==================== design 1
Fig. 1: design 1, selected gate families
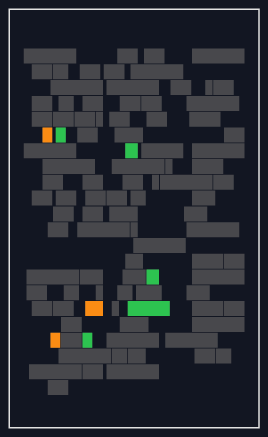

**config.mk**
```make
export PLATFORM = sky130hd
export DESIGN_NAME = serial_subtractor
export DESIGN_NICKNAME = d
export VERILOG_FILES = /design/src/rtl/serial_sub_pkg.sv /design/src/rtl/full_subtractor.sv /design/src/rtl/serial_subtractor.sv
export SDC_FILE = /design/constraint.sdc
export NUM_CORES = 1
export LEC_CHECK = 0
export CORE_ASPECT_RATIO = 1.75
export CORE_MARGIN = 2
export CORE_UTILIZATION = 41
export DETAILED_ROUTE_END_ITERATION = 12
export PLACE_DENSITY_LB_ADDON = 0.15
export REMOVE_ABC_BUFFERS = 1
export SKIP_LAST_GASP = 1
export SYNTH_ARGS = -nofsm -noshare
export SYNTH_HDL_FRONTEND = slang
export SYNTH_SLANG_ARGS = --single-unit
```
**constraint.sdc**
```tcl
create_clock -name clk -period 2 [get_ports clk]
set_input_delay 0.5 -clock clk [delete_from_list [all_inputs] [get_ports clk]]
set_output_delay 0.5 -clock clk [all_outputs]
set_load 0.02 [all_outputs]
```
**src/rtl/serial_sub_pkg.sv**
```systemverilog
// Shared definitions for the bit-serial subtractor: FSM state encoding and
// a constant clog2 helper for sizing the bit counter.
package serial_sub_pkg;

    typedef enum logic [1:0] {
        S_IDLE  = 2'd0,
        S_SHIFT = 2'd1,
        S_DONE  = 2'd2
    } state_t;

    function automatic int unsigned clog2(input int unsigned value);
        int unsigned result;
        result = 0;
        while ((64'd1 << result) < 64'(value)) begin
            result++;
        end
        return result;
    endfunction

endpackage

```
**src/rtl/full_subtractor.sv**
```systemverilog
// One-bit full subtractor cell: d = a - b - bin, with borrow-out.
module full_subtractor (
    input  logic a,
    input  logic b,
    input  logic bin,
    output logic d,
    output logic bout
);

    assign d    = a ^ b ^ bin;
    assign bout = (~a & b) | (~(a ^ b) & bin);

endmodule

```
**src/rtl/serial_subtractor.sv**
```systemverilog
// Bit-serial subtractor z = x - y, LSB first, one bit per clock, behind a
// start/busy/done handshake. Define OVERFLOW_FLAG_EN to add a signed-overflow output.
module serial_subtractor
    import serial_sub_pkg::*;
#(
    parameter int unsigned WIDTH = 4
) (
    input  logic             clk,
    input  logic             rst_n,
    input  logic             start,
    input  logic [WIDTH-1:0] x,
    input  logic [WIDTH-1:0] y,
    output logic [WIDTH-1:0] z,
    output logic             borrow,
    output logic             busy,
`ifdef OVERFLOW_FLAG_EN
    output logic             overflow,
`endif
    output logic             done
);

    localparam int unsigned CNT_W = (clog2(WIDTH) > 0) ? clog2(WIDTH) : 1;
    localparam logic [CNT_W-1:0] LAST_BIT = CNT_W'(WIDTH - 1);

    state_t           r_state;
    logic [WIDTH-1:0] r_x;
    logic [WIDTH-1:0] r_y;
    logic [WIDTH-1:0] r_res;
    logic [CNT_W-1:0] r_cnt;
    logic             r_b;

    logic             w_d;
    logic             w_bout;
    logic [WIDTH-1:0] w_res_next;

    full_subtractor u_cell (
        .a    (r_x[0]),
        .b    (r_y[0]),
        .bin  (r_b),
        .d    (w_d),
        .bout (w_bout)
    );

    // New difference bit enters at the MSB so the result ends up LSB-aligned.
    always_comb begin
        w_res_next            = r_res >> 1;
        w_res_next[WIDTH-1]   = w_d;
    end

    always_ff @(posedge clk or negedge rst_n) begin
        if (!rst_n) begin
            r_state  <= S_IDLE;
            r_x      <= '0;
            r_y      <= '0;
            r_res    <= '0;
            r_cnt    <= '0;
            r_b      <= 1'b0;
            z        <= '0;
            borrow   <= 1'b0;
            busy     <= 1'b0;
            done     <= 1'b0;
`ifdef OVERFLOW_FLAG_EN
            overflow <= 1'b0;
`endif
        end else begin
            case (r_state)
                S_IDLE, S_DONE: begin
                    done <= 1'b0;
                    if (start) begin
                        r_x     <= x;
                        r_y     <= y;
                        r_b     <= 1'b0;
                        r_cnt   <= '0;
                        busy    <= 1'b1;
                        r_state <= S_SHIFT;
                    end else begin
                        r_state <= S_IDLE;
                    end
                end
                S_SHIFT: begin
                    r_x   <= r_x >> 1;
                    r_y   <= r_y >> 1;
                    r_b   <= w_bout;
                    r_res <= w_res_next;
                    r_cnt <= r_cnt + 1'b1;
                    if (r_cnt == LAST_BIT) begin
                        z        <= w_res_next;
                        borrow   <= w_bout;
`ifdef OVERFLOW_FLAG_EN
                        // On the last bit the operand LSBs hold the original sign bits.
                        overflow <= (r_x[0] != r_y[0]) && (w_d != r_x[0]);
`endif
                        busy     <= 1'b0;
                        done     <= 1'b1;
                        r_state  <= S_DONE;
                    end
                end
                default: begin
                    busy    <= 1'b0;
                    done    <= 1'b0;
                    r_state <= S_IDLE;
                end
            endcase
        end
    end

endmodule

```
==================== design 2
===== config.mk =====
export PLATFORM = sky130hd
export DESIGN_NAME = control_unit_flat
export DESIGN_NICKNAME = d
export VERILOG_FILES = /design/src/rtl/control_unit_if.sv /design/src/rtl/control_unit.sv /design/src/flat_wrapper.sv
export SDC_FILE = /design/constraint.sdc
export NUM_CORES = 1
export LEC_CHECK = 0
export CAP_MARGIN = 40
export CORE_ASPECT_RATIO = 1.2
export CORE_MARGIN = 5
export CORE_UTILIZATION = 41
export DETAILED_ROUTE_END_ITERATION = 16
export GPL_TIMING_DRIVEN = 0
export MAX_ROUTING_LAYER = met4
export PLACE_DENSITY = 0.85
export RECOVER_POWER = 100
export SETUP_SLACK_MARGIN = 0.02
export SYNTH_ARGS = -nofsm -noshare
export SYNTH_HDL_FRONTEND = slang
export SYNTH_SLANG_ARGS = --single-unit

===== constraint.sdc =====
create_clock -name clock -period 2.7 [get_ports clock]
set_input_delay 0.54 -clock clock [delete_from_list [all_inputs] [get_ports clock]]
set_output_delay 0.54 -clock clock [all_outputs]
set_load 0.005 [all_outputs]

===== src/rtl/control_unit_if.sv =====
// Control bundle between the control unit and the CPU datapath: IR/flag/halt-request
// inputs to the controller, run status and every datapath strobe back out.
interface control_unit_if;
    logic [31:0] ir;
    logic        con_ff;
    logic        stop;
    logic        run;
    logic        Gra, Grb, Grc, Rin, Rout, BAout;
    logic        R15in;
    logic        PCout, PCin, IncPC;
    logic        MARin, MDRin, MDRout, Read, Write;
    logic        IRin, Yin, Zin, Zhighout, Zlowout, Cout, CONin;
    logic        HIin, HIout, LOin, LOout, InPortout, OutPortin;
    logic [4:0]  alu_op;

    modport master (
        input  ir, con_ff, stop,
        output run, Gra, Grb, Grc, Rin, Rout, BAout, R15in,
               PCout, PCin, IncPC, MARin, MDRin, MDRout, Read, Write,
               IRin, Yin, Zin, Zhighout, Zlowout, Cout, CONin,
               HIin, HIout, LOin, LOout, InPortout, OutPortin, alu_op
    );

    modport slave (
        output ir, con_ff, stop,
        input  run, Gra, Grb, Grc, Rin, Rout, BAout, R15in,
               PCout, PCin, IncPC, MARin, MDRin, MDRout, Read, Write,
               IRin, Yin, Zin, Zhighout, Zlowout, Cout, CONin,
               HIin, HIout, LOin, LOout, InPortout, OutPortin, alu_op
    );
endinterface


===== src/rtl/control_unit.sv =====
// Hardwired multi-cycle control FSM: 3-cycle fetch then per-class execute steps T3..T7.
// Latency: 4..8 cycles per instruction; strobes are a combinational decode of state/opcode.
// No backpressure: stop is honoured only at an instruction's final edge; clear aborts at once.
module control_unit #(
    parameter bit HALT_ON_UNDEF = 1'b0
) (
    input  logic           clock,
    input  logic           clear,
    control_unit_if.master cu
);

    localparam logic [3:0] T0   = 4'd0;
    localparam logic [3:0] T1   = 4'd1;
    localparam logic [3:0] T2   = 4'd2;
    localparam logic [3:0] T3   = 4'd3;
    localparam logic [3:0] T4   = 4'd4;
    localparam logic [3:0] T5   = 4'd5;
    localparam logic [3:0] T6   = 4'd6;
    localparam logic [3:0] T7   = 4'd7;
    localparam logic [3:0] HALT = 4'd8;

    localparam logic [4:0] ALU_ADD = 5'b00011;

    logic [3:0] state;
    logic [3:0] state_nxt;
    logic       done;
    logic [4:0] op;

    logic is_alu3, is_imm, is_unary, is_muldiv;
    logic is_ld, is_ldi, is_st, is_brx, is_jr, is_jal;
    logic is_in, is_out, is_mfhi, is_mflo, is_halt;
    logic unused_ir_bits;

    assign op             = cu.ir[31:27];
    assign unused_ir_bits = ^cu.ir[26:0];

    assign is_alu3   = (op >= 5'd3)  && (op <= 5'd11);
    assign is_imm    = (op >= 5'd12) && (op <= 5'd14);
    assign is_muldiv = (op == 5'd15) || (op == 5'd16);
    assign is_unary  = (op == 5'd17) || (op == 5'd18);
    assign is_ld     = (op == 5'd0);
    assign is_ldi    = (op == 5'd1);
    assign is_st     = (op == 5'd2);
    assign is_brx    = (op == 5'd19);
    assign is_jr     = (op == 5'd20);
    assign is_jal    = (op == 5'd21);
    assign is_in     = (op == 5'd22);
    assign is_out    = (op == 5'd23);
    assign is_mfhi   = (op == 5'd24);
    assign is_mflo   = (op == 5'd25);
    assign is_halt   = (op == 5'd27) || (HALT_ON_UNDEF && (op >= 5'd28));

    // Sequencing: each class leaves at its own last step; the branch skips T6 when not taken.
    always_comb begin
        state_nxt = state;
        done      = 1'b0;
        case (state)
            T0: state_nxt = T1;
            T1: state_nxt = T2;
            T2: state_nxt = T3;
            T3: begin
                if (is_halt)
                    state_nxt = HALT;
                else if (is_alu3 | is_imm | is_unary | is_muldiv | is_ld | is_ldi |
                         is_st | is_brx | is_jal)
                    state_nxt = T4;
                else
                    done = 1'b1;
            end
            T4: begin
                if (is_unary | is_jal) done = 1'b1;
                else                   state_nxt = T5;
            end
            T5: begin
                if (is_alu3 | is_imm | is_ldi | (is_brx & ~cu.con_ff)) done = 1'b1;
                else                                                   state_nxt = T6;
            end
            T6: begin
                if (is_muldiv | is_brx) done = 1'b1;
                else                    state_nxt = T7;
            end
            T7:      done      = 1'b1;
            HALT:    state_nxt = HALT;
            default: state_nxt = T0;
        endcase
        if (done)
            state_nxt = cu.stop ? HALT : T0;
    end

    always_ff @(posedge clock) begin
        if (clear) state <= T0;
        else       state <= state_nxt;
    end

    always_comb begin
        cu.run       = ~clear && (state != HALT);
        cu.alu_op    = ALU_ADD;
        cu.Gra       = 1'b0; cu.Grb      = 1'b0; cu.Grc     = 1'b0;
        cu.Rin       = 1'b0; cu.Rout     = 1'b0; cu.BAout   = 1'b0;
        cu.R15in     = 1'b0; cu.PCout    = 1'b0; cu.PCin    = 1'b0;
        cu.IncPC     = 1'b0; cu.MARin    = 1'b0; cu.MDRin   = 1'b0;
        cu.MDRout    = 1'b0; cu.Read     = 1'b0; cu.Write   = 1'b0;
        cu.IRin      = 1'b0; cu.Yin      = 1'b0; cu.Zin     = 1'b0;
        cu.Zhighout  = 1'b0; cu.Zlowout  = 1'b0; cu.Cout    = 1'b0;
        cu.CONin     = 1'b0; cu.HIin     = 1'b0; cu.HIout   = 1'b0;
        cu.LOin      = 1'b0; cu.LOout    = 1'b0; cu.InPortout = 1'b0;
        cu.OutPortin = 1'b0;
        if (!clear) begin
            case (state)
                T0: begin cu.PCout = 1'b1; cu.MARin = 1'b1; cu.IncPC = 1'b1; end
                T1: begin cu.Read = 1'b1; cu.MDRin = 1'b1; end
                T2: begin cu.MDRout = 1'b1; cu.IRin = 1'b1; end
                T3: begin
                    if (is_alu3 | is_imm) begin cu.Grb = 1'b1; cu.Rout = 1'b1; cu.Yin = 1'b1; end
                    if (is_unary) begin
                        cu.Grb = 1'b1; cu.Rout = 1'b1; cu.Zin = 1'b1; cu.alu_op = op;
                    end
                    if (is_muldiv) begin cu.Gra = 1'b1; cu.Rout = 1'b1; cu.Yin = 1'b1; end
                    if (is_ld | is_ldi | is_st) begin cu.Grb = 1'b1; cu.BAout = 1'b1; cu.Yin = 1'b1; end
                    if (is_brx) begin cu.Gra = 1'b1; cu.Rout = 1'b1; cu.CONin = 1'b1; end
                    if (is_jr)  begin cu.Gra = 1'b1; cu.Rout = 1'b1; cu.PCin = 1'b1; end
                    if (is_jal) begin cu.PCout = 1'b1; cu.R15in = 1'b1; end
                    if (is_in)  begin cu.InPortout = 1'b1; cu.Gra = 1'b1; cu.Rin = 1'b1; end
                    if (is_out) begin cu.Gra = 1'b1; cu.Rout = 1'b1; cu.OutPortin = 1'b1; end
                    if (is_mfhi) begin cu.HIout = 1'b1; cu.Gra = 1'b1; cu.Rin = 1'b1; end
                    if (is_mflo) begin cu.LOout = 1'b1; cu.Gra = 1'b1; cu.Rin = 1'b1; end
                end
                T4: begin
                    if (is_alu3) begin
                        cu.Grc = 1'b1; cu.Rout = 1'b1; cu.Zin = 1'b1; cu.alu_op = op;
                    end
                    if (is_imm) begin cu.Cout = 1'b1; cu.Zin = 1'b1; cu.alu_op = op; end
                    if (is_unary) begin cu.Zlowout = 1'b1; cu.Gra = 1'b1; cu.Rin = 1'b1; end
                    if (is_muldiv) begin
                        cu.Grb = 1'b1; cu.Rout = 1'b1; cu.Zin = 1'b1; cu.alu_op = op;
                    end
                    if (is_ld | is_ldi | is_st) begin cu.Cout = 1'b1; cu.Zin = 1'b1; end
                    if (is_brx) begin cu.PCout = 1'b1; cu.Yin = 1'b1; end
                    if (is_jal) begin cu.Gra = 1'b1; cu.Rout = 1'b1; cu.PCin = 1'b1; end
                end
                T5: begin
                    if (is_alu3 | is_imm | is_ldi) begin
                        cu.Zlowout = 1'b1; cu.Gra = 1'b1; cu.Rin = 1'b1;
                    end
                    if (is_muldiv) begin cu.Zlowout = 1'b1; cu.LOin = 1'b1; end
                    if (is_ld | is_st) begin cu.Zlowout = 1'b1; cu.MARin = 1'b1; end
                    if (is_brx) begin cu.Cout = 1'b1; cu.Zin = 1'b1; end
                end
                T6: begin
                    if (is_muldiv) begin cu.Zhighout = 1'b1; cu.HIin = 1'b1; end
                    if (is_ld) begin cu.Read = 1'b1; cu.MDRin = 1'b1; end
                    // Store data comes from the register file, so Read stays low here.
                    if (is_st) begin cu.Gra = 1'b1; cu.Rout = 1'b1; cu.MDRin = 1'b1; end
                    if (is_brx) begin cu.Zlowout = 1'b1; cu.PCin = 1'b1; end
                end
                T7: begin
                    if (is_ld) begin cu.MDRout = 1'b1; cu.Gra = 1'b1; cu.Rin = 1'b1; end
                    if (is_st) cu.Write = 1'b1;
                end
                default: ;
            endcase
        end
    end

endmodule


===== src/flat_wrapper.sv =====
// flat-port wrapper written by rule: the top's interface ports become plain ports
module control_unit_flat 
#(
    parameter bit HALT_ON_UNDEF = 1'b0
)
  (clock, clear, cu_ir, cu_con_ff, cu_stop, cu_run, cu_Gra, cu_Grb, cu_Grc, cu_Rin, cu_Rout, cu_BAout, cu_R15in, cu_PCout, cu_PCin, cu_IncPC, cu_MARin, cu_MDRin, cu_MDRout, cu_Read, cu_Write, cu_IRin, cu_Yin, cu_Zin, cu_Zhighout, cu_Zlowout, cu_Cout, cu_CONin, cu_HIin, cu_HIout, cu_LOin, cu_LOout, cu_InPortout, cu_OutPortin, cu_alu_op);
  control_unit_if cu_i ();
  input  logic clock;
  input  logic clear;
  input wire logic [$bits(cu_i.ir)-1:0] cu_ir;
  input wire logic [$bits(cu_i.con_ff)-1:0] cu_con_ff;
  input wire logic [$bits(cu_i.stop)-1:0] cu_stop;
  output wire logic [$bits(cu_i.run)-1:0] cu_run;
  output wire logic [$bits(cu_i.Gra)-1:0] cu_Gra;
  output wire logic [$bits(cu_i.Grb)-1:0] cu_Grb;
  output wire logic [$bits(cu_i.Grc)-1:0] cu_Grc;
  output wire logic [$bits(cu_i.Rin)-1:0] cu_Rin;
  output wire logic [$bits(cu_i.Rout)-1:0] cu_Rout;
  output wire logic [$bits(cu_i.BAout)-1:0] cu_BAout;
  output wire logic [$bits(cu_i.R15in)-1:0] cu_R15in;
  output wire logic [$bits(cu_i.PCout)-1:0] cu_PCout;
  output wire logic [$bits(cu_i.PCin)-1:0] cu_PCin;
  output wire logic [$bits(cu_i.IncPC)-1:0] cu_IncPC;
  output wire logic [$bits(cu_i.MARin)-1:0] cu_MARin;
  output wire logic [$bits(cu_i.MDRin)-1:0] cu_MDRin;
  output wire logic [$bits(cu_i.MDRout)-1:0] cu_MDRout;
  output wire logic [$bits(cu_i.Read)-1:0] cu_Read;
  output wire logic [$bits(cu_i.Write)-1:0] cu_Write;
  output wire logic [$bits(cu_i.IRin)-1:0] cu_IRin;
  output wire logic [$bits(cu_i.Yin)-1:0] cu_Yin;
  output wire logic [$bits(cu_i.Zin)-1:0] cu_Zin;
  output wire logic [$bits(cu_i.Zhighout)-1:0] cu_Zhighout;
  output wire logic [$bits(cu_i.Zlowout)-1:0] cu_Zlowout;
  output wire logic [$bits(cu_i.Cout)-1:0] cu_Cout;
  output wire logic [$bits(cu_i.CONin)-1:0] cu_CONin;
  output wire logic [$bits(cu_i.HIin)-1:0] cu_HIin;
  output wire logic [$bits(cu_i.HIout)-1:0] cu_HIout;
  output wire logic [$bits(cu_i.LOin)-1:0] cu_LOin;
  output wire logic [$bits(cu_i.LOout)-1:0] cu_LOout;
  output wire logic [$bits(cu_i.InPortout)-1:0] cu_InPortout;
  output wire logic [$bits(cu_i.OutPortin)-1:0] cu_OutPortin;
  output wire logic [$bits(cu_i.alu_op)-1:0] cu_alu_op;
  assign cu_i.ir = cu_ir;
  assign cu_i.con_ff = cu_con_ff;
  assign cu_i.stop = cu_stop;
  assign cu_run = cu_i.run;
  assign cu_Gra = cu_i.Gra;
  assign cu_Grb = cu_i.Grb;
  assign cu_Grc = cu_i.Grc;
  assign cu_Rin = cu_i.Rin;
  assign cu_Rout = cu_i.Rout;
  assign cu_BAout = cu_i.BAout;
  assign cu_R15in = cu_i.R15in;
  assign cu_PCout = cu_i.PCout;
  assign cu_PCin = cu_i.PCin;
  assign cu_IncPC = cu_i.IncPC;
  assign cu_MARin = cu_i.MARin;
  assign cu_MDRin = cu_i.MDRin;
  assign cu_MDRout = cu_i.MDRout;
  assign cu_Read = cu_i.Read;
  assign cu_Write = cu_i.Write;
  assign cu_IRin = cu_i.IRin;
  assign cu_Yin = cu_i.Yin;
  assign cu_Zin = cu_i.Zin;
  assign cu_Zhighout = cu_i.Zhighout;
  assign cu_Zlowout = cu_i.Zlowout;
  assign cu_Cout = cu_i.Cout;
  assign cu_CONin = cu_i.CONin;
  assign cu_HIin = cu_i.HIin;
  assign cu_HIout = cu_i.HIout;
  assign cu_LOin = cu_i.LOin;
  assign cu_LOout = cu_i.LOout;
  assign cu_InPortout = cu_i.InPortout;
  assign cu_OutPortin = cu_i.OutPortin;
  assign cu_alu_op = cu_i.alu_op;
  control_unit #(.HALT_ON_UNDEF(HALT_ON_UNDEF)) u_core (.clock(clock), .clear(clear), .cu(cu_i));
endmodule

==================== design 3
===== config.mk =====
export PLATFORM = sky130hd
export DESIGN_NAME = op_issuer
export DESIGN_NICKNAME = d
export VERILOG_FILES = /design/src/rtl/op_issuer.sv
export SDC_FILE = /design/constraint.sdc
export NUM_CORES = 1
export LEC_CHECK = 0
export CORE_ASPECT_RATIO = 1.75
export CORE_MARGIN = 1.5
export CORE_UTILIZATION = 31
export DETAILED_ROUTE_END_ITERATION = 12
export SKIP_CTS_REPAIR_TIMING = 1
export SLEW_MARGIN = 15
export SYNTH_ARGS = -nofsm -noshare
export SYNTH_HDL_FRONTEND = slang
export SYNTH_SLANG_ARGS = --single-unit

===== constraint.sdc =====
create_clock -name clock -period 3.9 [get_ports clock]
set_input_delay 0.39 -clock clock [delete_from_list [all_inputs] [get_ports clock]]
set_output_delay 0.39 -clock clock [all_outputs]
set_load 0.02 [all_outputs]

===== src/rtl/op_issuer.sv =====
// op_issuer: posts scalar/op words to the accelerator mailbox and polls for completion.
// Optional OP_ISSUER_TIMEOUT_EN adds an ABORT path once cycles reaches TIMEOUT.
`ifndef DATA_WIDTH
`define DATA_WIDTH 32
`endif
`ifndef ADDR_WIDTH
`define ADDR_WIDTH 16
`endif
`ifndef OP_ADDR
`define OP_ADDR 0
`endif
`ifndef SCALAR_ADDR
`define SCALAR_ADDR 1
`endif

module op_issuer #(
  parameter int unsigned POLL_INTERVAL = 4,
  parameter int unsigned CYC_W = 32,
  parameter int unsigned TIMEOUT = 1048576
) (
  input  logic                   clock,
  input  logic                   reset,
  input  logic                   cmd_valid,
  output logic                   cmd_ready,
  input  logic [`DATA_WIDTH-1:0] cmd_meta,
  input  logic [`DATA_WIDTH-1:0] cmd_scalar,
  output logic [`ADDR_WIDTH-1:0] mem_address,
  output logic                   mem_read,
  output logic                   mem_write,
  output logic [`DATA_WIDTH-1:0] mem_writedata,
  input  logic [`DATA_WIDTH-1:0] mem_readdata,
  output logic                   busy,
  output logic                   done,
  output logic                   err,
  output logic [1:0]             err_code,
  output logic [CYC_W-1:0]       cycles
);

  localparam int DW = `DATA_WIDTH;
  localparam int AW = `ADDR_WIDTH;
  localparam logic [AW-1:0] OP_A = AW'(`OP_ADDR);
  localparam logic [AW-1:0] SC_A = AW'(`SCALAR_ADDR);

  localparam int unsigned PI = (POLL_INTERVAL < 1) ? 1 : POLL_INTERVAL;
  localparam int WW = $clog2(PI + 1);
  localparam logic [WW-1:0] W_LAST = WW'(PI - 1);

  // op_code occupies the top byte of meta_data_t
  localparam logic [7:0] MAT_ADD      = 8'h01;
  localparam logic [7:0] MAT_ELE_MUL  = 8'h02;
  localparam logic [7:0] MAT_MUL      = 8'h03;
  localparam logic [7:0] MAT_SCAL_MUL = 8'h04;
  localparam logic [7:0] MAT_SCAL_DIV = 8'h05;
  localparam logic [7:0] MAT_SCAL_ADD = 8'h06;
  localparam logic [7:0] MAT_SCAL_INV = 8'h07;

  typedef enum logic [3:0] {
    S_IDLE,
    S_WR_SCALAR,
    S_WR_OP,
    S_POLL_WAIT,
    S_POLL_RD,
    S_POLL_CHK,
    S_DONE,
    S_ERR
`ifdef OP_ISSUER_TIMEOUT_EN
    , S_ABORT
`endif
  } state_t;

  state_t          state_q, state_d;
  logic [DW-1:0]   meta_q;
  logic [DW-1:0]   scalar_q;
  logic [WW-1:0]   wait_q;
  logic [CYC_W-1:0] cycles_q;
  logic [1:0]      err_code_q;

  logic       accept;
  logic [7:0] op_in;
  logic       is_scal;
  logic       is_mat;
  logic       counting;

  assign cmd_ready = (state_q == S_IDLE) & ~reset;
  assign accept    = cmd_valid & cmd_ready;
  assign busy      = (state_q != S_IDLE);
  assign err_code  = err_code_q;
  assign cycles    = cycles_q;

  assign op_in   = cmd_meta[DW-1 -: 8];
  assign is_scal = (op_in == MAT_SCAL_MUL) | (op_in == MAT_SCAL_DIV)
                 | (op_in == MAT_SCAL_ADD) | (op_in == MAT_SCAL_INV);
  assign is_mat  = (op_in == MAT_ADD) | (op_in == MAT_ELE_MUL)
                 | (op_in == MAT_MUL);

  assign counting = (state_q == S_WR_OP) | (state_q == S_POLL_WAIT)
                  | (state_q == S_POLL_RD) | (state_q == S_POLL_CHK);

  always_comb begin
    state_d       = state_q;
    mem_address   = '0;
    mem_read      = 1'b0;
    mem_write     = 1'b0;
    mem_writedata = '0;
    done          = 1'b0;
    err           = 1'b0;
    unique case (state_q)
      S_IDLE: begin
        if (accept) begin
          unique case (1'b1)
            is_scal: state_d = S_WR_SCALAR;
            is_mat:  state_d = S_WR_OP;
            default: state_d = S_ERR;
          endcase
        end
      end
      S_WR_SCALAR: begin
        mem_write     = 1'b1;
        mem_address   = SC_A;
        mem_writedata = scalar_q;
        state_d       = S_WR_OP;
      end
      S_WR_OP: begin
        mem_write     = 1'b1;
        mem_address   = OP_A;
        mem_writedata = meta_q;
        state_d       = S_POLL_WAIT;
      end
      S_POLL_WAIT: begin
        if (wait_q == W_LAST) state_d = S_POLL_RD;
      end
      S_POLL_RD: begin
        mem_read    = 1'b1;
        mem_address = OP_A;
        state_d     = S_POLL_CHK;
      end
      S_POLL_CHK: begin
        if (mem_readdata == '0) state_d = S_DONE;
        else                    state_d = S_POLL_WAIT;
      end
      S_DONE: begin
        done    = 1'b1;
        state_d = S_IDLE;
      end
      S_ERR: begin
        err     = 1'b1;
        state_d = S_IDLE;
      end
`ifdef OP_ISSUER_TIMEOUT_EN
      S_ABORT: begin
        mem_write   = 1'b1;
        mem_address = OP_A;
        err         = 1'b1;
        state_d     = S_IDLE;
      end
`endif
      default: state_d = S_IDLE;
    endcase
`ifdef OP_ISSUER_TIMEOUT_EN
    // a completed op seen in the same check wins over the abort
    if ((state_q == S_POLL_WAIT || state_q == S_POLL_RD ||
         state_q == S_POLL_CHK) &&
        cycles_q >= CYC_W'(TIMEOUT) && state_d != S_DONE)
      state_d = S_ABORT;
`endif
  end

  always_ff @(posedge clock or posedge reset) begin
    if (reset) begin
      state_q    <= S_IDLE;
      meta_q     <= '0;
      scalar_q   <= '0;
      wait_q     <= '0;
      cycles_q   <= '0;
      err_code_q <= '0;
    end else begin
      state_q <= state_d;
      if (accept) begin
        meta_q     <= cmd_meta;
        scalar_q   <= cmd_scalar;
        cycles_q   <= '0;
        err_code_q <= '0;
      end else if (counting && cycles_q != '1) begin
        cycles_q <= cycles_q + 1'b1;
      end
      if (state_d == S_ERR) err_code_q <= 2'b01;
`ifdef OP_ISSUER_TIMEOUT_EN
      if (state_d == S_ABORT) err_code_q <= 2'b10;
`endif
      if (state_q == S_WR_OP || state_q == S_POLL_CHK)
        wait_q <= '0;
      else if (state_q == S_POLL_WAIT)
        wait_q <= wait_q + 1'b1;
    end
  end

endmodule


==================== design 4
File: src/rtl/spm_driver_if.sv
// Host and spm-side signals of the spm_driver, bundled into one interface.
// Latency: none; wires only.
// Backpressure: valid/ready on the operand and product sides; spm side is free-running.
interface spm_driver_if #(
    parameter int WIDTH = 8
);
    logic                 in_valid;
    logic                 in_ready;
    logic [WIDTH-1:0]     mc;
    logic [WIDTH-1:0]     mp;
    logic                 out_valid;
    logic                 out_ready;
    logic [2*WIDTH-1:0]   product;
    logic [WIDTH-1:0]     spm_x;
    logic                 spm_y;
    logic                 spm_clr;
    logic                 spm_p;

    // Driver side
    modport slave (
        input  in_valid, mc, mp, out_ready, spm_p,
        output in_ready, out_valid, product, spm_x, spm_y, spm_clr
    );

    // Host / spm side
    modport master (
        output in_valid, mc, mp, out_ready, spm_p,
        input  in_ready, out_valid, product, spm_x, spm_y, spm_clr
    );
endinterface

File: src/rtl/spm_driver.sv
// Host controller for a serial-parallel multiplier: serialises mp, deserialises mc*mp.
// Latency: accept in cycle A -> out_valid in A+2*WIDTH+3 (A+1 for zero operands with SPM_DRV_ZERO_SKIP_EN).
// Backpressure: in_ready only in IDLE; out_valid/product held until out_ready. Optional macro: SPM_DRV_ZERO_SKIP_EN.
module spm_driver #(
    parameter int WIDTH = 8
) (
    input  logic         clk,
    input  logic         rst,
    spm_driver_if.slave  bus
);
    localparam int PW = 2 * WIDTH;
    localparam int CW = $clog2(PW + 1);
    localparam logic [CW-1:0] CNT_LAST = CW'(PW);

    typedef enum logic [1:0] {IDLE, CLEAR, SHIFT, DONE} state_t;

    state_t             state, state_nxt;
    logic [CW-1:0]      cnt, cnt_nxt;
    logic [WIDTH-1:0]   mp_sh, mp_sh_nxt;
    logic [WIDTH-1:0]   x_q, x_nxt;
    logic               y_q, y_nxt;
    logic [PW-1:0]      prod_q, prod_nxt;
    logic               in_ready_q, in_ready_nxt;
    logic               out_valid_q, out_valid_nxt;
    logic               clr_q, clr_nxt;
    logic               accept;

    assign accept        = bus.in_valid && in_ready_q;
    assign bus.in_ready  = in_ready_q;
    assign bus.out_valid = out_valid_q;
    assign bus.product   = prod_q;
    assign bus.spm_x     = x_q;
    assign bus.spm_y     = y_q;
    assign bus.spm_clr   = clr_q;

    // Next state and next register values; handshake/clear outputs follow the next state
    // so every output comes straight from a flop.
    always_comb begin
        state_nxt = state;
        cnt_nxt   = cnt;
        mp_sh_nxt = mp_sh;
        x_nxt     = x_q;
        y_nxt     = y_q;
        prod_nxt  = prod_q;
        case (state)
            IDLE: begin
                if (accept) begin
`ifdef SPM_DRV_ZERO_SKIP_EN
                    if (bus.mc == '0 || bus.mp == '0) begin
                        prod_nxt  = '0;
                        state_nxt = DONE;
                    end else begin
                        x_nxt     = bus.mc;
                        mp_sh_nxt = bus.mp;
                        y_nxt     = 1'b0;
                        state_nxt = CLEAR;
                    end
`else
                    x_nxt     = bus.mc;
                    mp_sh_nxt = bus.mp;
                    y_nxt     = 1'b0;
                    state_nxt = CLEAR;
`endif
                end
            end
            CLEAR: begin
                // First multiplier bit goes out in SHIFT cnt=0
                y_nxt     = mp_sh[0];
                mp_sh_nxt = mp_sh >> 1;
                cnt_nxt   = '0;
                state_nxt = SHIFT;
            end
            SHIFT: begin
                // Shift register drains to zero after WIDTH bits: zero extension for free
                y_nxt     = mp_sh[0];
                mp_sh_nxt = mp_sh >> 1;
                // cnt=0 sample is the cleared spm output, not a product bit
                if (cnt != '0)
                    prod_nxt = {bus.spm_p, prod_q[PW-1:1]};
                if (cnt == CNT_LAST) begin
                    cnt_nxt   = '0;
                    state_nxt = DONE;
                end else begin
                    cnt_nxt = cnt + 1'b1;
                end
            end
            DONE: begin
                if (bus.out_ready)
                    state_nxt = IDLE;
            end
            default: state_nxt = IDLE;
        endcase
        in_ready_nxt  = (state_nxt == IDLE);
        out_valid_nxt = (state_nxt == DONE);
        clr_nxt       = (state_nxt == CLEAR);
    end

    // State and output registers; reset aborts any operation and holds spm cleared
    always_ff @(posedge clk) begin
        if (rst) begin
            state       <= IDLE;
            cnt         <= '0;
            mp_sh       <= '0;
            x_q         <= '0;
            y_q         <= 1'b0;
            prod_q      <= '0;
            in_ready_q  <= 1'b0;
            out_valid_q <= 1'b0;
            clr_q       <= 1'b1;
        end else begin
            state       <= state_nxt;
            cnt         <= cnt_nxt;
            mp_sh       <= mp_sh_nxt;
            x_q         <= x_nxt;
            y_q         <= y_nxt;
            prod_q      <= prod_nxt;
            in_ready_q  <= in_ready_nxt;
            out_valid_q <= out_valid_nxt;
            clr_q       <= clr_nxt;
        end
    end
endmodule

File: src/flat_wrapper.sv
// flat-port wrapper written by rule: the top's interface ports become plain ports
module spm_driver_flat 
#(
    parameter int WIDTH = 8
)
  (clk, rst, bus_in_valid, bus_mc, bus_mp, bus_out_ready, bus_spm_p, bus_in_ready, bus_out_valid, bus_product, bus_spm_x, bus_spm_y, bus_spm_clr);
  spm_driver_if #(.WIDTH(WIDTH)) bus_i ();
  input  logic clk;
  input  logic rst;
  input wire logic [$bits(bus_i.in_valid)-1:0] bus_in_valid;
  input wire logic [$bits(bus_i.mc)-1:0] bus_mc;
  input wire logic [$bits(bus_i.mp)-1:0] bus_mp;
  input wire logic [$bits(bus_i.out_ready)-1:0] bus_out_ready;
  input wire logic [$bits(bus_i.spm_p)-1:0] bus_spm_p;
  output wire logic [$bits(bus_i.in_ready)-1:0] bus_in_ready;
  output wire logic [$bits(bus_i.out_valid)-1:0] bus_out_valid;
  output wire logic [$bits(bus_i.product)-1:0] bus_product;
  output wire logic [$bits(bus_i.spm_x)-1:0] bus_spm_x;
  output wire logic [$bits(bus_i.spm_y)-1:0] bus_spm_y;
  output wire logic [$bits(bus_i.spm_clr)-1:0] bus_spm_clr;
  assign bus_i.in_valid = bus_in_valid;
  assign bus_i.mc = bus_mc;
  assign bus_i.mp = bus_mp;
  assign bus_i.out_ready = bus_out_ready;
  assign bus_i.spm_p = bus_spm_p;
  assign bus_in_ready = bus_i.in_ready;
  assign bus_out_valid = bus_i.out_valid;
  assign bus_product = bus_i.product;
  assign bus_spm_x = bus_i.spm_x;
  assign bus_spm_y = bus_i.spm_y;
  assign bus_spm_clr = bus_i.spm_clr;
  spm_driver #(.WIDTH(WIDTH)) u_core (.clk(clk), .rst(rst), .bus(bus_i));
endmodule
File: config.mk
export PLATFORM = sky130hd
export DESIGN_NAME = spm_driver_flat
export DESIGN_NICKNAME = d
export VERILOG_FILES = /design/src/rtl/spm_driver_if.sv /design/src/rtl/spm_driver.sv /design/src/flat_wrapper.sv
export SDC_FILE = /design/constraint.sdc
export NUM_CORES = 1
export LEC_CHECK = 0
export CORE_AREA = 5 5 70 72
export DETAILED_ROUTE_END_ITERATION = 7
export DIE_AREA = 0 0 75 77
export PLACE_DENSITY_LB_ADDON = 0.3
export SLEW_MARGIN = 30
export SYNTH_ARGS = -nofsm -noshare
export SYNTH_HDL_FRONTEND = slang
export SYNTH_SLANG_ARGS = --single-unit
export TNS_END_PERCENT = 1
File: constraint.sdc
create_clock -name clk -period 2.23 [get_ports clk]
set_clock_uncertainty 0.15 [all_clocks]
set_input_delay 0.3345 -clock clk [delete_from_list [all_inputs] [get_ports clk]]
set_output_delay 0.3345 -clock clk [all_outputs]
set_load 0.01 [all_outputs]
Fig. 2: design 3, cell placement
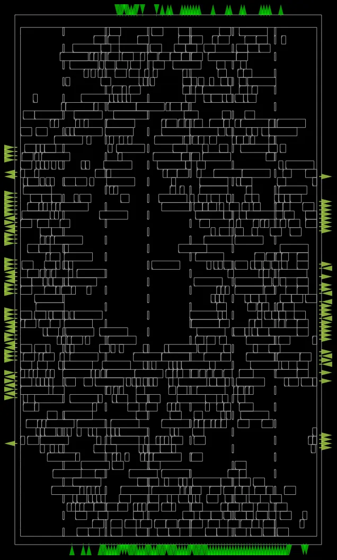
flop share of the area: 36.0%
core area: 16,000 sq um
# rows: 61
Final Non-Filler Cells: 929

==> results_dict.tcl, design 3 <==
# implementation run metrics
set metrics [dict create \
    synth-xor-area-share_pct 0.515 \
    clock.fmax_ghz 0.333 \
    dp_cells 913 \
    grt_pass1_vias 4725 \
    ys_chip_area_sq_um 5100 \
    clock_latency_ps 350 \
    diodes 0 \
    reg2reg_to "meta_q[28]$_DFFE_PP0N_" \
    setup_viol 0 \
    dpl_cell_area_sq_um 6910 \
    pwr-share-seq_pct 47.0 \
    wl_mm 14.9 \
    crit_start "state_q[2]$_DFF_PP0_" \
    ys_ff 104 \
    edf_count 0 \
    tool_warnings 26 \
    fin_crit_ps 3000 \
    most_common_cell "nand2_1" \
    grt_use_total_pct 17.3 \
    max_slew_margin_pct 36.7 \
    post_synth.cell_area_avg_sq_um 8.77 \
    setup_slack_ps 901 \
    run_status "finished clean" \
    ys_warn_count 0 \
    grt_pass1_wl_mm 23.8 \
    antenna_found_initial 0 \
    cts_buffers 9 \
    dieArea_sq_um 17300 \
    cts-root-buf "clkbuf_16" \
    dr.pass1.iters 4 \
    min_to "err_code[0]$_DFFE_PP0P_" \
    p_switching_mw 1.26 \
    ys_cells 582 \
    die_width_microns 100 \
    syn_area_sq_um 5100 \
    num-fill-cells 1545 \
    p_total_mw 3.69 \
    drive_gt1_share_pct 4.46 \
]
Fig. 3: design 2, the metal 2 layer
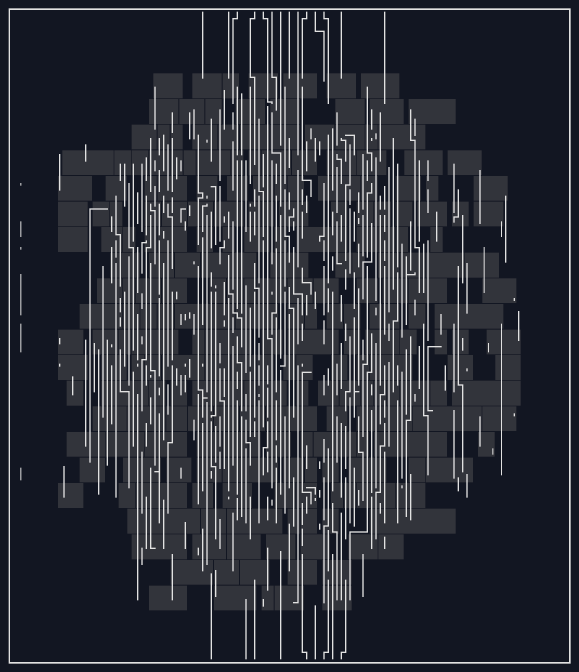
The layer holds 50% of the routed length. The longest straight run is 26.9 microns.

Fig. 4: design 2, cell placement
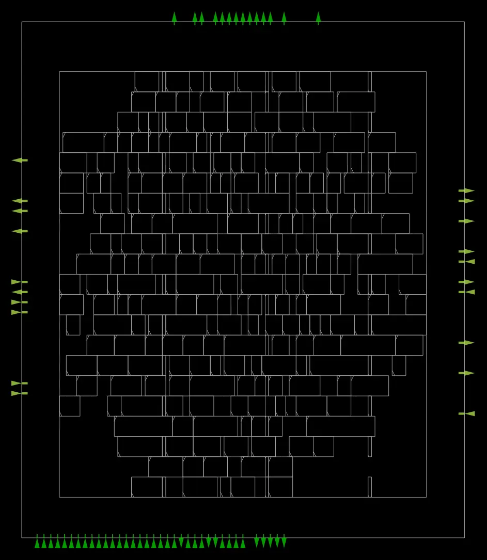
# rows: 21
# fillers: 222
Tap Cells: 34
flop count: 4

==> results_dict.tcl, design 2 <==
# implementation run metrics
set metrics [dict create \
    tool_warnings 54 \
    areaGrowthSynthToFinish_pct 61.3 \
    dp_hpwl_mm 3.21 \
    ys_cells 187 \
    edf_count 0 \
    wl_met2_mm 2.46 \
    seq_power_mw 0.0735 \
    cts.repair.resized 90 \
    rr_startpoint "u_core.state[3]$_SDFFE_PP0P_" \
    gp_congestion 0.959 \
    fin_crit_ps 2630 \
    comb_cells 156 \
    run_status "finished clean" \
    met1_length_mm 1.91 \
    seq_area_share_pct 4.20 \
    cts_tree "done" \
    core_area_sq_um 2810 \
    setup_slack_ps 66.3 \
    dieArea_sq_um 4110 \
    p_switching_mw 0.176 \
    wl_met3_microns 381 \
    setup_viol 0 \
    cp.arrival_ps 2090 \
    antenna_left 0 \
    syn_area_sq_um 1200 \
    topCellsByArea "nor2_1 6.9%, dfxtp_1 6.7%, nand2_1 5.3%" \
    comb_area_share_pct 58.5 \
    powerDensity_nw_per_um2 208 \
    largestRegisters "u_core.state (4)" \
    dr.pass1.iters 5 \
    post_synth.cell_area_avg_sq_um 6.42 \
]
Fig. 5: design 1, cells coloured by class
Bar = 10 microns.
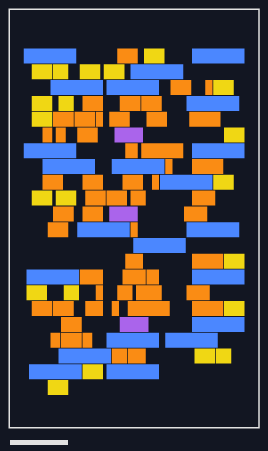
combinational and other logic: shown in orange, cells 53. other buffers and delay cells: shown in yellow, cells 21. clock drivers: shown in purple, cells 3. flops: shown in blue, cells 22.

About Fig. 1:
inverting AOI/OAI gates: shown in orange, cells 3, most used o21ai_0. NAND gates: shown in green, cells 5.

==> results_dict.tcl, design 1 <==
# implementation run metrics
set metrics [dict create \
    grt_max_degree 23 \
    hp-class "reg2reg" \
    mux_area_share_pct 30.3 \
    final-nonclk-buf-share_pct 15.2 \
    dp_hpwl_mm 1.30 \
    largest_class "flip-flops and latches" \
    clkSinkCount 22 \
    cts_buffers 3 \
    clockBufferDepth 2 \
    topCellsByArea "dfrtp_1 51%, mux2i_1 19%, mux2_4 5.6%" \
    flop_cell "dfrtp_1" \
    grt_overflow 0 \
    combGateArea_sq_um 482 \
    cap_violations 0 \
    grt_pass1_vias 756 \
    num-fill-cells 230 \
    rr_startpoint "r_y[0]$_DFFE_PN0P_" \
    pin_count 18 \
    die_width_microns 42.8 \
    rows 24 \
    setup_viol 0 \
    post-route-util_pct 53.0 \
    syn_area_sq_um 1080 \
    max_slew_margin_pct 75.7 \
    path_depth 1 \
    edf_count 0 \
    cts_tree "done" \
    ys_seq_share_pct 51.0 \
    top_area_share_pct 51.0 \
    peakVddDrop_mv 0.694 \
    routed_via_density 5.26 \
    grt_use_met1_pct 18.1 \
    comb_power_mw 0.946 \
    holdWs_ps 509 \
    buffers 21 \
    cp.arrival_ps 1260 \
    synth-xor-area-share_pct 0.812 \
    n_all_inverters 4 \
    period_used_pct 87.9 \
    wl_mm 1.82 \
    tapCellCount 26 \
    route.detailed.drc 0 \
    crit_start "busy$_DFFE_PN0P_" \
    pg_clk_mw 0.272 \
    run_status "finished clean" \
    path_delay_family "buffers and inverters" \
    rsz0062_at_grt "no" \
    common_cells "22 x dfrtp_1, 21 x mux2i_1, 5 x mux2_2" \
    grt_pass1_wl_mm 3.45 \
    dp_cells 122 \
    leakagePower_nw 0.635 \
]
Fig. 6: design 4, the metal 2 layer
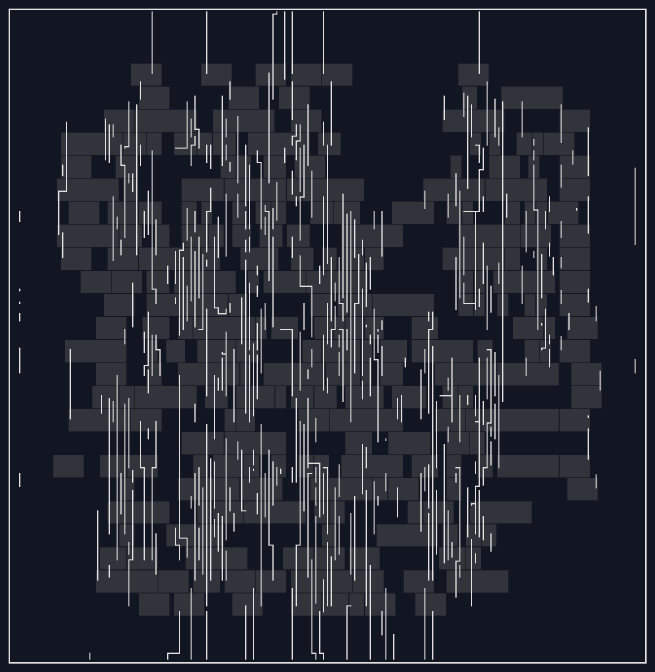
229 nets have wire on it. The longest straight run is 35.4 microns. The wires run mostly vertical.

==> results_dict.tcl, design 4 <==
# implementation run metrics
set metrics [dict create \
    run_status "finished clean" \
    areaGrowthSynthToFinish_pct 29.1 \
    final-nonclk-buf-share_pct 21.0 \
    top_area_share_pct 44.1 \
    mostFrequentLayoutCells "47 x clkdlybuf4s50_1, 43 x dfxtp_1, 26 x a21oi_1, 18 x nand2_1, 15 x o21ai_1" \
    largest_class "multi-input combinational cells" \
    post_cts_buffers 0 \
    grt_pass1_wl_mm 7.29 \
    rows 24 \
    wl_per_cell_microns 13.8 \
    dp_hpwl_mm 2.98 \
    clockBufferDepth 2 \
    ys_chip_area_sq_um 1950 \
    syn_area_sq_um 1950 \
    common_cells "43 x dfxtp_1, 26 x a21oi_1, 18 x nand2_1" \
    cts.repair.resized 0 \
    aoi_share_pct 23.8 \
    ys_seq_share_pct 44.1 \
    comb_cells 142 \
    ff2ff_path_depth 5 \
    drive_gt1_share_pct 13.9 \
    largest_register_ffs 16 \
    drv_slew 0 \
    switching_share_pct 29.9 \
    ys_ff 43 \
    hold_buffers 0 \
    pin_count 49 \
    setup_tns_ps 0 \
    period_used_pct 83.4 \
    n_all_inverters 6 \
    dpl_cell_area_sq_um 2450 \
    final_common_cell "clkdlybuf4s50_1" \
    reg2reg_to "u_core.bus.product[12]$_SDFFE_PP0P_" \
    finalHoldViolations 0 \
    die_width_microns 75 \
    syn-num-nets 233 \
    cpPeakStageDelay_ps 700 \
    min_to "u_core.bus.spm_x[6]$_SDFFE_PP0P_" \
    clock_area_share_pct 2.88 \
    fp.dieH_microns 77 \
    hp-class "reg2reg" \
    combPwrFrac_pct 26.2 \
    combGateArea_sq_um 971 \
    h-tree-depth 2 \
    met3_usage_pct 2.75 \
    post_synth.cell_area_avg_sq_um 9.43 \
    cap_violations 0 \
    topCellsByArea "dfxtp_1 44%, a21oi_1 6.7%, nand3_2 5.1%" \
    cp-end-kind "flop" \
    holdPathStages 2 \
    clkPwrFrac_pct 25.0 \
    max_slew_margin_pct 44.3 \
    dieArea_sq_um 5780 \
    intPower_mw 1.26 \
    cts-root-buf "clkbuf_8" \
    r2r_slack_ps 370 \
    leakagePower_nw 0.840 \
    ys_warn_count 0 \
    tapCellCount 52 \
    preCtsSetupSlack_ps 355 \
    power.group.top "registers" \
]

==> notes/layouts.md <==
Pictures saved along the way, in no particular order.

Selected gate families.
shot_01.png
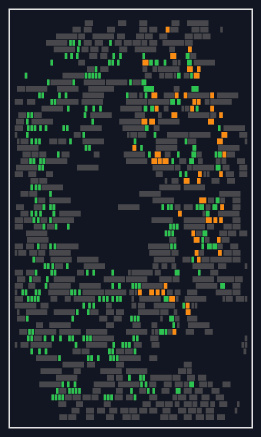
shot_02.png
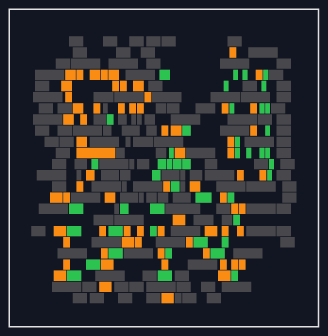
shot_03.png
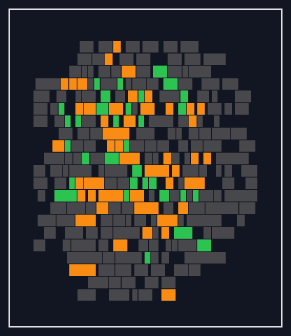
The one with the most cells is shot_01.png.
design 2: shot_03.png
design 3: shot_01.png
design 4: shot_02.png


==================== design 5
Fig. 7: design 5, selected gate families
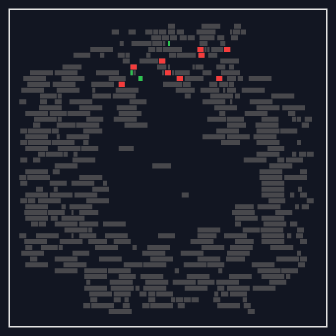

--- src/rtl/bram_req_pkg.sv ---
// Shared defaults and width helper for the block-RAM request controller.
package bram_req_pkg;

    localparam int RSP_DEPTH_DEFAULT = 4;

    // Bits needed to index `value` distinct items (ceil(log2(value))).
    function automatic int clog2(input int value);
        int result;
        int rem;
        result = 0;
        rem    = value - 1;
        while (rem > 0) begin
            result = result + 1;
            rem    = rem >> 1;
        end
        return result;
    endfunction

endpackage

--- src/rtl/sync_fifo_fwft.sv ---
// First-word-fall-through FIFO: the head entry is always presented on dout
// while not empty. Pushes become visible the cycle after they are written.
module sync_fifo_fwft
    import bram_req_pkg::*;
#(
    parameter int DATA_WIDTH = 32,
    parameter int DEPTH      = RSP_DEPTH_DEFAULT
) (
    input  logic                         clk,
    input  logic                         rst_n,
    input  logic                         push,
    input  logic [DATA_WIDTH-1:0]        din,
    input  logic                         pop,
    output logic [DATA_WIDTH-1:0]        dout,
    output logic                         empty,
    output logic                         full,
    output logic [clog2(DEPTH+1)-1:0]    count
);

    localparam int PTR_W = clog2(DEPTH);
    localparam int CNT_W = clog2(DEPTH + 1);
    localparam logic [PTR_W-1:0] PTR_ONE    = PTR_W'(1);
    localparam logic [CNT_W-1:0] CNT_ONE    = CNT_W'(1);
    localparam logic [CNT_W-1:0] FULL_COUNT = CNT_W'(DEPTH);

    logic [DATA_WIDTH-1:0] mem [DEPTH];
    logic [PTR_W-1:0]      wr_ptr;
    logic [PTR_W-1:0]      rd_ptr;
    logic [CNT_W-1:0]      count_q;
    logic                  do_push;
    logic                  do_pop;

    assign empty   = (count_q == '0);
    assign full    = (count_q == FULL_COUNT);
    assign count   = count_q;
    assign do_pop  = pop & ~empty;
    // A push into a full FIFO is only taken when the head leaves in the same cycle.
    assign do_push = push & (~full | do_pop);
    assign dout    = empty ? '0 : mem[rd_ptr];

    always_ff @(posedge clk or negedge rst_n) begin
        if (!rst_n) begin
            wr_ptr  <= '0;
            rd_ptr  <= '0;
            count_q <= '0;
        end else begin
            if (do_push) wr_ptr <= wr_ptr + PTR_ONE;
            if (do_pop)  rd_ptr <= rd_ptr + PTR_ONE;
            if (do_push & ~do_pop)      count_q <= count_q + CNT_ONE;
            else if (do_pop & ~do_push) count_q <= count_q - CNT_ONE;
        end
    end

    always_ff @(posedge clk) begin
        if (do_push) mem[wr_ptr] <= din;
    end

    no_overflow: assert property (@(posedge clk) disable iff (!rst_n) !(push && full && !pop));

endmodule

--- src/rtl/bram_req_ctrl.sv ---
// Valid/ready front end for the single-port BRAM with two-stage registered
// read output; tracks loads in flight and buffers their data in order.
module bram_req_ctrl
    import bram_req_pkg::*;
#(
    parameter int DATA_WIDTH = 32,
    parameter int ADDR_WIDTH = 10,
    parameter int RSP_DEPTH  = RSP_DEPTH_DEFAULT
) (
    input  logic                  clk,
    input  logic                  rst_n,
    input  logic                  req_valid,
    output logic                  req_ready,
    input  logic                  req_we,
    input  logic [ADDR_WIDTH-1:0] req_addr,
    input  logic [DATA_WIDTH-1:0] req_wdata,
    output logic                  rsp_valid,
    input  logic                  rsp_ready,
    output logic [DATA_WIDTH-1:0] rsp_rdata,
    output logic                  ram_en,
    output logic                  ram_we,
    output logic [ADDR_WIDTH-1:0] ram_addr,
    output logic [DATA_WIDTH-1:0] ram_di,
    output logic                  ram_rst,
    output logic                  ram_en2,
    output logic                  ram_rst2,
    input  logic [DATA_WIDTH-1:0] ram_do
);

    localparam int CNT_W = clog2(RSP_DEPTH + 1);
    localparam logic [CNT_W-1:0] MAX_INFLIGHT = CNT_W'(RSP_DEPTH);
    localparam logic [CNT_W-1:0] CNT_ONE      = CNT_W'(1);

    logic             s1_valid;
    logic             s2_valid;
    logic [CNT_W-1:0] inflight;
    logic             acc;
    logic             load_acc;
    logic             pop;
    logic             fifo_empty;
    logic             fifo_full;
    logic [CNT_W-1:0] fifo_count;

    // inflight covers pipeline plus FIFO, so gating on it alone prevents overflow.
    assign req_ready = rst_n & (inflight < MAX_INFLIGHT);
    assign acc       = req_valid & req_ready;
    assign load_acc  = acc & ~req_we;
    assign pop       = rsp_valid & rsp_ready;

    assign ram_en   = acc;
    assign ram_we   = acc & req_we;
    assign ram_addr = req_addr;
    assign ram_di   = req_wdata;
    assign ram_en2  = s1_valid;
    assign ram_rst  = ~rst_n;
    assign ram_rst2 = ~rst_n;

    always_ff @(posedge clk or negedge rst_n) begin
        if (!rst_n) begin
            s1_valid <= 1'b0;
            s2_valid <= 1'b0;
            inflight <= '0;
        end else begin
            s1_valid <= load_acc;
            s2_valid <= s1_valid;
            if (load_acc & ~pop)      inflight <= inflight + CNT_ONE;
            else if (pop & ~load_acc) inflight <= inflight - CNT_ONE;
        end
    end

    // s2_valid marks the cycle in which ram_do carries the load's data.
    sync_fifo_fwft #(
        .DATA_WIDTH (DATA_WIDTH),
        .DEPTH      (RSP_DEPTH)
    ) u_rsp_fifo (
        .clk   (clk),
        .rst_n (rst_n),
        .push  (s2_valid),
        .din   (ram_do),
        .pop   (pop),
        .dout  (rsp_rdata),
        .empty (fifo_empty),
        .full  (fifo_full),
        .count (fifo_count)
    );

    assign rsp_valid = ~fifo_empty;

    fifo_within_inflight: assert property (@(posedge clk) disable iff (!rst_n) fifo_count <= inflight);
    full_implies_max:     assert property (@(posedge clk) disable iff (!rst_n) fifo_full |-> (inflight == MAX_INFLIGHT));

endmodule

--- config.mk ---
export PLATFORM = sky130hd
export DESIGN_NAME = bram_req_ctrl
export DESIGN_NICKNAME = d
export VERILOG_FILES = /design/src/rtl/bram_req_pkg.sv /design/src/rtl/sync_fifo_fwft.sv /design/src/rtl/bram_req_ctrl.sv
export SDC_FILE = /design/constraint.sdc
export NUM_CORES = 1
export LEC_CHECK = 0
export CORE_MARGIN = 4
export CORE_UTILIZATION = 30
export DETAILED_ROUTE_END_ITERATION = 6
export SLEW_MARGIN = 20
export SYNTH_ARGS = -nofsm -noshare
export SYNTH_HDL_FRONTEND = slang
export SYNTH_HIERARCHICAL = 1
export SYNTH_SLANG_ARGS = --single-unit
--- constraint.sdc ---
create_clock -name clk -period 4.35 [get_ports clk]
set_clock_uncertainty 0.1 [all_clocks]
set_input_delay 0.6525 -clock clk [delete_from_list [all_inputs] [get_ports clk]]
set_output_delay 0.6525 -clock clk [all_outputs]
set_load 0.01 [all_outputs]
==================== design 6
[config.mk]
export PLATFORM = sky130hd
export DESIGN_NAME = nco_sym_gen
export DESIGN_NICKNAME = d
export VERILOG_FILES = /design/src/rtl/sin_gen_pkg.sv /design/src/rtl/sine_rom.sv /design/src/rtl/nco_sym_gen.sv
export SDC_FILE = /design/constraint.sdc
export NUM_CORES = 1
export LEC_CHECK = 0
export CORE_ASPECT_RATIO = 1.25
export CORE_MARGIN = 2
export CORE_UTILIZATION = 35
export CTS_CLUSTER_DIAMETER = 100
export DETAILED_ROUTE_END_ITERATION = 16
export GPL_TIMING_DRIVEN = 0
export PLACE_DENSITY = 0.57
export SLEW_MARGIN = 20
export SYNTH_ARGS = -nofsm -noshare
export SYNTH_HDL_FRONTEND = slang
export SYNTH_HIERARCHICAL = 1
export SYNTH_SLANG_ARGS = --single-unit
[constraint.sdc]
create_clock -name clk -period 4.4 [get_ports clk]
set_input_delay 0.44 -clock clk [delete_from_list [all_inputs] [get_ports clk]]
set_output_delay 0.44 -clock clk [all_outputs]
set_load 0.05 [all_outputs]
[src/rtl/sin_gen_pkg.sv]
// Shared constants and elaboration-time helpers for the sine generators:
// quadrant offset mapping and sine ROM contents.
package sin_gen_pkg;

  localparam int MID = 128;

  typedef enum logic [1:0] {
    SYM_Q0   = 2'd0,
    SYM_Q90  = 2'd1,
    SYM_Q180 = 2'd2,
    SYM_Q270 = 2'd3
  } sym_e;

  function automatic int mid_of(input int data_w);
    return 1 << (data_w - 1);
  endfunction

  // {dataodd,dataeve} -> quadrant offset in ROM index units
  function automatic int sym_off(input logic [1:0] sym, input int lut_aw);
    case (sym_e'(sym))
      SYM_Q0:   return 0;
      SYM_Q90:  return 1 << (lut_aw - 2);
      SYM_Q180: return 2 << (lut_aw - 2);
      default:  return 3 << (lut_aw - 2);
    endcase
  endfunction

  // Offset-binary sine sample, rounded half away from zero
  function automatic int lut_val(input int k, input int data_w, input int lut_aw);
    real amp;
    real x;
    int  r;
    amp = real'((1 << (data_w - 1)) - 1);
    x   = amp * $sin(2.0 * 3.14159265358979 * real'(k) / real'(1 << lut_aw));
    r   = (x >= 0.0) ? $rtoi(x + 0.5) : -$rtoi(-x + 0.5);
    return mid_of(data_w) + r;
  endfunction

endpackage

[src/rtl/sine_rom.sv]
// Full-period sine ROM with two registered read ports (sine and cosine index).
module sine_rom
  import sin_gen_pkg::*;
#(
  parameter int DATA_W = 8,
  parameter int LUT_AW = 8
) (
  input  logic              clk,
  input  logic              reset,
  input  logic              en,
  input  logic [LUT_AW-1:0] sin_idx,
  input  logic [LUT_AW-1:0] cos_idx,
  output logic [DATA_W-1:0] sin_q,
  output logic [DATA_W-1:0] cos_q
);
  localparam int N = 1 << LUT_AW;

  logic [DATA_W-1:0] lut [N];

  for (genvar k = 0; k < N; k++) begin : g_lut
    localparam logic [DATA_W-1:0] V = DATA_W'(lut_val(k, DATA_W, LUT_AW));
    assign lut[k] = V;
  end

  // Reset presents phase 0: sine at midscale, cosine at full positive
  always_ff @(posedge clk) begin
    if (reset) begin
      sin_q <= DATA_W'(mid_of(DATA_W));
      cos_q <= '1;
    end else if (en) begin
      sin_q <= lut[sin_idx];
      cos_q <= lut[cos_idx];
    end
  end
endmodule

[src/rtl/nco_sym_gen.sv]
// Phase-accumulator NCO with quadrant symbol offset applied at accumulator
// wrap, sine/cosine ROM outputs and a moving average of the sine output.
module nco_sym_gen
  import sin_gen_pkg::*;
#(
  parameter int DATA_W   = 8,
  parameter int ACC_W    = 16,
  parameter int LUT_AW   = 8,
  parameter int AVG_LOG2 = 2
) (
  input  logic              clk,
  input  logic              reset,
  input  logic              en,
  input  logic [ACC_W-1:0]  fcw,
  input  logic              dataeve,
  input  logic              dataodd,
  output logic [DATA_W-1:0] sineout,
  output logic [DATA_W-1:0] cosout,
  output logic [DATA_W-1:0] avgout,
  output logic              sym_applied
);
  localparam int W     = 1 << AVG_LOG2;
  localparam int SUM_W = DATA_W + AVG_LOG2;
  localparam logic [DATA_W-1:0] MID_V = DATA_W'(mid_of(DATA_W));
  localparam logic [LUT_AW-1:0] QTR   = LUT_AW'(1 << (LUT_AW - 2));

  logic [ACC_W-1:0]  acc;
  logic [ACC_W:0]    acc_nxt;
  logic              wrap;
  logic [LUT_AW-1:0] off;
  logic [LUT_AW-1:0] off_new;
  logic [LUT_AW-1:0] sin_idx;
  logic [LUT_AW-1:0] cos_idx;

  assign acc_nxt = {1'b0, acc} + {1'b0, fcw};
  assign wrap    = acc_nxt[ACC_W];
  assign off_new = LUT_AW'(sym_off({dataodd, dataeve}, LUT_AW));
  assign sin_idx = acc[ACC_W-1 -: LUT_AW] + off;
  assign cos_idx = sin_idx + QTR;

  // Symbol inputs are only looked at on the wrap cycle
  always_ff @(posedge clk) begin
    if (reset) begin
      acc         <= '0;
      off         <= '0;
      sym_applied <= 1'b0;
    end else if (en) begin
      acc         <= acc_nxt[ACC_W-1:0];
      sym_applied <= wrap && (off_new != off);
      if (wrap) off <= off_new;
    end else begin
      sym_applied <= 1'b0;
    end
  end

  sine_rom #(.DATA_W(DATA_W), .LUT_AW(LUT_AW)) u_rom (
    .clk     (clk),
    .reset   (reset),
    .en      (en),
    .sin_idx (sin_idx),
    .cos_idx (cos_idx),
    .sin_q   (sineout),
    .cos_q   (cosout)
  );

  logic [W-1:0][DATA_W-1:0] hist;
  logic [SUM_W-1:0]         sum;

  always_ff @(posedge clk) begin
    if (reset) begin
      for (int i = 0; i < W; i++) hist[i] <= MID_V;
      sum <= SUM_W'(MID_V) << AVG_LOG2;
    end else if (en) begin
      hist[0] <= sineout;
      for (int i = 1; i < W; i++) hist[i] <= hist[i-1];
      sum <= sum + SUM_W'(sineout) - SUM_W'(hist[W-1]);
    end
  end

  assign avgout = sum[SUM_W-1:AVG_LOG2];
endmodule

==================== design 7
### src/rtl/tank_pkg.sv
// tank_pkg: shared tank constants, field limits and the fire-control state enum.
package tank_pkg;
  localparam logic [1:0] DIR_UP    = 2'b00;
  localparam logic [1:0] DIR_DOWN  = 2'b01;
  localparam logic [1:0] DIR_LEFT  = 2'b10;
  localparam logic [1:0] DIR_RIGHT = 2'b11;
  localparam int FIELD_X_MAX = 24;
  localparam int FIELD_Y_MAX = 12;
  typedef enum logic [2:0] {
    ST_IDLE,
    ST_LOAD,
    ST_ARM,
    ST_FLY,
    ST_RELEASE,
    ST_COOLDOWN
  } shoot_st_t;
endpackage

### src/rtl/key_sync_edge.sv
// key_sync_edge: 2-FF synchroniser for an asynchronous key plus a rising-edge pulse.
module key_sync_edge (
  input  logic clk,
  input  logic rst_n,
  input  logic key_i,
  output logic key_lvl_o,
  output logic key_rise_o
);
  logic s1_q, s2_q, prev_q;
  always_ff @(posedge clk or negedge rst_n) begin
    if (!rst_n) begin
      s1_q   <= 1'b0;
      s2_q   <= 1'b0;
      prev_q <= 1'b0;
    end else begin
      s1_q   <= key_i;
      s2_q   <= s1_q;
      prev_q <= s2_q;
    end
  end
  assign key_lvl_o  = s2_q;
  assign key_rise_o = s2_q & ~prev_q;
endmodule

### src/rtl/tank_shoot_ctrl.sv
// tank_shoot_ctrl: per-tank fire control driving the bullet handshake, with cooldown.
// Define SHOOT_AUTOFIRE_EN to let a held key refire every cooldown period.
module tank_shoot_ctrl
  import tank_pkg::*;
#(
  parameter int COOLDOWN_TICKS = 4,
  parameter int ARM_TIMEOUT    = 3,
  parameter int X_MAX          = FIELD_X_MAX,
  parameter int Y_MAX          = FIELD_Y_MAX
) (
  input  logic       clk,
  input  logic       rst_n,
  input  logic       enable,
  input  logic       tick_8hz,
  input  logic       fire_key,
  input  logic [1:0] tank_dir,
  input  logic [4:0] tank_xpos,
  input  logic [4:0] tank_ypos,
  input  logic       bul_state_feedback,
  output logic       bul_state,
  output logic [1:0] bul_dir,
  output logic [4:0] bul_x_init,
  output logic [4:0] bul_y_init,
  output logic       busy,
  output logic [7:0] shot_cnt
);
`ifdef SHOOT_AUTOFIRE_EN
  localparam bit AUTOFIRE = 1'b1;
`else
  localparam bit AUTOFIRE = 1'b0;
`endif
  shoot_st_t  st_q, st_d;
  logic       pend_q, pend_d;
  logic [7:0] cnt_q, cnt_d, tmr_q, tmr_d;
  logic [1:0] dir_q, dir_d;
  logic [4:0] x_q, x_d, y_q, y_d;
  logic       key_lvl, key_rise, tick, pend_eff, oob;

  key_sync_edge u_key (
    .clk       (clk),
    .rst_n     (rst_n),
    .key_i     (fire_key),
    .key_lvl_o (key_lvl),
    .key_rise_o(key_rise)
  );

  assign tick     = tick_8hz & enable;
  assign pend_eff = pend_q | (AUTOFIRE & key_lvl);
  assign oob      = (32'(tank_xpos) > X_MAX) || (32'(tank_ypos) > Y_MAX);

  always_comb begin
    st_d   = st_q;
    pend_d = pend_q;
    cnt_d  = cnt_q;
    tmr_d  = tmr_q;
    dir_d  = dir_q;
    x_d    = x_q;
    y_d    = y_q;
    if (enable) begin
      pend_d = 1'b0;
      unique case (st_q)
        ST_IDLE: begin
          pend_d = pend_q | key_rise;
          if (tick && pend_eff) begin
            // launch position is captured on entry so it is valid throughout LOAD
            if (oob) pend_d = key_rise;
            else begin
              st_d  = ST_LOAD;
              dir_d = tank_dir;
              x_d   = tank_xpos;
              y_d   = tank_ypos;
            end
          end
        end
        ST_LOAD: begin
          st_d  = ST_ARM;
          tmr_d = '0;
        end
        ST_ARM: if (tick) begin
          if (bul_state_feedback) begin
            st_d  = ST_FLY;
            cnt_d = cnt_q + 8'd1;
          end else if (tmr_q == 8'(ARM_TIMEOUT - 1)) st_d = ST_RELEASE;
          else tmr_d = tmr_q + 8'd1;
        end
        ST_FLY: if (tick && !bul_state_feedback) st_d = ST_RELEASE;
        ST_RELEASE: if (tick) begin
          tmr_d = '0;
          st_d  = (COOLDOWN_TICKS == 0) ? ST_IDLE : ST_COOLDOWN;
        end
        ST_COOLDOWN: if (tick) begin
          st_d  = (tmr_q == 8'(COOLDOWN_TICKS - 1)) ? ST_IDLE : ST_COOLDOWN;
          tmr_d = tmr_q + 8'd1;
        end
        default: st_d = ST_IDLE;
      endcase
    end
  end

  always_ff @(posedge clk or negedge rst_n) begin
    if (!rst_n) begin
      st_q   <= ST_IDLE;
      pend_q <= 1'b0;
      cnt_q  <= '0;
      tmr_q  <= '0;
      dir_q  <= DIR_UP;
      x_q    <= '0;
      y_q    <= '0;
    end else begin
      st_q   <= st_d;
      pend_q <= pend_d;
      cnt_q  <= cnt_d;
      tmr_q  <= tmr_d;
      dir_q  <= dir_d;
      x_q    <= x_d;
      y_q    <= y_d;
    end
  end

  assign bul_state  = (st_q == ST_ARM) || (st_q == ST_FLY);
  assign busy       = st_q != ST_IDLE;
  assign bul_dir    = dir_q;
  assign bul_x_init = x_q;
  assign bul_y_init = y_q;
  assign shot_cnt   = cnt_q;
endmodule
### config.mk
export PLATFORM = sky130hd
export DESIGN_NAME = tank_shoot_ctrl
export DESIGN_NICKNAME = d
export VERILOG_FILES = /design/src/rtl/tank_pkg.sv /design/src/rtl/key_sync_edge.sv /design/src/rtl/tank_shoot_ctrl.sv
export SDC_FILE = /design/constraint.sdc
export NUM_CORES = 1
export LEC_CHECK = 0
export CORE_MARGIN = 2
export CORE_UTILIZATION = 44
export CTS_BUF_LIST = sky130_fd_sc_hd__clkbuf_16
export DETAILED_ROUTE_END_ITERATION = 10
export PLACE_DENSITY = 0.74
export SYNTH_ARGS = -nofsm -noshare
export SYNTH_HDL_FRONTEND = slang
export SYNTH_SLANG_ARGS = --single-unit
### constraint.sdc
create_clock -name clk -period 1.84 [get_ports clk]
set_input_delay 0.46 -clock clk [delete_from_list [all_inputs] [get_ports clk]]
set_output_delay 0.46 -clock clk [all_outputs]
set_load 0.1 [all_outputs]
Fig. 8: design 5, cell placement
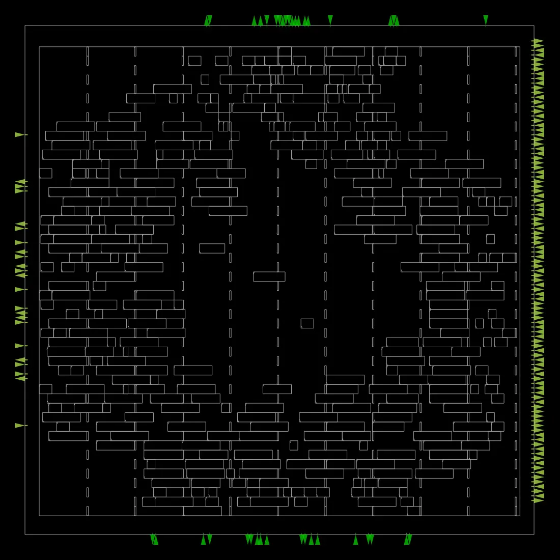
# fillers: 1,734
# rows: 50
Final Non-Filler Cells: 617
fin util: 38.0%

About Fig. 7:
NAND gates: shown in green, cells 3, most used nand2_1. XOR/XNOR gates: shown in red, cells 9, most used xor2_1, where top middle.

==> results_dict.tcl, design 5 <==
# implementation run metrics
set metrics [dict create \
    run_status "finished clean" \
    comb_power_mw 1.34 \
    post_synth.cell_area_avg_sq_um 19.3 \
    drt_iter0_markers 147 \
    cpPeakStageDelay_ps 780 \
    tapCellCount 260 \
    wl_met2_mm 5.45 \
    wl_mm 11.2 \
    route.detailed.drc 0 \
    synthArstFlopShare_pct 8.57 \
    crit_buf_inv 2 \
    setup_slack_ps 949 \
    path_cells "buf_12, mux4_2, nor2b_1, clkdlybuf4s50_1" \
    rr_startpoint "u_rsp_fifo/count[0]$_DFFE_PN0P_" \
    cp_slowest_cell "dfrtp_2" \
    dpl_cell_area_sq_um 6580 \
    clockBufferDepth 2 \
    cp.arrival_ps 2650 \
    largest_class "flip-flops and latches" \
    switching_share_pct 26.2 \
    pwr-share-seq_pct 38.0 \
    r2r_slack_ps 1530 \
    top_area_share_pct 65.7 \
    reg2reg_to "u_rsp_fifo/mem[2][6]$_DFFE_PP_" \
]
Fig. 9: design 7, cell placement
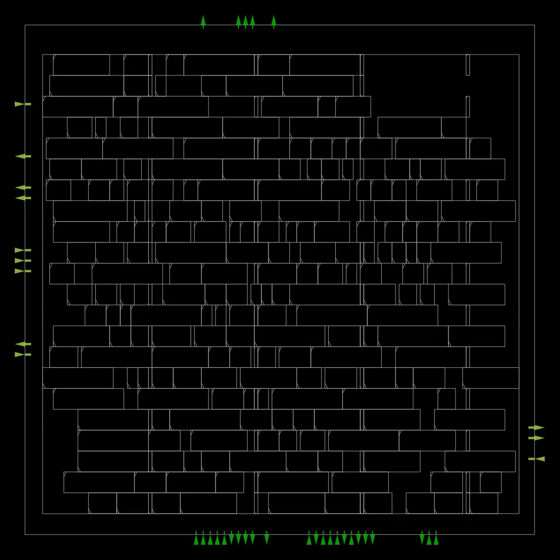
Final Non-Filler Cells: 273
core area: 3720 sq um
flop share of the area: 30.4%
fin util: 77.8%

Fig. 10: design 7, the metal 2 layer
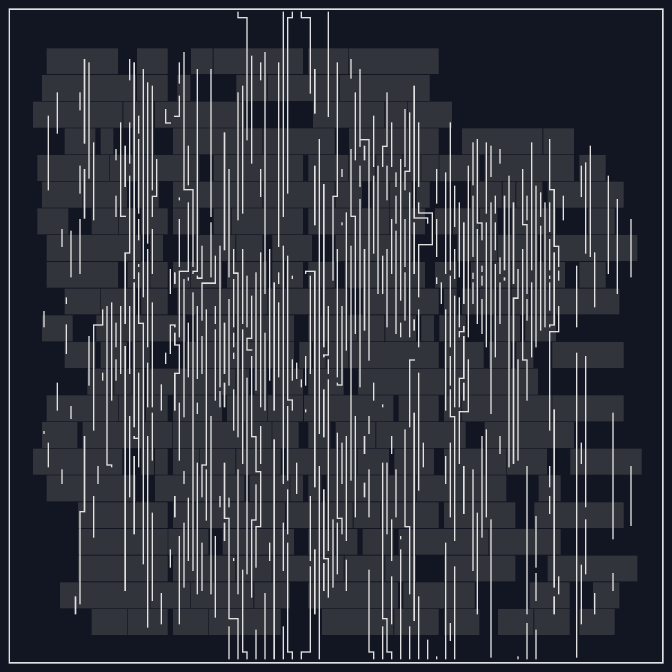
The wires run mostly vertical. 230 nets have wire on it.

==> results_dict.tcl, design 7 <==
# implementation run metrics
set metrics [dict create \
    seq_power_mw 1.05 \
    dieArea_sq_um 4410 \
    clock_area_share_pct 4.76 \
    leakagePower_nw 1.30 \
    pin_count 40 \
    clock_buffers 5 \
    areaGrowthSynthToFinish_pct 68.7 \
    violations "negative setup slack" \
    preCtsSetupSlack_ps -530 \
    max_slew_margin_pct 70.2 \
    wl_met3_microns 288 \
    top_logic_kind "simple AND/OR/NAND/NOR gates" \
    grt_pass1_wl_mm 7.73 \
    syn_area_sq_um 1710 \
    buffers 67 \
    grt_pass1_vias 1620 \
    dr_total_vias 1569 \
    final_common_cell "dfrtp_1" \
    reg2reg_to "tmr_q[5]$_DFFE_PN0P_" \
    met3_usage_pct 6.47 \
    rsz0062_at_grt "yes" \
    min_to "u_key.key_lvl_o$_DFF_PN0_" \
    crit_buf_inv 1 \
    ys_chip_area_sq_um 1710 \
    finalHoldViolations 0 \
    run_status "finished, violations left" \
    antenna_left 0 \
    cpPeakStageDelay_ps 440 \
    p_switching_mw 1.66 \
    fp-utilization_pct 46.1 \
    ys_warn_count 0 \
    mux_area_share_pct 9.78 \
    p_total_mw 3.88 \
    fin_skew_ps 5.02 \
    pg_clk_mw 0.799 \
    holdWs_ps 355 \
    rows 22 \
    grt-busiest-layer "met2" \
    setup_slack_ps -111 \
    comb_power_mw 2.04 \
    seq_area_sq_um 880 \
    setup_viol 17 \
    port_buffers 39 \
    cts_buffers 5 \
    cts.clk_slew.worst_paths_ps 50 \
    intPower_mw 2.22 \
    pwr-share-seq_pct 26.9 \
    synth_cells 155 \
    clock.fmax_ghz 0.512 \
    clkPwrFrac_pct 20.6 \
    clkSinkCount 35 \
    syn-num-nets 176 \
    clockBufferDepth 2 \
    wl_per_cell_microns 18.9 \
    rr_startpoint "st_q[2]$_DFFE_PN0P_" \
    final-nonclk-buf-share_pct 29.2 \
    ys_seq_share_pct 51.1 \
    mostFrequentLayoutCells "32 x dfrtp_1, 22 x buf_12, 21 x buf_4, 13 x mux2_2, 10 x clkdlybuf4s50_1" \
    hold_buffers 0 \
    cp_max_fo 2 \
    post_synth.cell_area_avg_sq_um 11.1 \
    dp_hpwl_mm 3.10 \
    largest_class "multi-input combinational cells" \
]
Fig. 11: design 6, selected gate families
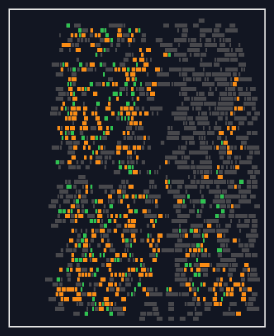
NAND gates: shown in green, cells 149, most used nand2_1. inverting AOI/OAI gates: shown in orange, cells 317, most used a21oi_1.

==> results_dict.tcl, design 6 <==
# implementation run metrics
set metrics [dict create \
    run_status "finished clean" \
    rsz0062_at_grt "no" \
    topCellsByArea "dfxtp_1 19%, ha_1 7.7%, mux2i_1 5.6%" \
    dr.pass1.iters 7 \
    drv_slew 0 \
    tapCellCount 288 \
    ff2ff_path_depth 10 \
    synth_cells 1097 \
    preCtsSetupSlack_ps 403 \
    reg2reg_to "u_rom/sin_q[2]$_SDFFE_PP0P_" \
    critPathRequiredTime_ps 4620 \
    setup_tns_ps 0 \
    peakVddDrop_mv 0.232 \
    dp_hpwl_mm 24.3 \
    top_logic_kind "AND-OR/OR-AND gates" \
    ys_cells 1097 \
    clock_buffers 9 \
    synth_top_cell_by_area "dfxtp_1" \
    path_depth 10 \
    pwr-share-seq_pct 20.6 \
    crit_buf_inv 3 \
    r2r_slack_ps 250 \
    holdWs_ps 457 \
    dp_cells 1430 \
    routed.top_layer "met4" \
    leakagePower_nw 3.74 \
    wl_met2_mm 15.4 \
    path_cells "buf_2, inv_1, ha_1, clkbuf_1, nor2_1, o21ai_0, a21oi_1, nor3_1, a211oi_1, a311o_1" \
    cap_violations 0 \
    seq_area_share_pct 16.4 \
    period_used_pct 94.2 \
    path_delay_family "buffers and inverters" \
    flop_cell "dfxtp_1" \
    setup_slack_ps 255 \
    seq_area_sq_um 1540 \
    cp-end-kind "flop" \
    met1_length_mm 12.9 \
    mostFrequentLayoutCells "97 x nor2_1, 77 x dfxtp_1, 76 x nand2_1, 73 x a21oi_1, 61 x o21ai_0" \
    clock_latency_ps 340 \
    synth_cell_types 85 \
    max_slew_margin_pct 29.2 \
    nets 1234 \
    cp.arrival_ps 4360 \
    grt-busiest-layer "met2" \
    cp_max_fo 16 \
    critPathKind "reg2reg" \
    routed_via_density 6.27 \
    min_to "hist[23]$_SDFFE_PP1P_" \
    wl_per_cell_microns 22.4 \
    tool_warnings 46 \
    dr_total_vias 9060 \
    crit_start "acc[9]$_SDFFE_PP0P_" \
    grt_use_met1_pct 31.2 \
    ys_ff 77 \
    areaGrowthSynthToFinish_pct 13.8 \
    dpl_cell_area_sq_um 9080 \
    h-tree-depth 3 \
    edf_count 0 \
    cp_slowest_cell "dfxtp_1" \
]

==================== design 8
Fig. 12: design 8, routed clock nets over the placement
Bar = 200 microns.
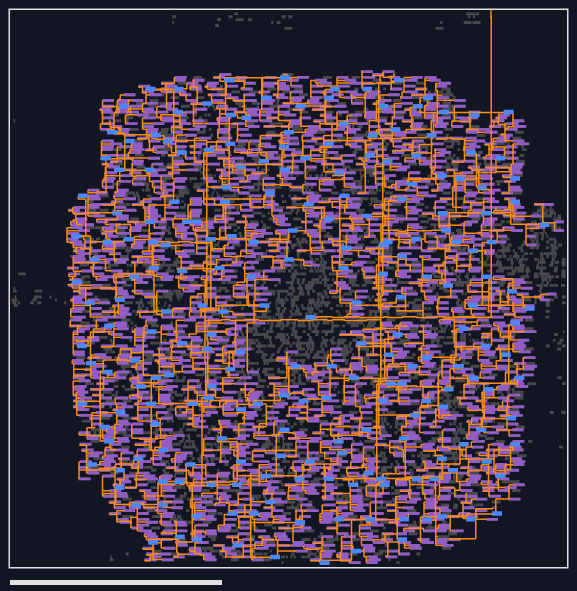

**config.mk**
```make
export PLATFORM = sky130hd
export DESIGN_NAME = bus_memory_responder
export DESIGN_NICKNAME = d
export VERILOG_FILES = /design/src/rtl/bus_pkg.sv /design/src/rtl/bus_responder_mem.sv /design/src/rtl/bus_memory_responder.sv
export SDC_FILE = /design/constraint.sdc
export NUM_CORES = 2
export LEC_CHECK = 0
export ABC_CLOCK_PERIOD_IN_PS = 2800
export CORE_MARGIN = 1
export CORE_UTILIZATION = 30
export DETAILED_ROUTE_END_ITERATION = 10
export GPL_TIMING_DRIVEN = 1
export HOLD_SLACK_MARGIN = 0.06
export PLACE_DENSITY_LB_ADDON = 0.2
export SLEW_MARGIN = 20
export SYNTH_ARGS = -nofsm -noshare
export SYNTH_HDL_FRONTEND = slang
export SYNTH_HIERARCHICAL = 1
export SYNTH_SLANG_ARGS = --single-unit
```
**constraint.sdc**
```tcl
create_clock -name JTCK -period 2.8 [get_ports JTCK]
set_input_delay 0.28 -clock JTCK [delete_from_list [all_inputs] [get_ports JTCK]]
set_output_delay 0.28 -clock JTCK [all_outputs]
set_load 0.02 [all_outputs]
```
**src/rtl/bus_pkg.sv**
```systemverilog
// Shared types and widths for the burst bus target: FSM state encoding and bus field widths.
package bus_pkg;

    localparam int DATA_W  = 32;
    localparam int BE_W    = 4;
    localparam int BURST_W = 8;

    typedef enum logic [1:0] {
        ST_IDLE     = 2'd0,
        ST_READ     = 2'd1,
        ST_READ_END = 2'd2,
        ST_WRITE    = 2'd3
    } state_t;

endpackage

```
**src/rtl/bus_responder_mem.sv**
```systemverilog
// Word-addressed register array, one 8-bit array per byte lane so each lane writes independently.
// Asynchronous read, synchronous byte-enabled write; contents are never reset.
module bus_responder_mem
    import bus_pkg::*;
#(
    parameter int ADDR_BITS = 6
) (
    input  logic                 i_clk,
    input  logic                 i_we,
    input  logic [BE_W-1:0]      i_be,
    input  logic [ADDR_BITS-1:0] i_waddr,
    input  logic [DATA_W-1:0]    i_wdata,
    input  logic [ADDR_BITS-1:0] i_raddr,
    output logic [DATA_W-1:0]    o_rdata
);

    generate
        for (genvar gi = 0; gi < BE_W; gi++) begin : g_lane
            logic [7:0] r_lane [2**ADDR_BITS];

            always_ff @(posedge i_clk) begin
                if (i_we && i_be[gi]) begin
                    r_lane[i_waddr] <= i_wdata[8*gi +: 8];
                end
            end

            assign o_rdata[8*gi +: 8] = r_lane[i_raddr];
        end
    endgenerate

endmodule

```
**src/rtl/bus_memory_responder.sv**
```systemverilog
// Bus target answering JTAG DMA bursts from a windowed register-array memory.
// Define BUS_RESPONDER_WAIT_STATE_EN to insert read gaps and alternating write busy cycles.
module bus_memory_responder
    import bus_pkg::*;
#(
    parameter int          ADDR_BITS    = 6,
    parameter logic [31:0] BASE_ADDRESS = 32'h5555_5500
) (
    input  logic               JTCK,
    input  logic               JRSTN,
    input  logic [DATA_W-1:0]  address_dataIN,
    input  logic [BE_W-1:0]    byte_enableIN,
    input  logic [BURST_W-1:0] burst_sizeIN,
    input  logic               read_n_writeIN,
    input  logic               begin_transactionIN,
    input  logic               end_transactionIN,
    input  logic               data_validIN,
    input  logic               busyIN,
    output logic [DATA_W-1:0]  address_dataOUT,
    output logic               data_validOUT,
    output logic               end_transactionOUT,
    output logic               busyOUT,
    output logic               errorOUT
);

    localparam int TAG_LSB = ADDR_BITS + 2;
    localparam int DEPTH   = 1 << ADDR_BITS;
    localparam int SUM_W   = ((ADDR_BITS > BURST_W) ? ADDR_BITS : BURST_W) + 1;

    state_t               r_state, w_state_next;
    logic [ADDR_BITS-1:0] r_idx, w_idx_next;
    logic [BURST_W:0]     r_count, w_count_next;
    logic [BE_W-1:0]      r_be, w_be_next;
    logic [DATA_W-1:0]    r_rdata, w_rdata_next;
    logic                 r_dvalid, w_dvalid_next;
    logic                 r_end, w_end_next;
    logic                 r_busy, w_busy_next;
    logic                 r_error, w_error_next;
    logic                 r_gap, w_gap_next;

    logic                 w_we;
    logic [ADDR_BITS-1:0] w_rd_idx;
    logic [DATA_W-1:0]    w_rd_data;
    logic [ADDR_BITS-1:0] w_begin_idx;
    logic [SUM_W-1:0]     w_sum;
    logic                 w_sel;
    logic                 w_range_err;

    assign w_begin_idx = address_dataIN[ADDR_BITS+1:2];
    assign w_sel       = begin_transactionIN && (r_state == ST_IDLE) &&
                         (address_dataIN[31:TAG_LSB] == BASE_ADDRESS[31:TAG_LSB]);
    // Widened sum so a burst running off the top of the array is rejected, never wrapped.
    assign w_sum       = SUM_W'(w_begin_idx) + SUM_W'(burst_sizeIN);
    assign w_range_err = w_sum > SUM_W'(DEPTH - 1);

    bus_responder_mem #(
        .ADDR_BITS (ADDR_BITS)
    ) u_mem (
        .i_clk   (JTCK),
        .i_we    (w_we),
        .i_be    (r_be),
        .i_waddr (r_idx),
        .i_wdata (address_dataIN),
        .i_raddr (w_rd_idx),
        .o_rdata (w_rd_data)
    );

    always_comb begin
        w_state_next  = r_state;
        w_idx_next    = r_idx;
        w_count_next  = r_count;
        w_be_next     = r_be;
        w_rdata_next  = r_rdata;
        w_dvalid_next = r_dvalid;
        w_end_next    = 1'b0;
        w_busy_next   = 1'b0;
        w_error_next  = 1'b0;
        w_gap_next    = r_gap;
        w_we          = 1'b0;
        w_rd_idx      = r_idx + ADDR_BITS'(1);

        case (r_state)
            ST_IDLE: begin
                w_rdata_next  = '0;
                w_dvalid_next = 1'b0;
                w_gap_next    = 1'b0;
                w_rd_idx      = w_begin_idx;
                if (w_sel) begin
                    if (w_range_err) begin
                        w_error_next = 1'b1;
                    end else begin
                        w_idx_next = w_begin_idx;
                        w_be_next  = byte_enableIN;
                        if (read_n_writeIN) begin
                            w_state_next  = ST_READ;
                            w_count_next  = {1'b0, burst_sizeIN};
                            w_rdata_next  = w_rd_data;
                            w_dvalid_next = 1'b1;
                        end else begin
                            // Write counts words still allowed, so extra beats are dropped.
                            w_state_next = ST_WRITE;
                            w_count_next = {1'b0, burst_sizeIN} + (BURST_W+1)'(1);
`ifdef BUS_RESPONDER_WAIT_STATE_EN
                            w_busy_next  = 1'b1;
`endif
                        end
                    end
                end
            end

            ST_READ: begin
                if (end_transactionIN) begin
                    w_state_next  = ST_IDLE;
                    w_rdata_next  = '0;
                    w_dvalid_next = 1'b0;
                    w_gap_next    = 1'b0;
                end else if (r_gap) begin
                    w_rd_idx      = r_idx;
                    w_rdata_next  = w_rd_data;
                    w_dvalid_next = 1'b1;
                    w_gap_next    = 1'b0;
                end else if (!busyIN) begin
                    if (r_count == '0) begin
                        w_state_next  = ST_READ_END;
                        w_rdata_next  = '0;
                        w_dvalid_next = 1'b0;
                        w_end_next    = 1'b1;
                    end else begin
                        w_idx_next   = r_idx + ADDR_BITS'(1);
                        w_count_next = r_count - (BURST_W+1)'(1);
`ifdef BUS_RESPONDER_WAIT_STATE_EN
                        w_rdata_next  = '0;
                        w_dvalid_next = 1'b0;
                        w_gap_next    = 1'b1;
`else
                        w_rdata_next  = w_rd_data;
                        w_dvalid_next = 1'b1;
`endif
                    end
                end
            end

            ST_READ_END: begin
                w_state_next = ST_IDLE;
            end

            ST_WRITE: begin
                if (data_validIN && !r_busy && (r_count != '0)) begin
                    w_we         = 1'b1;
                    w_idx_next   = r_idx + ADDR_BITS'(1);
                    w_count_next = r_count - (BURST_W+1)'(1);
                end
                if (end_transactionIN) begin
                    w_state_next = ST_IDLE;
                end else begin
`ifdef BUS_RESPONDER_WAIT_STATE_EN
                    w_busy_next = !r_busy;
`endif
                end
            end

            default: w_state_next = ST_IDLE;
        endcase
    end

    always_ff @(posedge JTCK or negedge JRSTN) begin
        if (!JRSTN) begin
            r_state  <= ST_IDLE;
            r_idx    <= '0;
            r_count  <= '0;
            r_be     <= '0;
            r_rdata  <= '0;
            r_dvalid <= 1'b0;
            r_end    <= 1'b0;
            r_busy   <= 1'b0;
            r_error  <= 1'b0;
            r_gap    <= 1'b0;
        end else begin
            r_state  <= w_state_next;
            r_idx    <= w_idx_next;
            r_count  <= w_count_next;
            r_be     <= w_be_next;
            r_rdata  <= w_rdata_next;
            r_dvalid <= w_dvalid_next;
            r_end    <= w_end_next;
            r_busy   <= w_busy_next;
            r_error  <= w_error_next;
            r_gap    <= w_gap_next;
        end
    end

    assign address_dataOUT    = r_rdata;
    assign data_validOUT      = r_dvalid;
    assign end_transactionOUT = r_end;
    assign busyOUT            = r_busy;
    assign errorOUT           = r_error;

endmodule

```
==================== design 9
File: config.mk
export PLATFORM = sky130hd
export DESIGN_NAME = alu_arbiter
export DESIGN_NICKNAME = d
export VERILOG_FILES = /design/src/rtl/alu_arbiter.sv
export SDC_FILE = /design/constraint.sdc
export NUM_CORES = 1
export LEC_CHECK = 0
export ABC_AREA = 1
export CELL_PAD_IN_SITES_DETAIL_PLACEMENT = 0
export CELL_PAD_IN_SITES_GLOBAL_PLACEMENT = 1
export CORE_AREA = 3 3 124 126
export DETAILED_ROUTE_END_ITERATION = 7
export DIE_AREA = 0 0 127 129
export DONT_BUFFER_PORTS = 1
export HOLD_SLACK_MARGIN = 0.12
export PLACE_DENSITY_LB_ADDON = 0.1
export SLEW_MARGIN = 5
export SYNTH_ARGS = -nofsm -noshare
export SYNTH_HDL_FRONTEND = slang
export SYNTH_SLANG_ARGS = --single-unit
File: constraint.sdc
create_clock -name CLK -period 1.49 [get_ports CLK]
set_clock_uncertainty 0.15 [all_clocks]
set_input_delay 0.2235 -clock CLK [delete_from_list [all_inputs] [get_ports CLK]]
set_output_delay 0.2235 -clock CLK [all_outputs]
set_load 0.02 [all_outputs]
File: src/rtl/alu_arbiter.sv
// Two-requester front end for a single shared ALU: arbitrates, latches one operation,
// runs it through the external ALU for one cycle and holds the result until taken.
module alu_arbiter #(
    parameter int unsigned FAIR = 1
) (
    input  logic        CLK,
    input  logic        RST,
    input  logic        req0_valid,
    output logic        req0_ready,
    input  logic [3:0]  req0_op,
    input  logic [31:0] req0_a,
    input  logic [31:0] req0_b,
    input  logic        req1_valid,
    output logic        req1_ready,
    input  logic [3:0]  req1_op,
    input  logic [31:0] req1_a,
    input  logic [31:0] req1_b,
    output logic        rsp0_valid,
    input  logic        rsp0_ready,
    output logic [31:0] rsp0_data,
    output logic        rsp0_neg,
    output logic        rsp0_of,
    output logic        rsp0_zero,
    output logic        rsp1_valid,
    input  logic        rsp1_ready,
    output logic [31:0] rsp1_data,
    output logic        rsp1_neg,
    output logic        rsp1_of,
    output logic        rsp1_zero,
    output logic [3:0]  alu_op,
    output logic [31:0] alu_a,
    output logic [31:0] alu_b,
    input  logic [31:0] alu_out,
    input  logic        alu_neg,
    input  logic        alu_of,
    input  logic        alu_zero,
    output logic        busy,
    output logic        grant
);

    typedef enum logic [1:0] {
        IDLE = 2'd0,
        EXEC = 2'd1,
        RESP = 2'd2
    } state_t;

    state_t      r_state;
    state_t      w_next;
    logic        r_last_grant;
    logic        r_grant;
    logic [3:0]  r_op;
    logic [31:0] r_a;
    logic [31:0] r_b;
    logic [31:0] r_res;
    logic        r_neg;
    logic        r_of;
    logic        r_zero;
    logic        w_win;
    logic        w_accept;

    // w_win is the index of the winning requester; only meaningful when one is valid
    always_comb begin
        w_win = 1'b0;
        if (FAIR != 0) begin
            if (req0_valid && req1_valid) w_win = ~r_last_grant;
            else                          w_win = req1_valid;
        end else begin
            w_win = ~req0_valid;
        end
    end

    assign w_accept = (r_state == IDLE) && !RST && (req0_valid || req1_valid);

    always_ff @(posedge CLK) begin
        if (RST) r_state <= IDLE;
        else     r_state <= w_next;
    end

    always_comb begin
        w_next     = r_state;
        req0_ready = 1'b0;
        req1_ready = 1'b0;
        rsp0_valid = 1'b0;
        rsp1_valid = 1'b0;
        alu_op     = '0;
        alu_a      = '0;
        alu_b      = '0;
        case (r_state)
            IDLE: begin
                if (w_accept) begin
                    w_next     = EXEC;
                    req0_ready = ~w_win;
                    req1_ready = w_win;
                end
            end
            EXEC: begin
                alu_op = r_op;
                alu_a  = r_a;
                alu_b  = r_b;
                w_next = RESP;
            end
            RESP: begin
                if (!r_grant) begin
                    rsp0_valid = 1'b1;
                    if (rsp0_ready) w_next = IDLE;
                end else begin
                    rsp1_valid = 1'b1;
                    if (rsp1_ready) w_next = IDLE;
                end
            end
            default: w_next = IDLE;
        endcase
    end

    always_ff @(posedge CLK) begin
        if (RST) begin
            r_last_grant <= 1'b1;
            r_grant      <= 1'b0;
            r_op         <= '0;
            r_a          <= '0;
            r_b          <= '0;
            r_res        <= '0;
            r_neg        <= 1'b0;
            r_of         <= 1'b0;
            r_zero       <= 1'b0;
        end else begin
            if (w_accept) begin
                r_grant      <= w_win;
                r_last_grant <= w_win;
                r_op         <= w_win ? req1_op : req0_op;
                r_a          <= w_win ? req1_a  : req0_a;
                r_b          <= w_win ? req1_b  : req0_b;
            end
            if (r_state == EXEC) begin
                r_res  <= alu_out;
                r_neg  <= alu_neg;
                r_of   <= alu_of;
                r_zero <= alu_zero;
            end
        end
    end

    assign rsp0_data = r_res;
    assign rsp0_neg  = r_neg;
    assign rsp0_of   = r_of;
    assign rsp0_zero = r_zero;
    assign rsp1_data = r_res;
    assign rsp1_neg  = r_neg;
    assign rsp1_of   = r_of;
    assign rsp1_zero = r_zero;
    assign busy      = (r_state != IDLE);
    assign grant     = r_grant;

endmodule
==================== design 10
--- config.mk ---
export PLATFORM = sky130hd
export DESIGN_NAME = ssd_scan_driver
export DESIGN_NICKNAME = d
export VERILOG_FILES = /design/src/rtl/ssd_scan_driver.sv
export SDC_FILE = /design/constraint.sdc
export NUM_CORES = 1
export LEC_CHECK = 0
export ABC_AREA = 0
export ABC_CLOCK_PERIOD_IN_PS = 4300
export CORE_MARGIN = 2
export CORE_UTILIZATION = 45
export CTS_CLUSTER_SIZE = 30
export DETAILED_ROUTE_END_ITERATION = 8
export GPL_TIMING_DRIVEN = 0
export PLACE_DENSITY = 0.68
export SYNTH_ARGS = -nofsm -noshare
export SYNTH_HDL_FRONTEND = slang
export SYNTH_SLANG_ARGS = --single-unit
--- constraint.sdc ---
create_clock -name clk -period 4.3 [get_ports clk]
set_input_delay 0.86 -clock clk [delete_from_list [all_inputs] [get_ports clk]]
set_output_delay 0.86 -clock clk [all_outputs]
set_load 0.005 [all_outputs]
--- src/rtl/ssd_scan_driver.sv ---
// ssd_scan_driver: time-multiplexes four BCD digits onto a 4-digit
// common-anode seven-segment display from a frame-coherent snapshot.
//
// Ports:
//   clk       system clock, all logic on posedge
//   rst_n     asynchronous active-low reset
//   bcd       four BCD digits, digit i = bcd[4i+3:4i], digit 0 rightmost
//   dp        decimal-point request per digit, 1 = lit
//   blank_en  leading-zero blanking enable, used live (not snapshotted)
//   ssd_ctl   anode enables, active-low, one-hot-low, bit i = digit i
//   segs      cathodes, active-low, {a,b,c,d,e,f,g,dp}
module ssd_scan_driver #(
    parameter int SCAN_CNT = 100000
) (
    input  logic        clk,
    input  logic        rst_n,
    input  logic [15:0] bcd,
    input  logic [3:0]  dp,
    input  logic        blank_en,
    output logic [3:0]  ssd_ctl,
    output logic [7:0]  segs
);

    localparam int PW = (SCAN_CNT > 1) ? $clog2(SCAN_CNT) : 1;
    localparam logic [PW-1:0] PMAX = PW'(SCAN_CNT - 1);

    logic [PW-1:0] pcnt;
    logic          tc;
    logic [1:0]    idx;
    logic [15:0]   snap_bcd;
    logic [3:0]    snap_dp;

    logic [3:0]    digit;
    logic          blank;
    logic [6:0]    glyph;
    logic          z3, z2, z1;

    assign tc = (pcnt == PMAX);

    // Prescaler and digit index
    always_ff @(posedge clk or negedge rst_n) begin
        if (!rst_n) begin
            pcnt <= '0;
            idx  <= 2'd0;
        end else begin
            pcnt <= tc ? '0 : pcnt + 1'b1;
            if (tc)
                idx <= idx + 2'd1;
        end
    end

    // Snapshot reloads only when leaving digit 3, so a frame never
    // shows a mix of old and new input values.
    always_ff @(posedge clk or negedge rst_n) begin
        if (!rst_n) begin
            snap_bcd <= 16'h0000;
            snap_dp  <= 4'b0000;
        end else if (tc && idx == 2'd3) begin
            snap_bcd <= bcd;
            snap_dp  <= dp;
        end
    end

    assign z3 = (snap_bcd[15:12] == 4'd0);
    assign z2 = (snap_bcd[11:8]  == 4'd0);
    assign z1 = (snap_bcd[7:4]   == 4'd0);

    // Digit select and blanking: a digit is blank only if it and all
    // digits to its left are zero; digit 0 always shows.
    always_comb begin
        digit = snap_bcd[3:0];
        blank = 1'b0;
        case (idx)
            2'd0: begin
                digit = snap_bcd[3:0];
                blank = 1'b0;
            end
            2'd1: begin
                digit = snap_bcd[7:4];
                blank = blank_en & z3 & z2 & z1;
            end
            2'd2: begin
                digit = snap_bcd[11:8];
                blank = blank_en & z3 & z2;
            end
            default: begin
                digit = snap_bcd[15:12];
                blank = blank_en & z3;
            end
        endcase
    end

    // Segment decode {a..g}, active-low; non-BCD codes show a dash
    always_comb begin
        glyph = 7'b1111110;
        case (digit)
            4'd0:    glyph = 7'b0000001;
            4'd1:    glyph = 7'b1001111;
            4'd2:    glyph = 7'b0010010;
            4'd3:    glyph = 7'b0000110;
            4'd4:    glyph = 7'b1001100;
            4'd5:    glyph = 7'b0100100;
            4'd6:    glyph = 7'b0100000;
            4'd7:    glyph = 7'b0001111;
            4'd8:    glyph = 7'b0000000;
            4'd9:    glyph = 7'b0000100;
            default: glyph = 7'b1111110;
        endcase
        if (blank)
            glyph = 7'b1111111;
    end

    // Registered outputs keep the pins glitch-free
    always_ff @(posedge clk or negedge rst_n) begin
        if (!rst_n) begin
            ssd_ctl <= 4'b1111;
            segs    <= 8'hFF;
        end else begin
            ssd_ctl <= ~(4'b0001 << idx);
            segs    <= {glyph, ~snap_dp[idx]};
        end
    end

endmodule

==================== design 11
[src/rtl/rshift_div.sv]
// rshift_div -- sequential restoring divider, 12-bit dividend by 6-bit divisor.
//
// Ports:
//   clk        rising-edge clock for all state
//   reset      asynchronous reset, active low (0 = held in reset)
//   load       start request, accepted only in IDLE or DONE
//   dividend   12-bit unsigned dividend
//   divisor    6-bit unsigned divisor
//   quotient   6-bit registered quotient, valid while done=1, else 0
//   remainder  6-bit registered remainder, valid while done=1, else 0
//   busy       high while the divider iterates (RUN)
//   done       high while a result is held (DONE)
//   err        (only with RSHIFT_DIV_ERR_EN) divide-by-zero or quotient overflow
//
// Optional feature: define RSHIFT_DIV_ERR_EN to screen operands at load time.
// Bad operands skip the iteration and report quotient 6'h3F, remainder 0, err=1.
// Without it every operand pair takes the full six-cycle iteration.

module rshift_div (
  input  logic        clk,
  input  logic        reset,
  input  logic        load,
  input  logic [11:0] dividend,
  input  logic [5:0]  divisor,
  output logic [5:0]  quotient,
  output logic [5:0]  remainder,
  output logic        busy,
  output logic        done
`ifdef RSHIFT_DIV_ERR_EN
  ,
  output logic        err
`endif
);

  typedef enum logic [1:0] {
    IDLE = 2'd0,
    RUN  = 2'd1,
    DONE = 2'd2
  } state_t;

  state_t      state;
  state_t      stateNext;
  logic [12:0] p;
  logic [12:0] pShifted;
  logic [12:0] pStep;
  logic [2:0]  cnt;
  logic [5:0]  divReg;
  logic        accept;
  logic        badOperands;
  logic        lastStep;

  // A load is only honoured outside RUN, so an iteration can never be disturbed.
  assign accept   = load && (state != RUN);
  assign lastStep = (cnt == 3'd5);

  // Operand screening: the quotient only fits in 6 bits when the dividend's
  // upper half is strictly below the divisor (this also rejects divisor 0).
`ifdef RSHIFT_DIV_ERR_EN
  assign badOperands = (divisor == 6'd0) || (dividend[11:6] >= divisor);
`else
  assign badOperands = 1'b0;
`endif

  // One restoring step: shift left, and if the top seven bits cover the
  // divisor, subtract it and shift a 1 into the quotient end of P.
  assign pShifted = {p[11:0], 1'b0};

  always_comb begin
    pStep = pShifted;
    if (pShifted[12:6] >= {1'b0, divReg}) begin
      pStep[12:6] = pShifted[12:6] - {1'b0, divReg};
      pStep[0]    = 1'b1;
    end
  end

  // State register.
  always_ff @(posedge clk or negedge reset) begin
    if (!reset) begin
      state <= IDLE;
    end else begin
      state <= stateNext;
    end
  end

  // Next-state and status decoding. DONE with a load behaves like IDLE with
  // a load; screened-out operands jump straight to DONE.
  always_comb begin
    stateNext = state;
    busy      = 1'b0;
    done      = 1'b0;
    case (state)
      IDLE: begin
        if (accept) stateNext = badOperands ? DONE : RUN;
      end
      RUN: begin
        busy = 1'b1;
        if (lastStep) stateNext = DONE;
      end
      DONE: begin
        done = 1'b1;
        if (accept) stateNext = badOperands ? DONE : RUN;
      end
      default: stateNext = IDLE;
    endcase
  end

  // Datapath: capture operands on an accepted load, iterate in RUN, and latch
  // the result registers on the final step so they are zero outside DONE.
  always_ff @(posedge clk or negedge reset) begin
    if (!reset) begin
      p         <= 13'd0;
      cnt       <= 3'd0;
      divReg    <= 6'd0;
      quotient  <= 6'd0;
      remainder <= 6'd0;
`ifdef RSHIFT_DIV_ERR_EN
      err       <= 1'b0;
`endif
    end else if (accept) begin
      p         <= {1'b0, dividend};
      divReg    <= divisor;
      cnt       <= 3'd0;
      quotient  <= badOperands ? 6'h3F : 6'd0;
      remainder <= 6'd0;
`ifdef RSHIFT_DIV_ERR_EN
      err       <= badOperands;
`endif
    end else if (state == RUN) begin
      p   <= pStep;
      cnt <= cnt + 3'd1;
      if (lastStep) begin
        quotient  <= pStep[5:0];
        remainder <= pStep[11:6];
      end
    end
  end

endmodule

[config.mk]
export PLATFORM = sky130hd
export DESIGN_NAME = rshift_div
export DESIGN_NICKNAME = d
export VERILOG_FILES = /design/src/rtl/rshift_div.sv
export SDC_FILE = /design/constraint.sdc
export NUM_CORES = 1
export LEC_CHECK = 0
export CAP_MARGIN = 20
export CORE_ASPECT_RATIO = 1.75
export CORE_MARGIN = 1
export CORE_UTILIZATION = 46
export DETAILED_ROUTE_END_ITERATION = 6
export PLACE_DENSITY = 0.85
export SYNTH_ARGS = -nofsm -noshare
export SYNTH_HDL_FRONTEND = slang
export SYNTH_SLANG_ARGS = --single-unit
[constraint.sdc]
create_clock -name clk -period 1.9 [get_ports clk]
set_input_delay 0.38 -clock clk [delete_from_list [all_inputs] [get_ports clk]]
set_output_delay 0.38 -clock clk [all_outputs]
set_load 0.01 [all_outputs]
==================== design 12
File: config.mk
export PLATFORM = sky130hd
export DESIGN_NAME = adder_bist
export DESIGN_NICKNAME = d
export VERILOG_FILES = /design/src/rtl/adder_bist_pkg.sv /design/src/rtl/adder_bist_settle_timer.sv /design/src/rtl/adder_bist.sv
export SDC_FILE = /design/constraint.sdc
export NUM_CORES = 1
export LEC_CHECK = 0
export ABC_AREA = 1
export CORE_UTILIZATION = 43
export DETAILED_ROUTE_END_ITERATION = 8
export PLACE_DENSITY = 0.72
export SLEW_MARGIN = 25
export SYNTH_ARGS = -nofsm -noshare
export SYNTH_HDL_FRONTEND = slang
export SYNTH_SLANG_ARGS = --single-unit
File: constraint.sdc
create_clock -name clk -period 1.6 [get_ports clk]
set_input_delay 0.32 -clock clk [delete_from_list [all_inputs] [get_ports clk]]
set_output_delay 0.32 -clock clk [all_outputs]
set_load 0.02 [all_outputs]
File: src/rtl/adder_bist_pkg.sv
// adder_bist_pkg: shared state encoding, vector count and golden adder function for the adder BIST
package adder_bist_pkg;

   typedef enum logic [2:0] {
      IDLE   = 3'd0,
      DRIVE  = 3'd1,
      SETTLE = 3'd2,
      CHECK  = 3'd3,
      DONE   = 3'd4
   } state_t;

   localparam int NUM_VECTORS = 8;

   // Golden response of a 1-bit full adder for vector {cin,b,a}, returned as {cout,sum}
   function automatic logic [1:0] exp_add(logic [2:0] v);
      return 2'(v[0]) + 2'(v[1]) + 2'(v[2]);
   endfunction

endpackage

File: src/rtl/adder_bist_settle_timer.sv
// bist_settle_timer: loadable down-counter that flags the last cycle of the settle window
module bist_settle_timer #(
   parameter int SETTLE_CYCLES = 1
) (
   input  logic clk,
   input  logic nrst,
   input  logic load,
   input  logic en,
   output logic expired
);

   localparam int W = $clog2(SETTLE_CYCLES + 1);
   localparam logic [W-1:0] LOAD_VAL = W'(SETTLE_CYCLES);

   logic [W-1:0] cnt;

   // Reload on DRIVE, count down while settling, park at zero otherwise
   always_ff @(posedge clk) begin
      if (!nrst)
         cnt <= '0;
      else if (load)
         cnt <= LOAD_VAL;
      else if (en && cnt != '0)
         cnt <= cnt - W'(1);
   end

   assign expired = en && (cnt == W'(1));

endmodule

File: src/rtl/adder_bist.sv
// adder_bist: exhaustive self-test driver/checker for a 1-bit full adder
module adder_bist
   import adder_bist_pkg::*;
#(
   parameter int SETTLE_CYCLES = 1,
   parameter int ERR_W         = 4
) (
   input  logic             clk,
   input  logic             nrst,
   input  logic             start,
   output logic             a_o,
   output logic             b_o,
   output logic             cin_o,
   input  logic             sum_i,
   input  logic             cout_i,
   output logic             busy,
   output logic             done,
   output logic             pass,
   output logic [ERR_W-1:0] err_count,
   output logic [2:0]       first_fail,
   output logic [2:0]       vec_idx
);

   localparam logic [ERR_W-1:0] ERR_MAX  = '1;
   localparam logic [2:0]       LAST_VEC = 3'(NUM_VECTORS - 1);

   state_t state, state_next;
   logic   settle_done;
   logic   launch;
   logic   last_vec;
   logic   mismatch;

   bist_settle_timer #(
      .SETTLE_CYCLES(SETTLE_CYCLES)
   ) u_settle_timer (
      .clk    (clk),
      .nrst   (nrst),
      .load   (state == DRIVE),
      .en     (state == SETTLE),
      .expired(settle_done)
   );

   assign launch   = (state == IDLE || state == DONE) && start;
   assign last_vec = vec_idx == LAST_VEC;
   assign mismatch = {cout_i, sum_i} != exp_add(vec_idx);
   assign busy     = state == DRIVE || state == SETTLE || state == CHECK;
   assign done     = state == DONE;
   assign pass     = done && err_count == '0;

   // Next-state: start is only honoured when idle or finished, so a running sweep cannot be restarted
   always_comb begin
      state_next = state;
      case (state)
         IDLE, DONE: state_next = start ? DRIVE : state;
         DRIVE:      state_next = SETTLE;
         SETTLE:     state_next = settle_done ? CHECK : SETTLE;
         CHECK:      state_next = last_vec ? DONE : DRIVE;
         default:    state_next = IDLE;
      endcase
   end

   // State register
   always_ff @(posedge clk) begin
      if (!nrst)
         state <= IDLE;
      else
         state <= state_next;
   end

   // Operands change only on the DRIVE edge and stay put through SETTLE and CHECK
   always_ff @(posedge clk) begin
      if (!nrst)
         {cin_o, b_o, a_o} <= '0;
      else if (state == DRIVE)
         {cin_o, b_o, a_o} <= vec_idx;
   end

   // Vector counter stops at the last vector so the final index stays visible in DONE
   always_ff @(posedge clk) begin
      if (!nrst || launch)
         vec_idx <= '0;
      else if (state == CHECK && !last_vec)
         vec_idx <= vec_idx + 3'd1;
   end

   // Error bookkeeping: one count per failing vector, saturating, and the first failing index
   always_ff @(posedge clk) begin
      if (!nrst || launch) begin
         err_count  <= '0;
         first_fail <= '0;
      end else if (state == CHECK && mismatch) begin
         if (err_count == '0)
            first_fail <= vec_idx;
         if (err_count != ERR_MAX)
            err_count <= err_count + ERR_W'(1);
      end
   end

endmodule

Fig. 13: design 12, cell placement
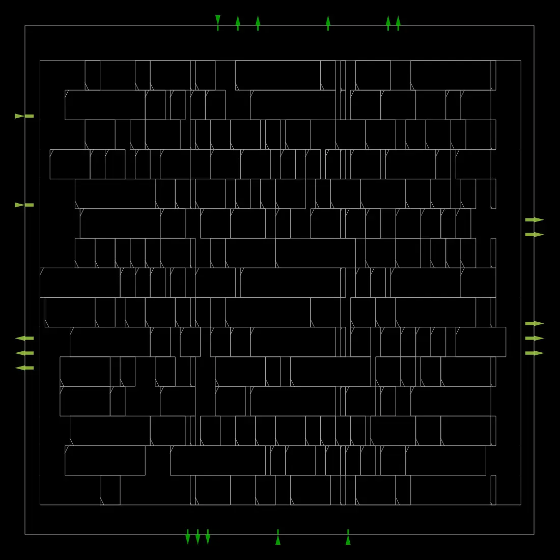
flop count: 17
fin util: 73.1%
# fillers: 163
Tap Cells: 25
# rows: 15

Fig. 14: design 12, selected gate families
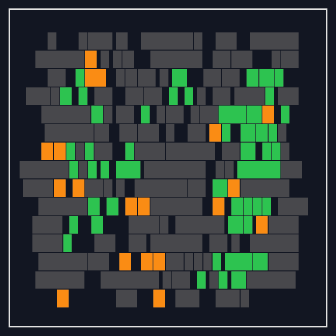
inverting AOI/OAI gates: shown in orange, cells 18, most used a21oi_1. NAND gates: shown in green, cells 48, most used nand2_1.

==> results_dict.tcl, design 12 <==
# implementation run metrics
set metrics [dict create \
    tightest_slew_ps 267 \
    p_switching_mw 0.294 \
    run_status "finished, violations left" \
    max_slew_margin_pct 82.2 \
    r2r_slack_ps -20 \
    finalHoldViolations 0 \
    h-tree-depth 1 \
    hp-class "reg2reg" \
    largest_class "multi-input combinational cells" \
    pwr-share-seq_pct 48.5 \
    routed.top_layer "met4" \
    setup_tns_ps -111 \
    met3_usage_pct 3.85 \
    gp_congestion 0.735 \
    rsz0062_at_grt "yes" \
    dp_cells 184 \
    final_common_cell "nand2_1" \
    critPathRequiredTime_ps 1280 \
    setup.worst_path.end "pass" \
    combGateArea_sq_um 494 \
    seq_area_sq_um 349 \
    path_depth 5 \
    grt-busiest-layer "met2" \
    cp.arrival_ps 1360 \
    clock_area_share_pct 2.09 \
    cp-end-kind "output pin" \
    setup_slack_ps -77.1 \
    nets 175 \
    setup_viol 3 \
    clkSinkCount 17 \
    switching_share_pct 31.6 \
    dr_total_vias 918 \
    dp_hpwl_mm 1.58 \
    violations "negative setup slack" \
    pin_count 21 \
    grt_pass1_wl_mm 3.31 \
    ff2ff_path_depth 9 \
    top_logic_kind "simple AND/OR/NAND/NOR gates" \
    cts-root-buf "clkbuf_4" \
    n_all_inverters 21 \
    grt_pass1_vias 822 \
    grt_overflow 0 \
]
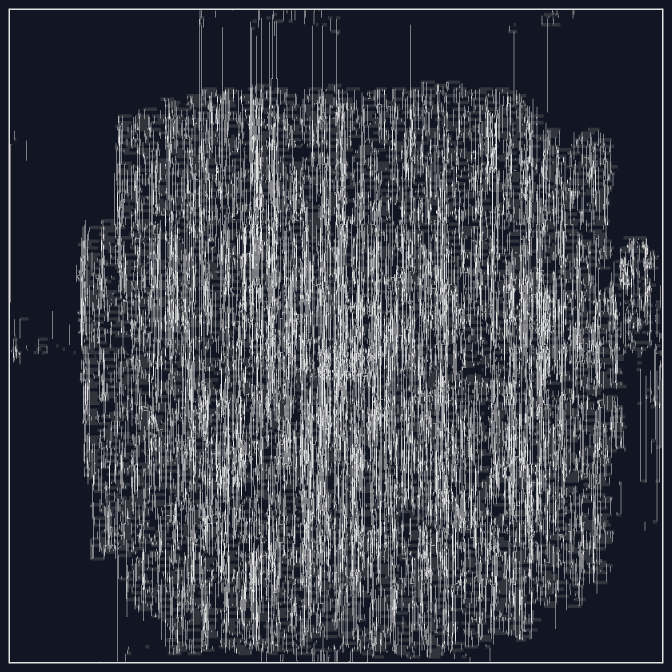
Fig. 15. The metal 2 layer (design 8).
The longest straight run is 287 microns. The layer holds 47% of the routed length. 4,475 nets have wire on it. The wires run mostly vertical.

About Fig. 12:
clock drivers: shown in blue, count 223. clock wires: shown in orange, length 25.8 mm. flip-flops: shown in purple, count 2,104.
There are 224 routed clock nets.

==> results_dict.tcl, design 8 <==
# implementation run metrics
set metrics [dict create \
    run_status "finished, violations left" \
    violations "negative setup slack" \
    seq_area_sq_um 62900 \
    cap_violations 0 \
    synth-xor-area-share_pct 0.107 \
    design_area_sq_um 104000 \
    top_area_share_pct 75.1 \
    combGateArea_sq_um 19600 \
    mostFrequentLayoutCells "2,048 x edfxtp_1, 562 x buf_4, 509 x mux4_2, 231 x clkbuf_16, 192 x nor2_2" \
    cp_max_fo 10 \
    period_used_pct 113 \
    drt_iter0_markers 4968 \
    hp-class "in2reg" \
    wl_per_cell_microns 31.8 \
    switching_share_pct 31.1 \
    setup_viol 32 \
    comb_area_share_pct 18.8 \
    power.group.top "registers" \
    diodes 6 \
    cts-root-buf "clkbuf_16" \
    cp.arrival_ps 3910 \
    dpl_cell_area_sq_um 93300 \
    ys_ff 2104 \
    setup_slack_ps -353 \
    cts.repair.resized 324 \
    startpoint_type "flop" \
    holdWs_ps 112 \
    ff2ff_path_depth 17 \
    seq_power_mw 35.4 \
    aoi_share_pct 3.25 \
    areaGrowthSynthToFinish_pct 27.1 \
    powerDensity_nw_per_um2 938 \
    clock_latency_ps 890 \
    combPwrFrac_pct 34.3 \
    dr_total_vias 44400 \
    rows 191 \
]
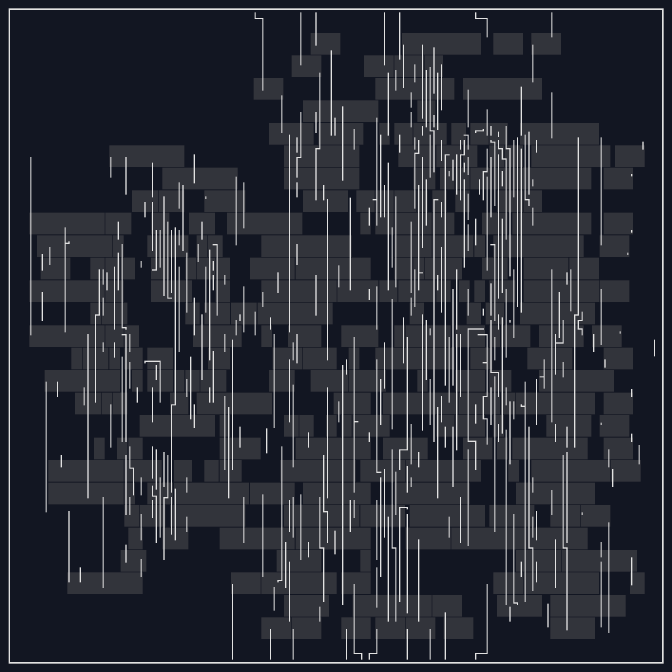
Fig. 16. The metal 2 layer (design 10).
The longest straight run is 29.2 microns. The layer carries 2,190 microns of wire.

==> results_dict.tcl, design 10 <==
# implementation run metrics
set metrics [dict create \
    run_status "finished clean" \
    clock_latency_ps 300 \
    dr_total_vias 1667 \
    min_to "pcnt[0]$_DFF_PN0_" \
    holdWs_ps 494 \
    clock.fmax_ghz 0.418 \
    tapCellCount 72 \
    post-route-util_pct 56.7 \
    gp_congestion 0.821 \
    cp.arrival_ps 2600 \
    route.detailed.drc 0 \
    edf_count 0 \
    flop_cell "dfrtp_1" \
    ys_chip_area_sq_um 2520 \
    tightest_slew_ps 679 \
    fin_skew_ps 10.1 \
    clock_buffers 6 \
    reg2reg_to "segs[4]$_DFF_PN1_" \
    dpl_cell_area_sq_um 2970 \
    wl_met2_mm 2.19 \
    rows 27 \
    ys_warn_count 0 \
]
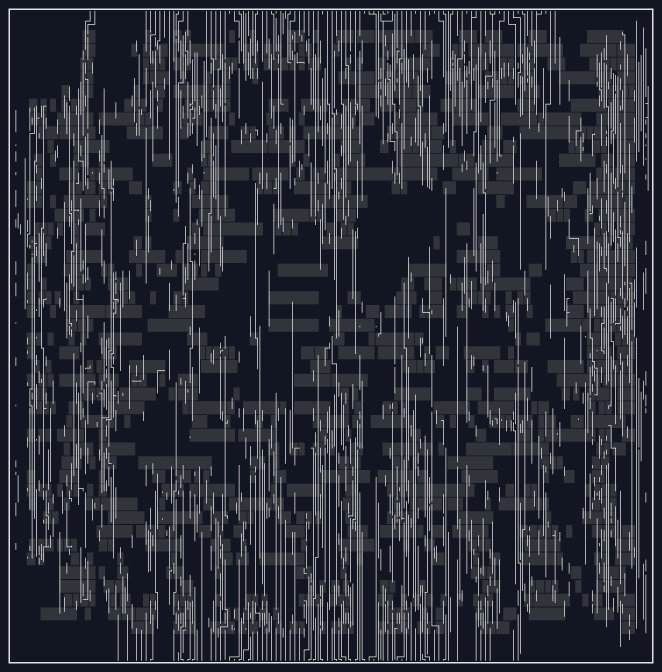
Fig. 17. The metal 2 layer (design 9).
866 nets have wire on it. The layer carries 9,160 microns of wire. The layer holds 53% of the routed length. The longest straight run is 70.7 microns.

Fig. 18: design 9, cells coloured by class
Bar = 50 microns.
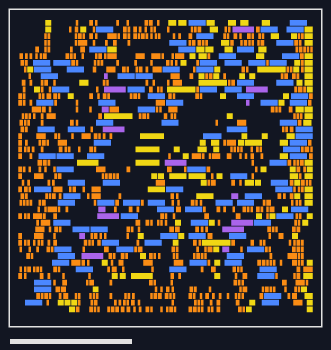
flops: shown in blue, cells 107. combinational and other logic: shown in orange, cells 682. other buffers and delay cells: shown in yellow, cells 126. clock drivers and dummy loads: shown in purple, cells 16.

==> results_dict.tcl, design 9 <==
# implementation run metrics
set metrics [dict create \
    rows 44 \
    r2r_slack_ps -100 \
    switching_share_pct 33.0 \
    holdWs_ps -200 \
    clock_latency_ps 350 \
    grt_overflow 0 \
    setup_viol 108 \
    run_status "finished, violations left" \
    dr_total_vias 5467 \
    route.detailed.drc 0 \
    powerDensity_nw_per_um2 1030 \
    clockBufferDepth 2 \
    cp.arrival_ps 1450 \
    topCellsByArea "dfxtp_1 39%, nand2_1 19%, nor2_1 10%" \
    seq_area_share_pct 30.0 \
    min_to "r_b[17]$_SDFFE_PP0P_" \
    violations "negative hold slack, negative setup slack" \
    common_cells "280 x nand2_1, 146 x nor2_1, 107 x dfxtp_1" \
    finalHoldViolations 69 \
    final_common_cell "nand2_1" \
    top_area_share_pct 39.1 \
    ys_cells 886 \
    setup_tns_ps -22030 \
    period_used_pct 123 \
    setup_slack_ps -337 \
]
Fig. 19: design 11, selected gate families
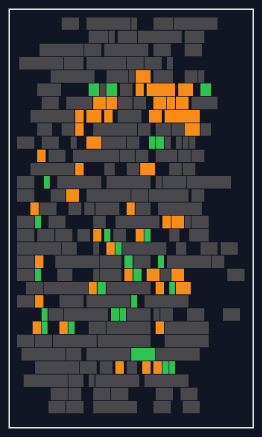
inverting AOI/OAI gates: shown in orange, cells 42, most used o21ai_0. NAND gates: shown in green, cells 25, most used nand2_1.

==> results_dict.tcl, design 11 <==
# implementation run metrics
set metrics [dict create \
    startpoint_type "flop" \
    wl_per_cell_microns 15.5 \
    path_delay_family "AND-OR/OR-AND gates" \
    cap_violations 0 \
    p_switching_mw 2.16 \
    cp_slowest_cell "dfrtp_1" \
    pg_clk_mw 0.699 \
    diodes 0 \
    fp.dieH_microns 85.8 \
    max_slew_margin_pct 43.7 \
    hold_buffers 0 \
    path_depth 8 \
    run_status "finished, violations left" \
    design_area_sq_um 2540 \
    reg2reg_to "p[6]$_DFFE_PN0P_" \
    edf_count 0 \
    p_total_mw 5.35 \
    grt-busiest-layer "met2" \
    comb_power_mw 3.26 \
    setup_viol 3 \
    tool_warnings 29 \
    met3_usage_pct 4.61 \
    n_all_inverters 13 \
    synth-xor-area-share_pct 0.950 \
    preCtsSetupSlack_ps -137 \
    top_logic_kind "AND-OR/OR-AND gates" \
    cp.arrival_ps 2130 \
    leakagePower_nw 1.13 \
    pwr-share-seq_pct 26.0 \
    ys_warn_count 0 \
    wl_mm 4.27 \
    holdWs_ps 494 \
    wl_met2_mm 2.33 \
    core_area_sq_um 3870 \
    ff2ff_path_depth 8 \
    top_area_share_pct 47.5 \
    areaGrowthSynthToFinish_pct 37.9 \
    most_common_cell "dfrtp_1" \
    power.group.top "combinational logic" \
    synth_top_cell_by_area "dfrtp_1" \
    period_used_pct 100 \
    violations "negative setup slack" \
    grt_use_met1_pct 25.9 \
    drt_iter0_markers 24 \
    clock_latency_ps 300 \
    setup_slack_ps -8.28 \
    synth_cell_types 34 \
    syn_area_sq_um 1840 \
    ys_sh_adder_pct 6.51 \
]


## Gallery

Routed clock nets over the placement.
(a)
Bar = 20 microns.
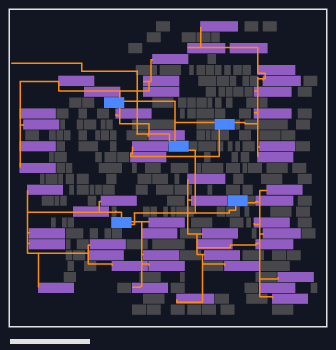
(b)
Bar = 10 microns.
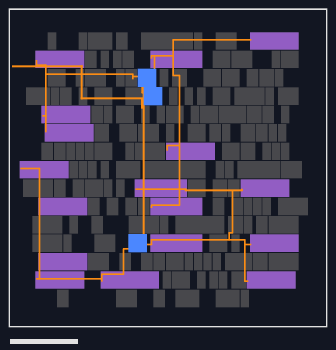
(c)
Bar = 10 microns.
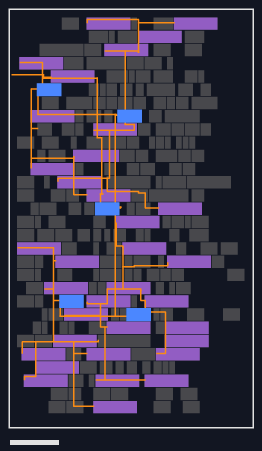
(d)
Bar = 20 microns.
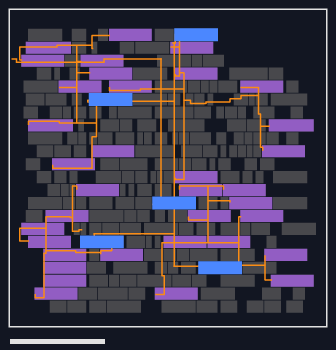
(e)
Bar = 20 microns.
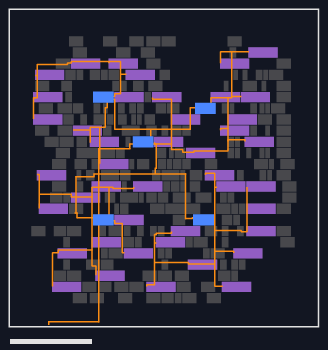
(f)
Bar = 50 microns.
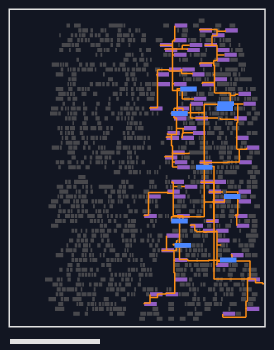
(d) comes from design 7.
(e) comes from design 4.
(c) comes from design 11.
(a) comes from design 10.
(b) comes from design 12.
(f) comes from design 6.


## Gallery

Cells coloured by class.
image #1
Bar = 20 microns.
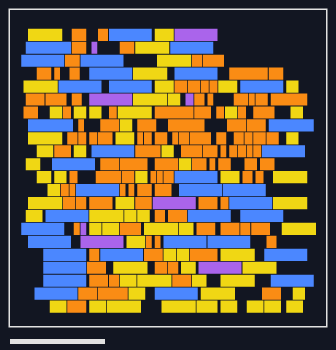
image #2
Bar = 20 microns.
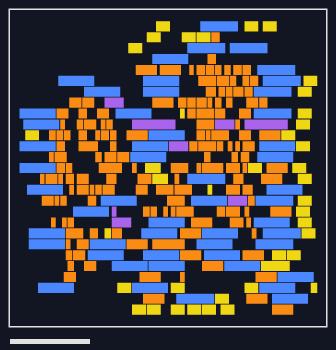
image #3
Bar = 20 microns.
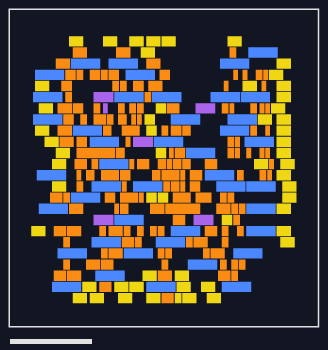
image #4
Bar = 200 microns.
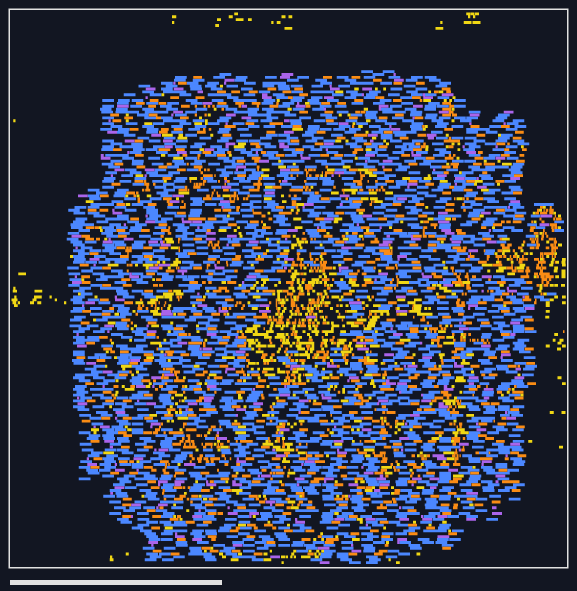
image #5
Bar = 50 microns.
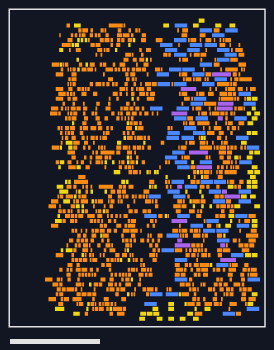
image #6
Bar = 20 microns.
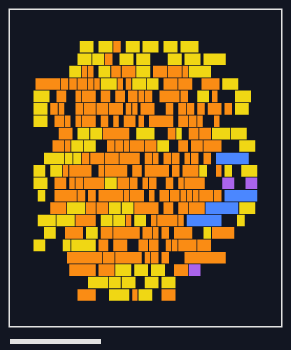
- fewest sequential cells: image #6
- most cells: image #4
Image #2 is design 10.
Image #5 is design 6.
Image #6 is design 2.
Image #3 is design 4.
Image #4 is design 8.
Image #1 is design 7.

Power figures rest on the tool's default switching activity, not on a simulated workload.
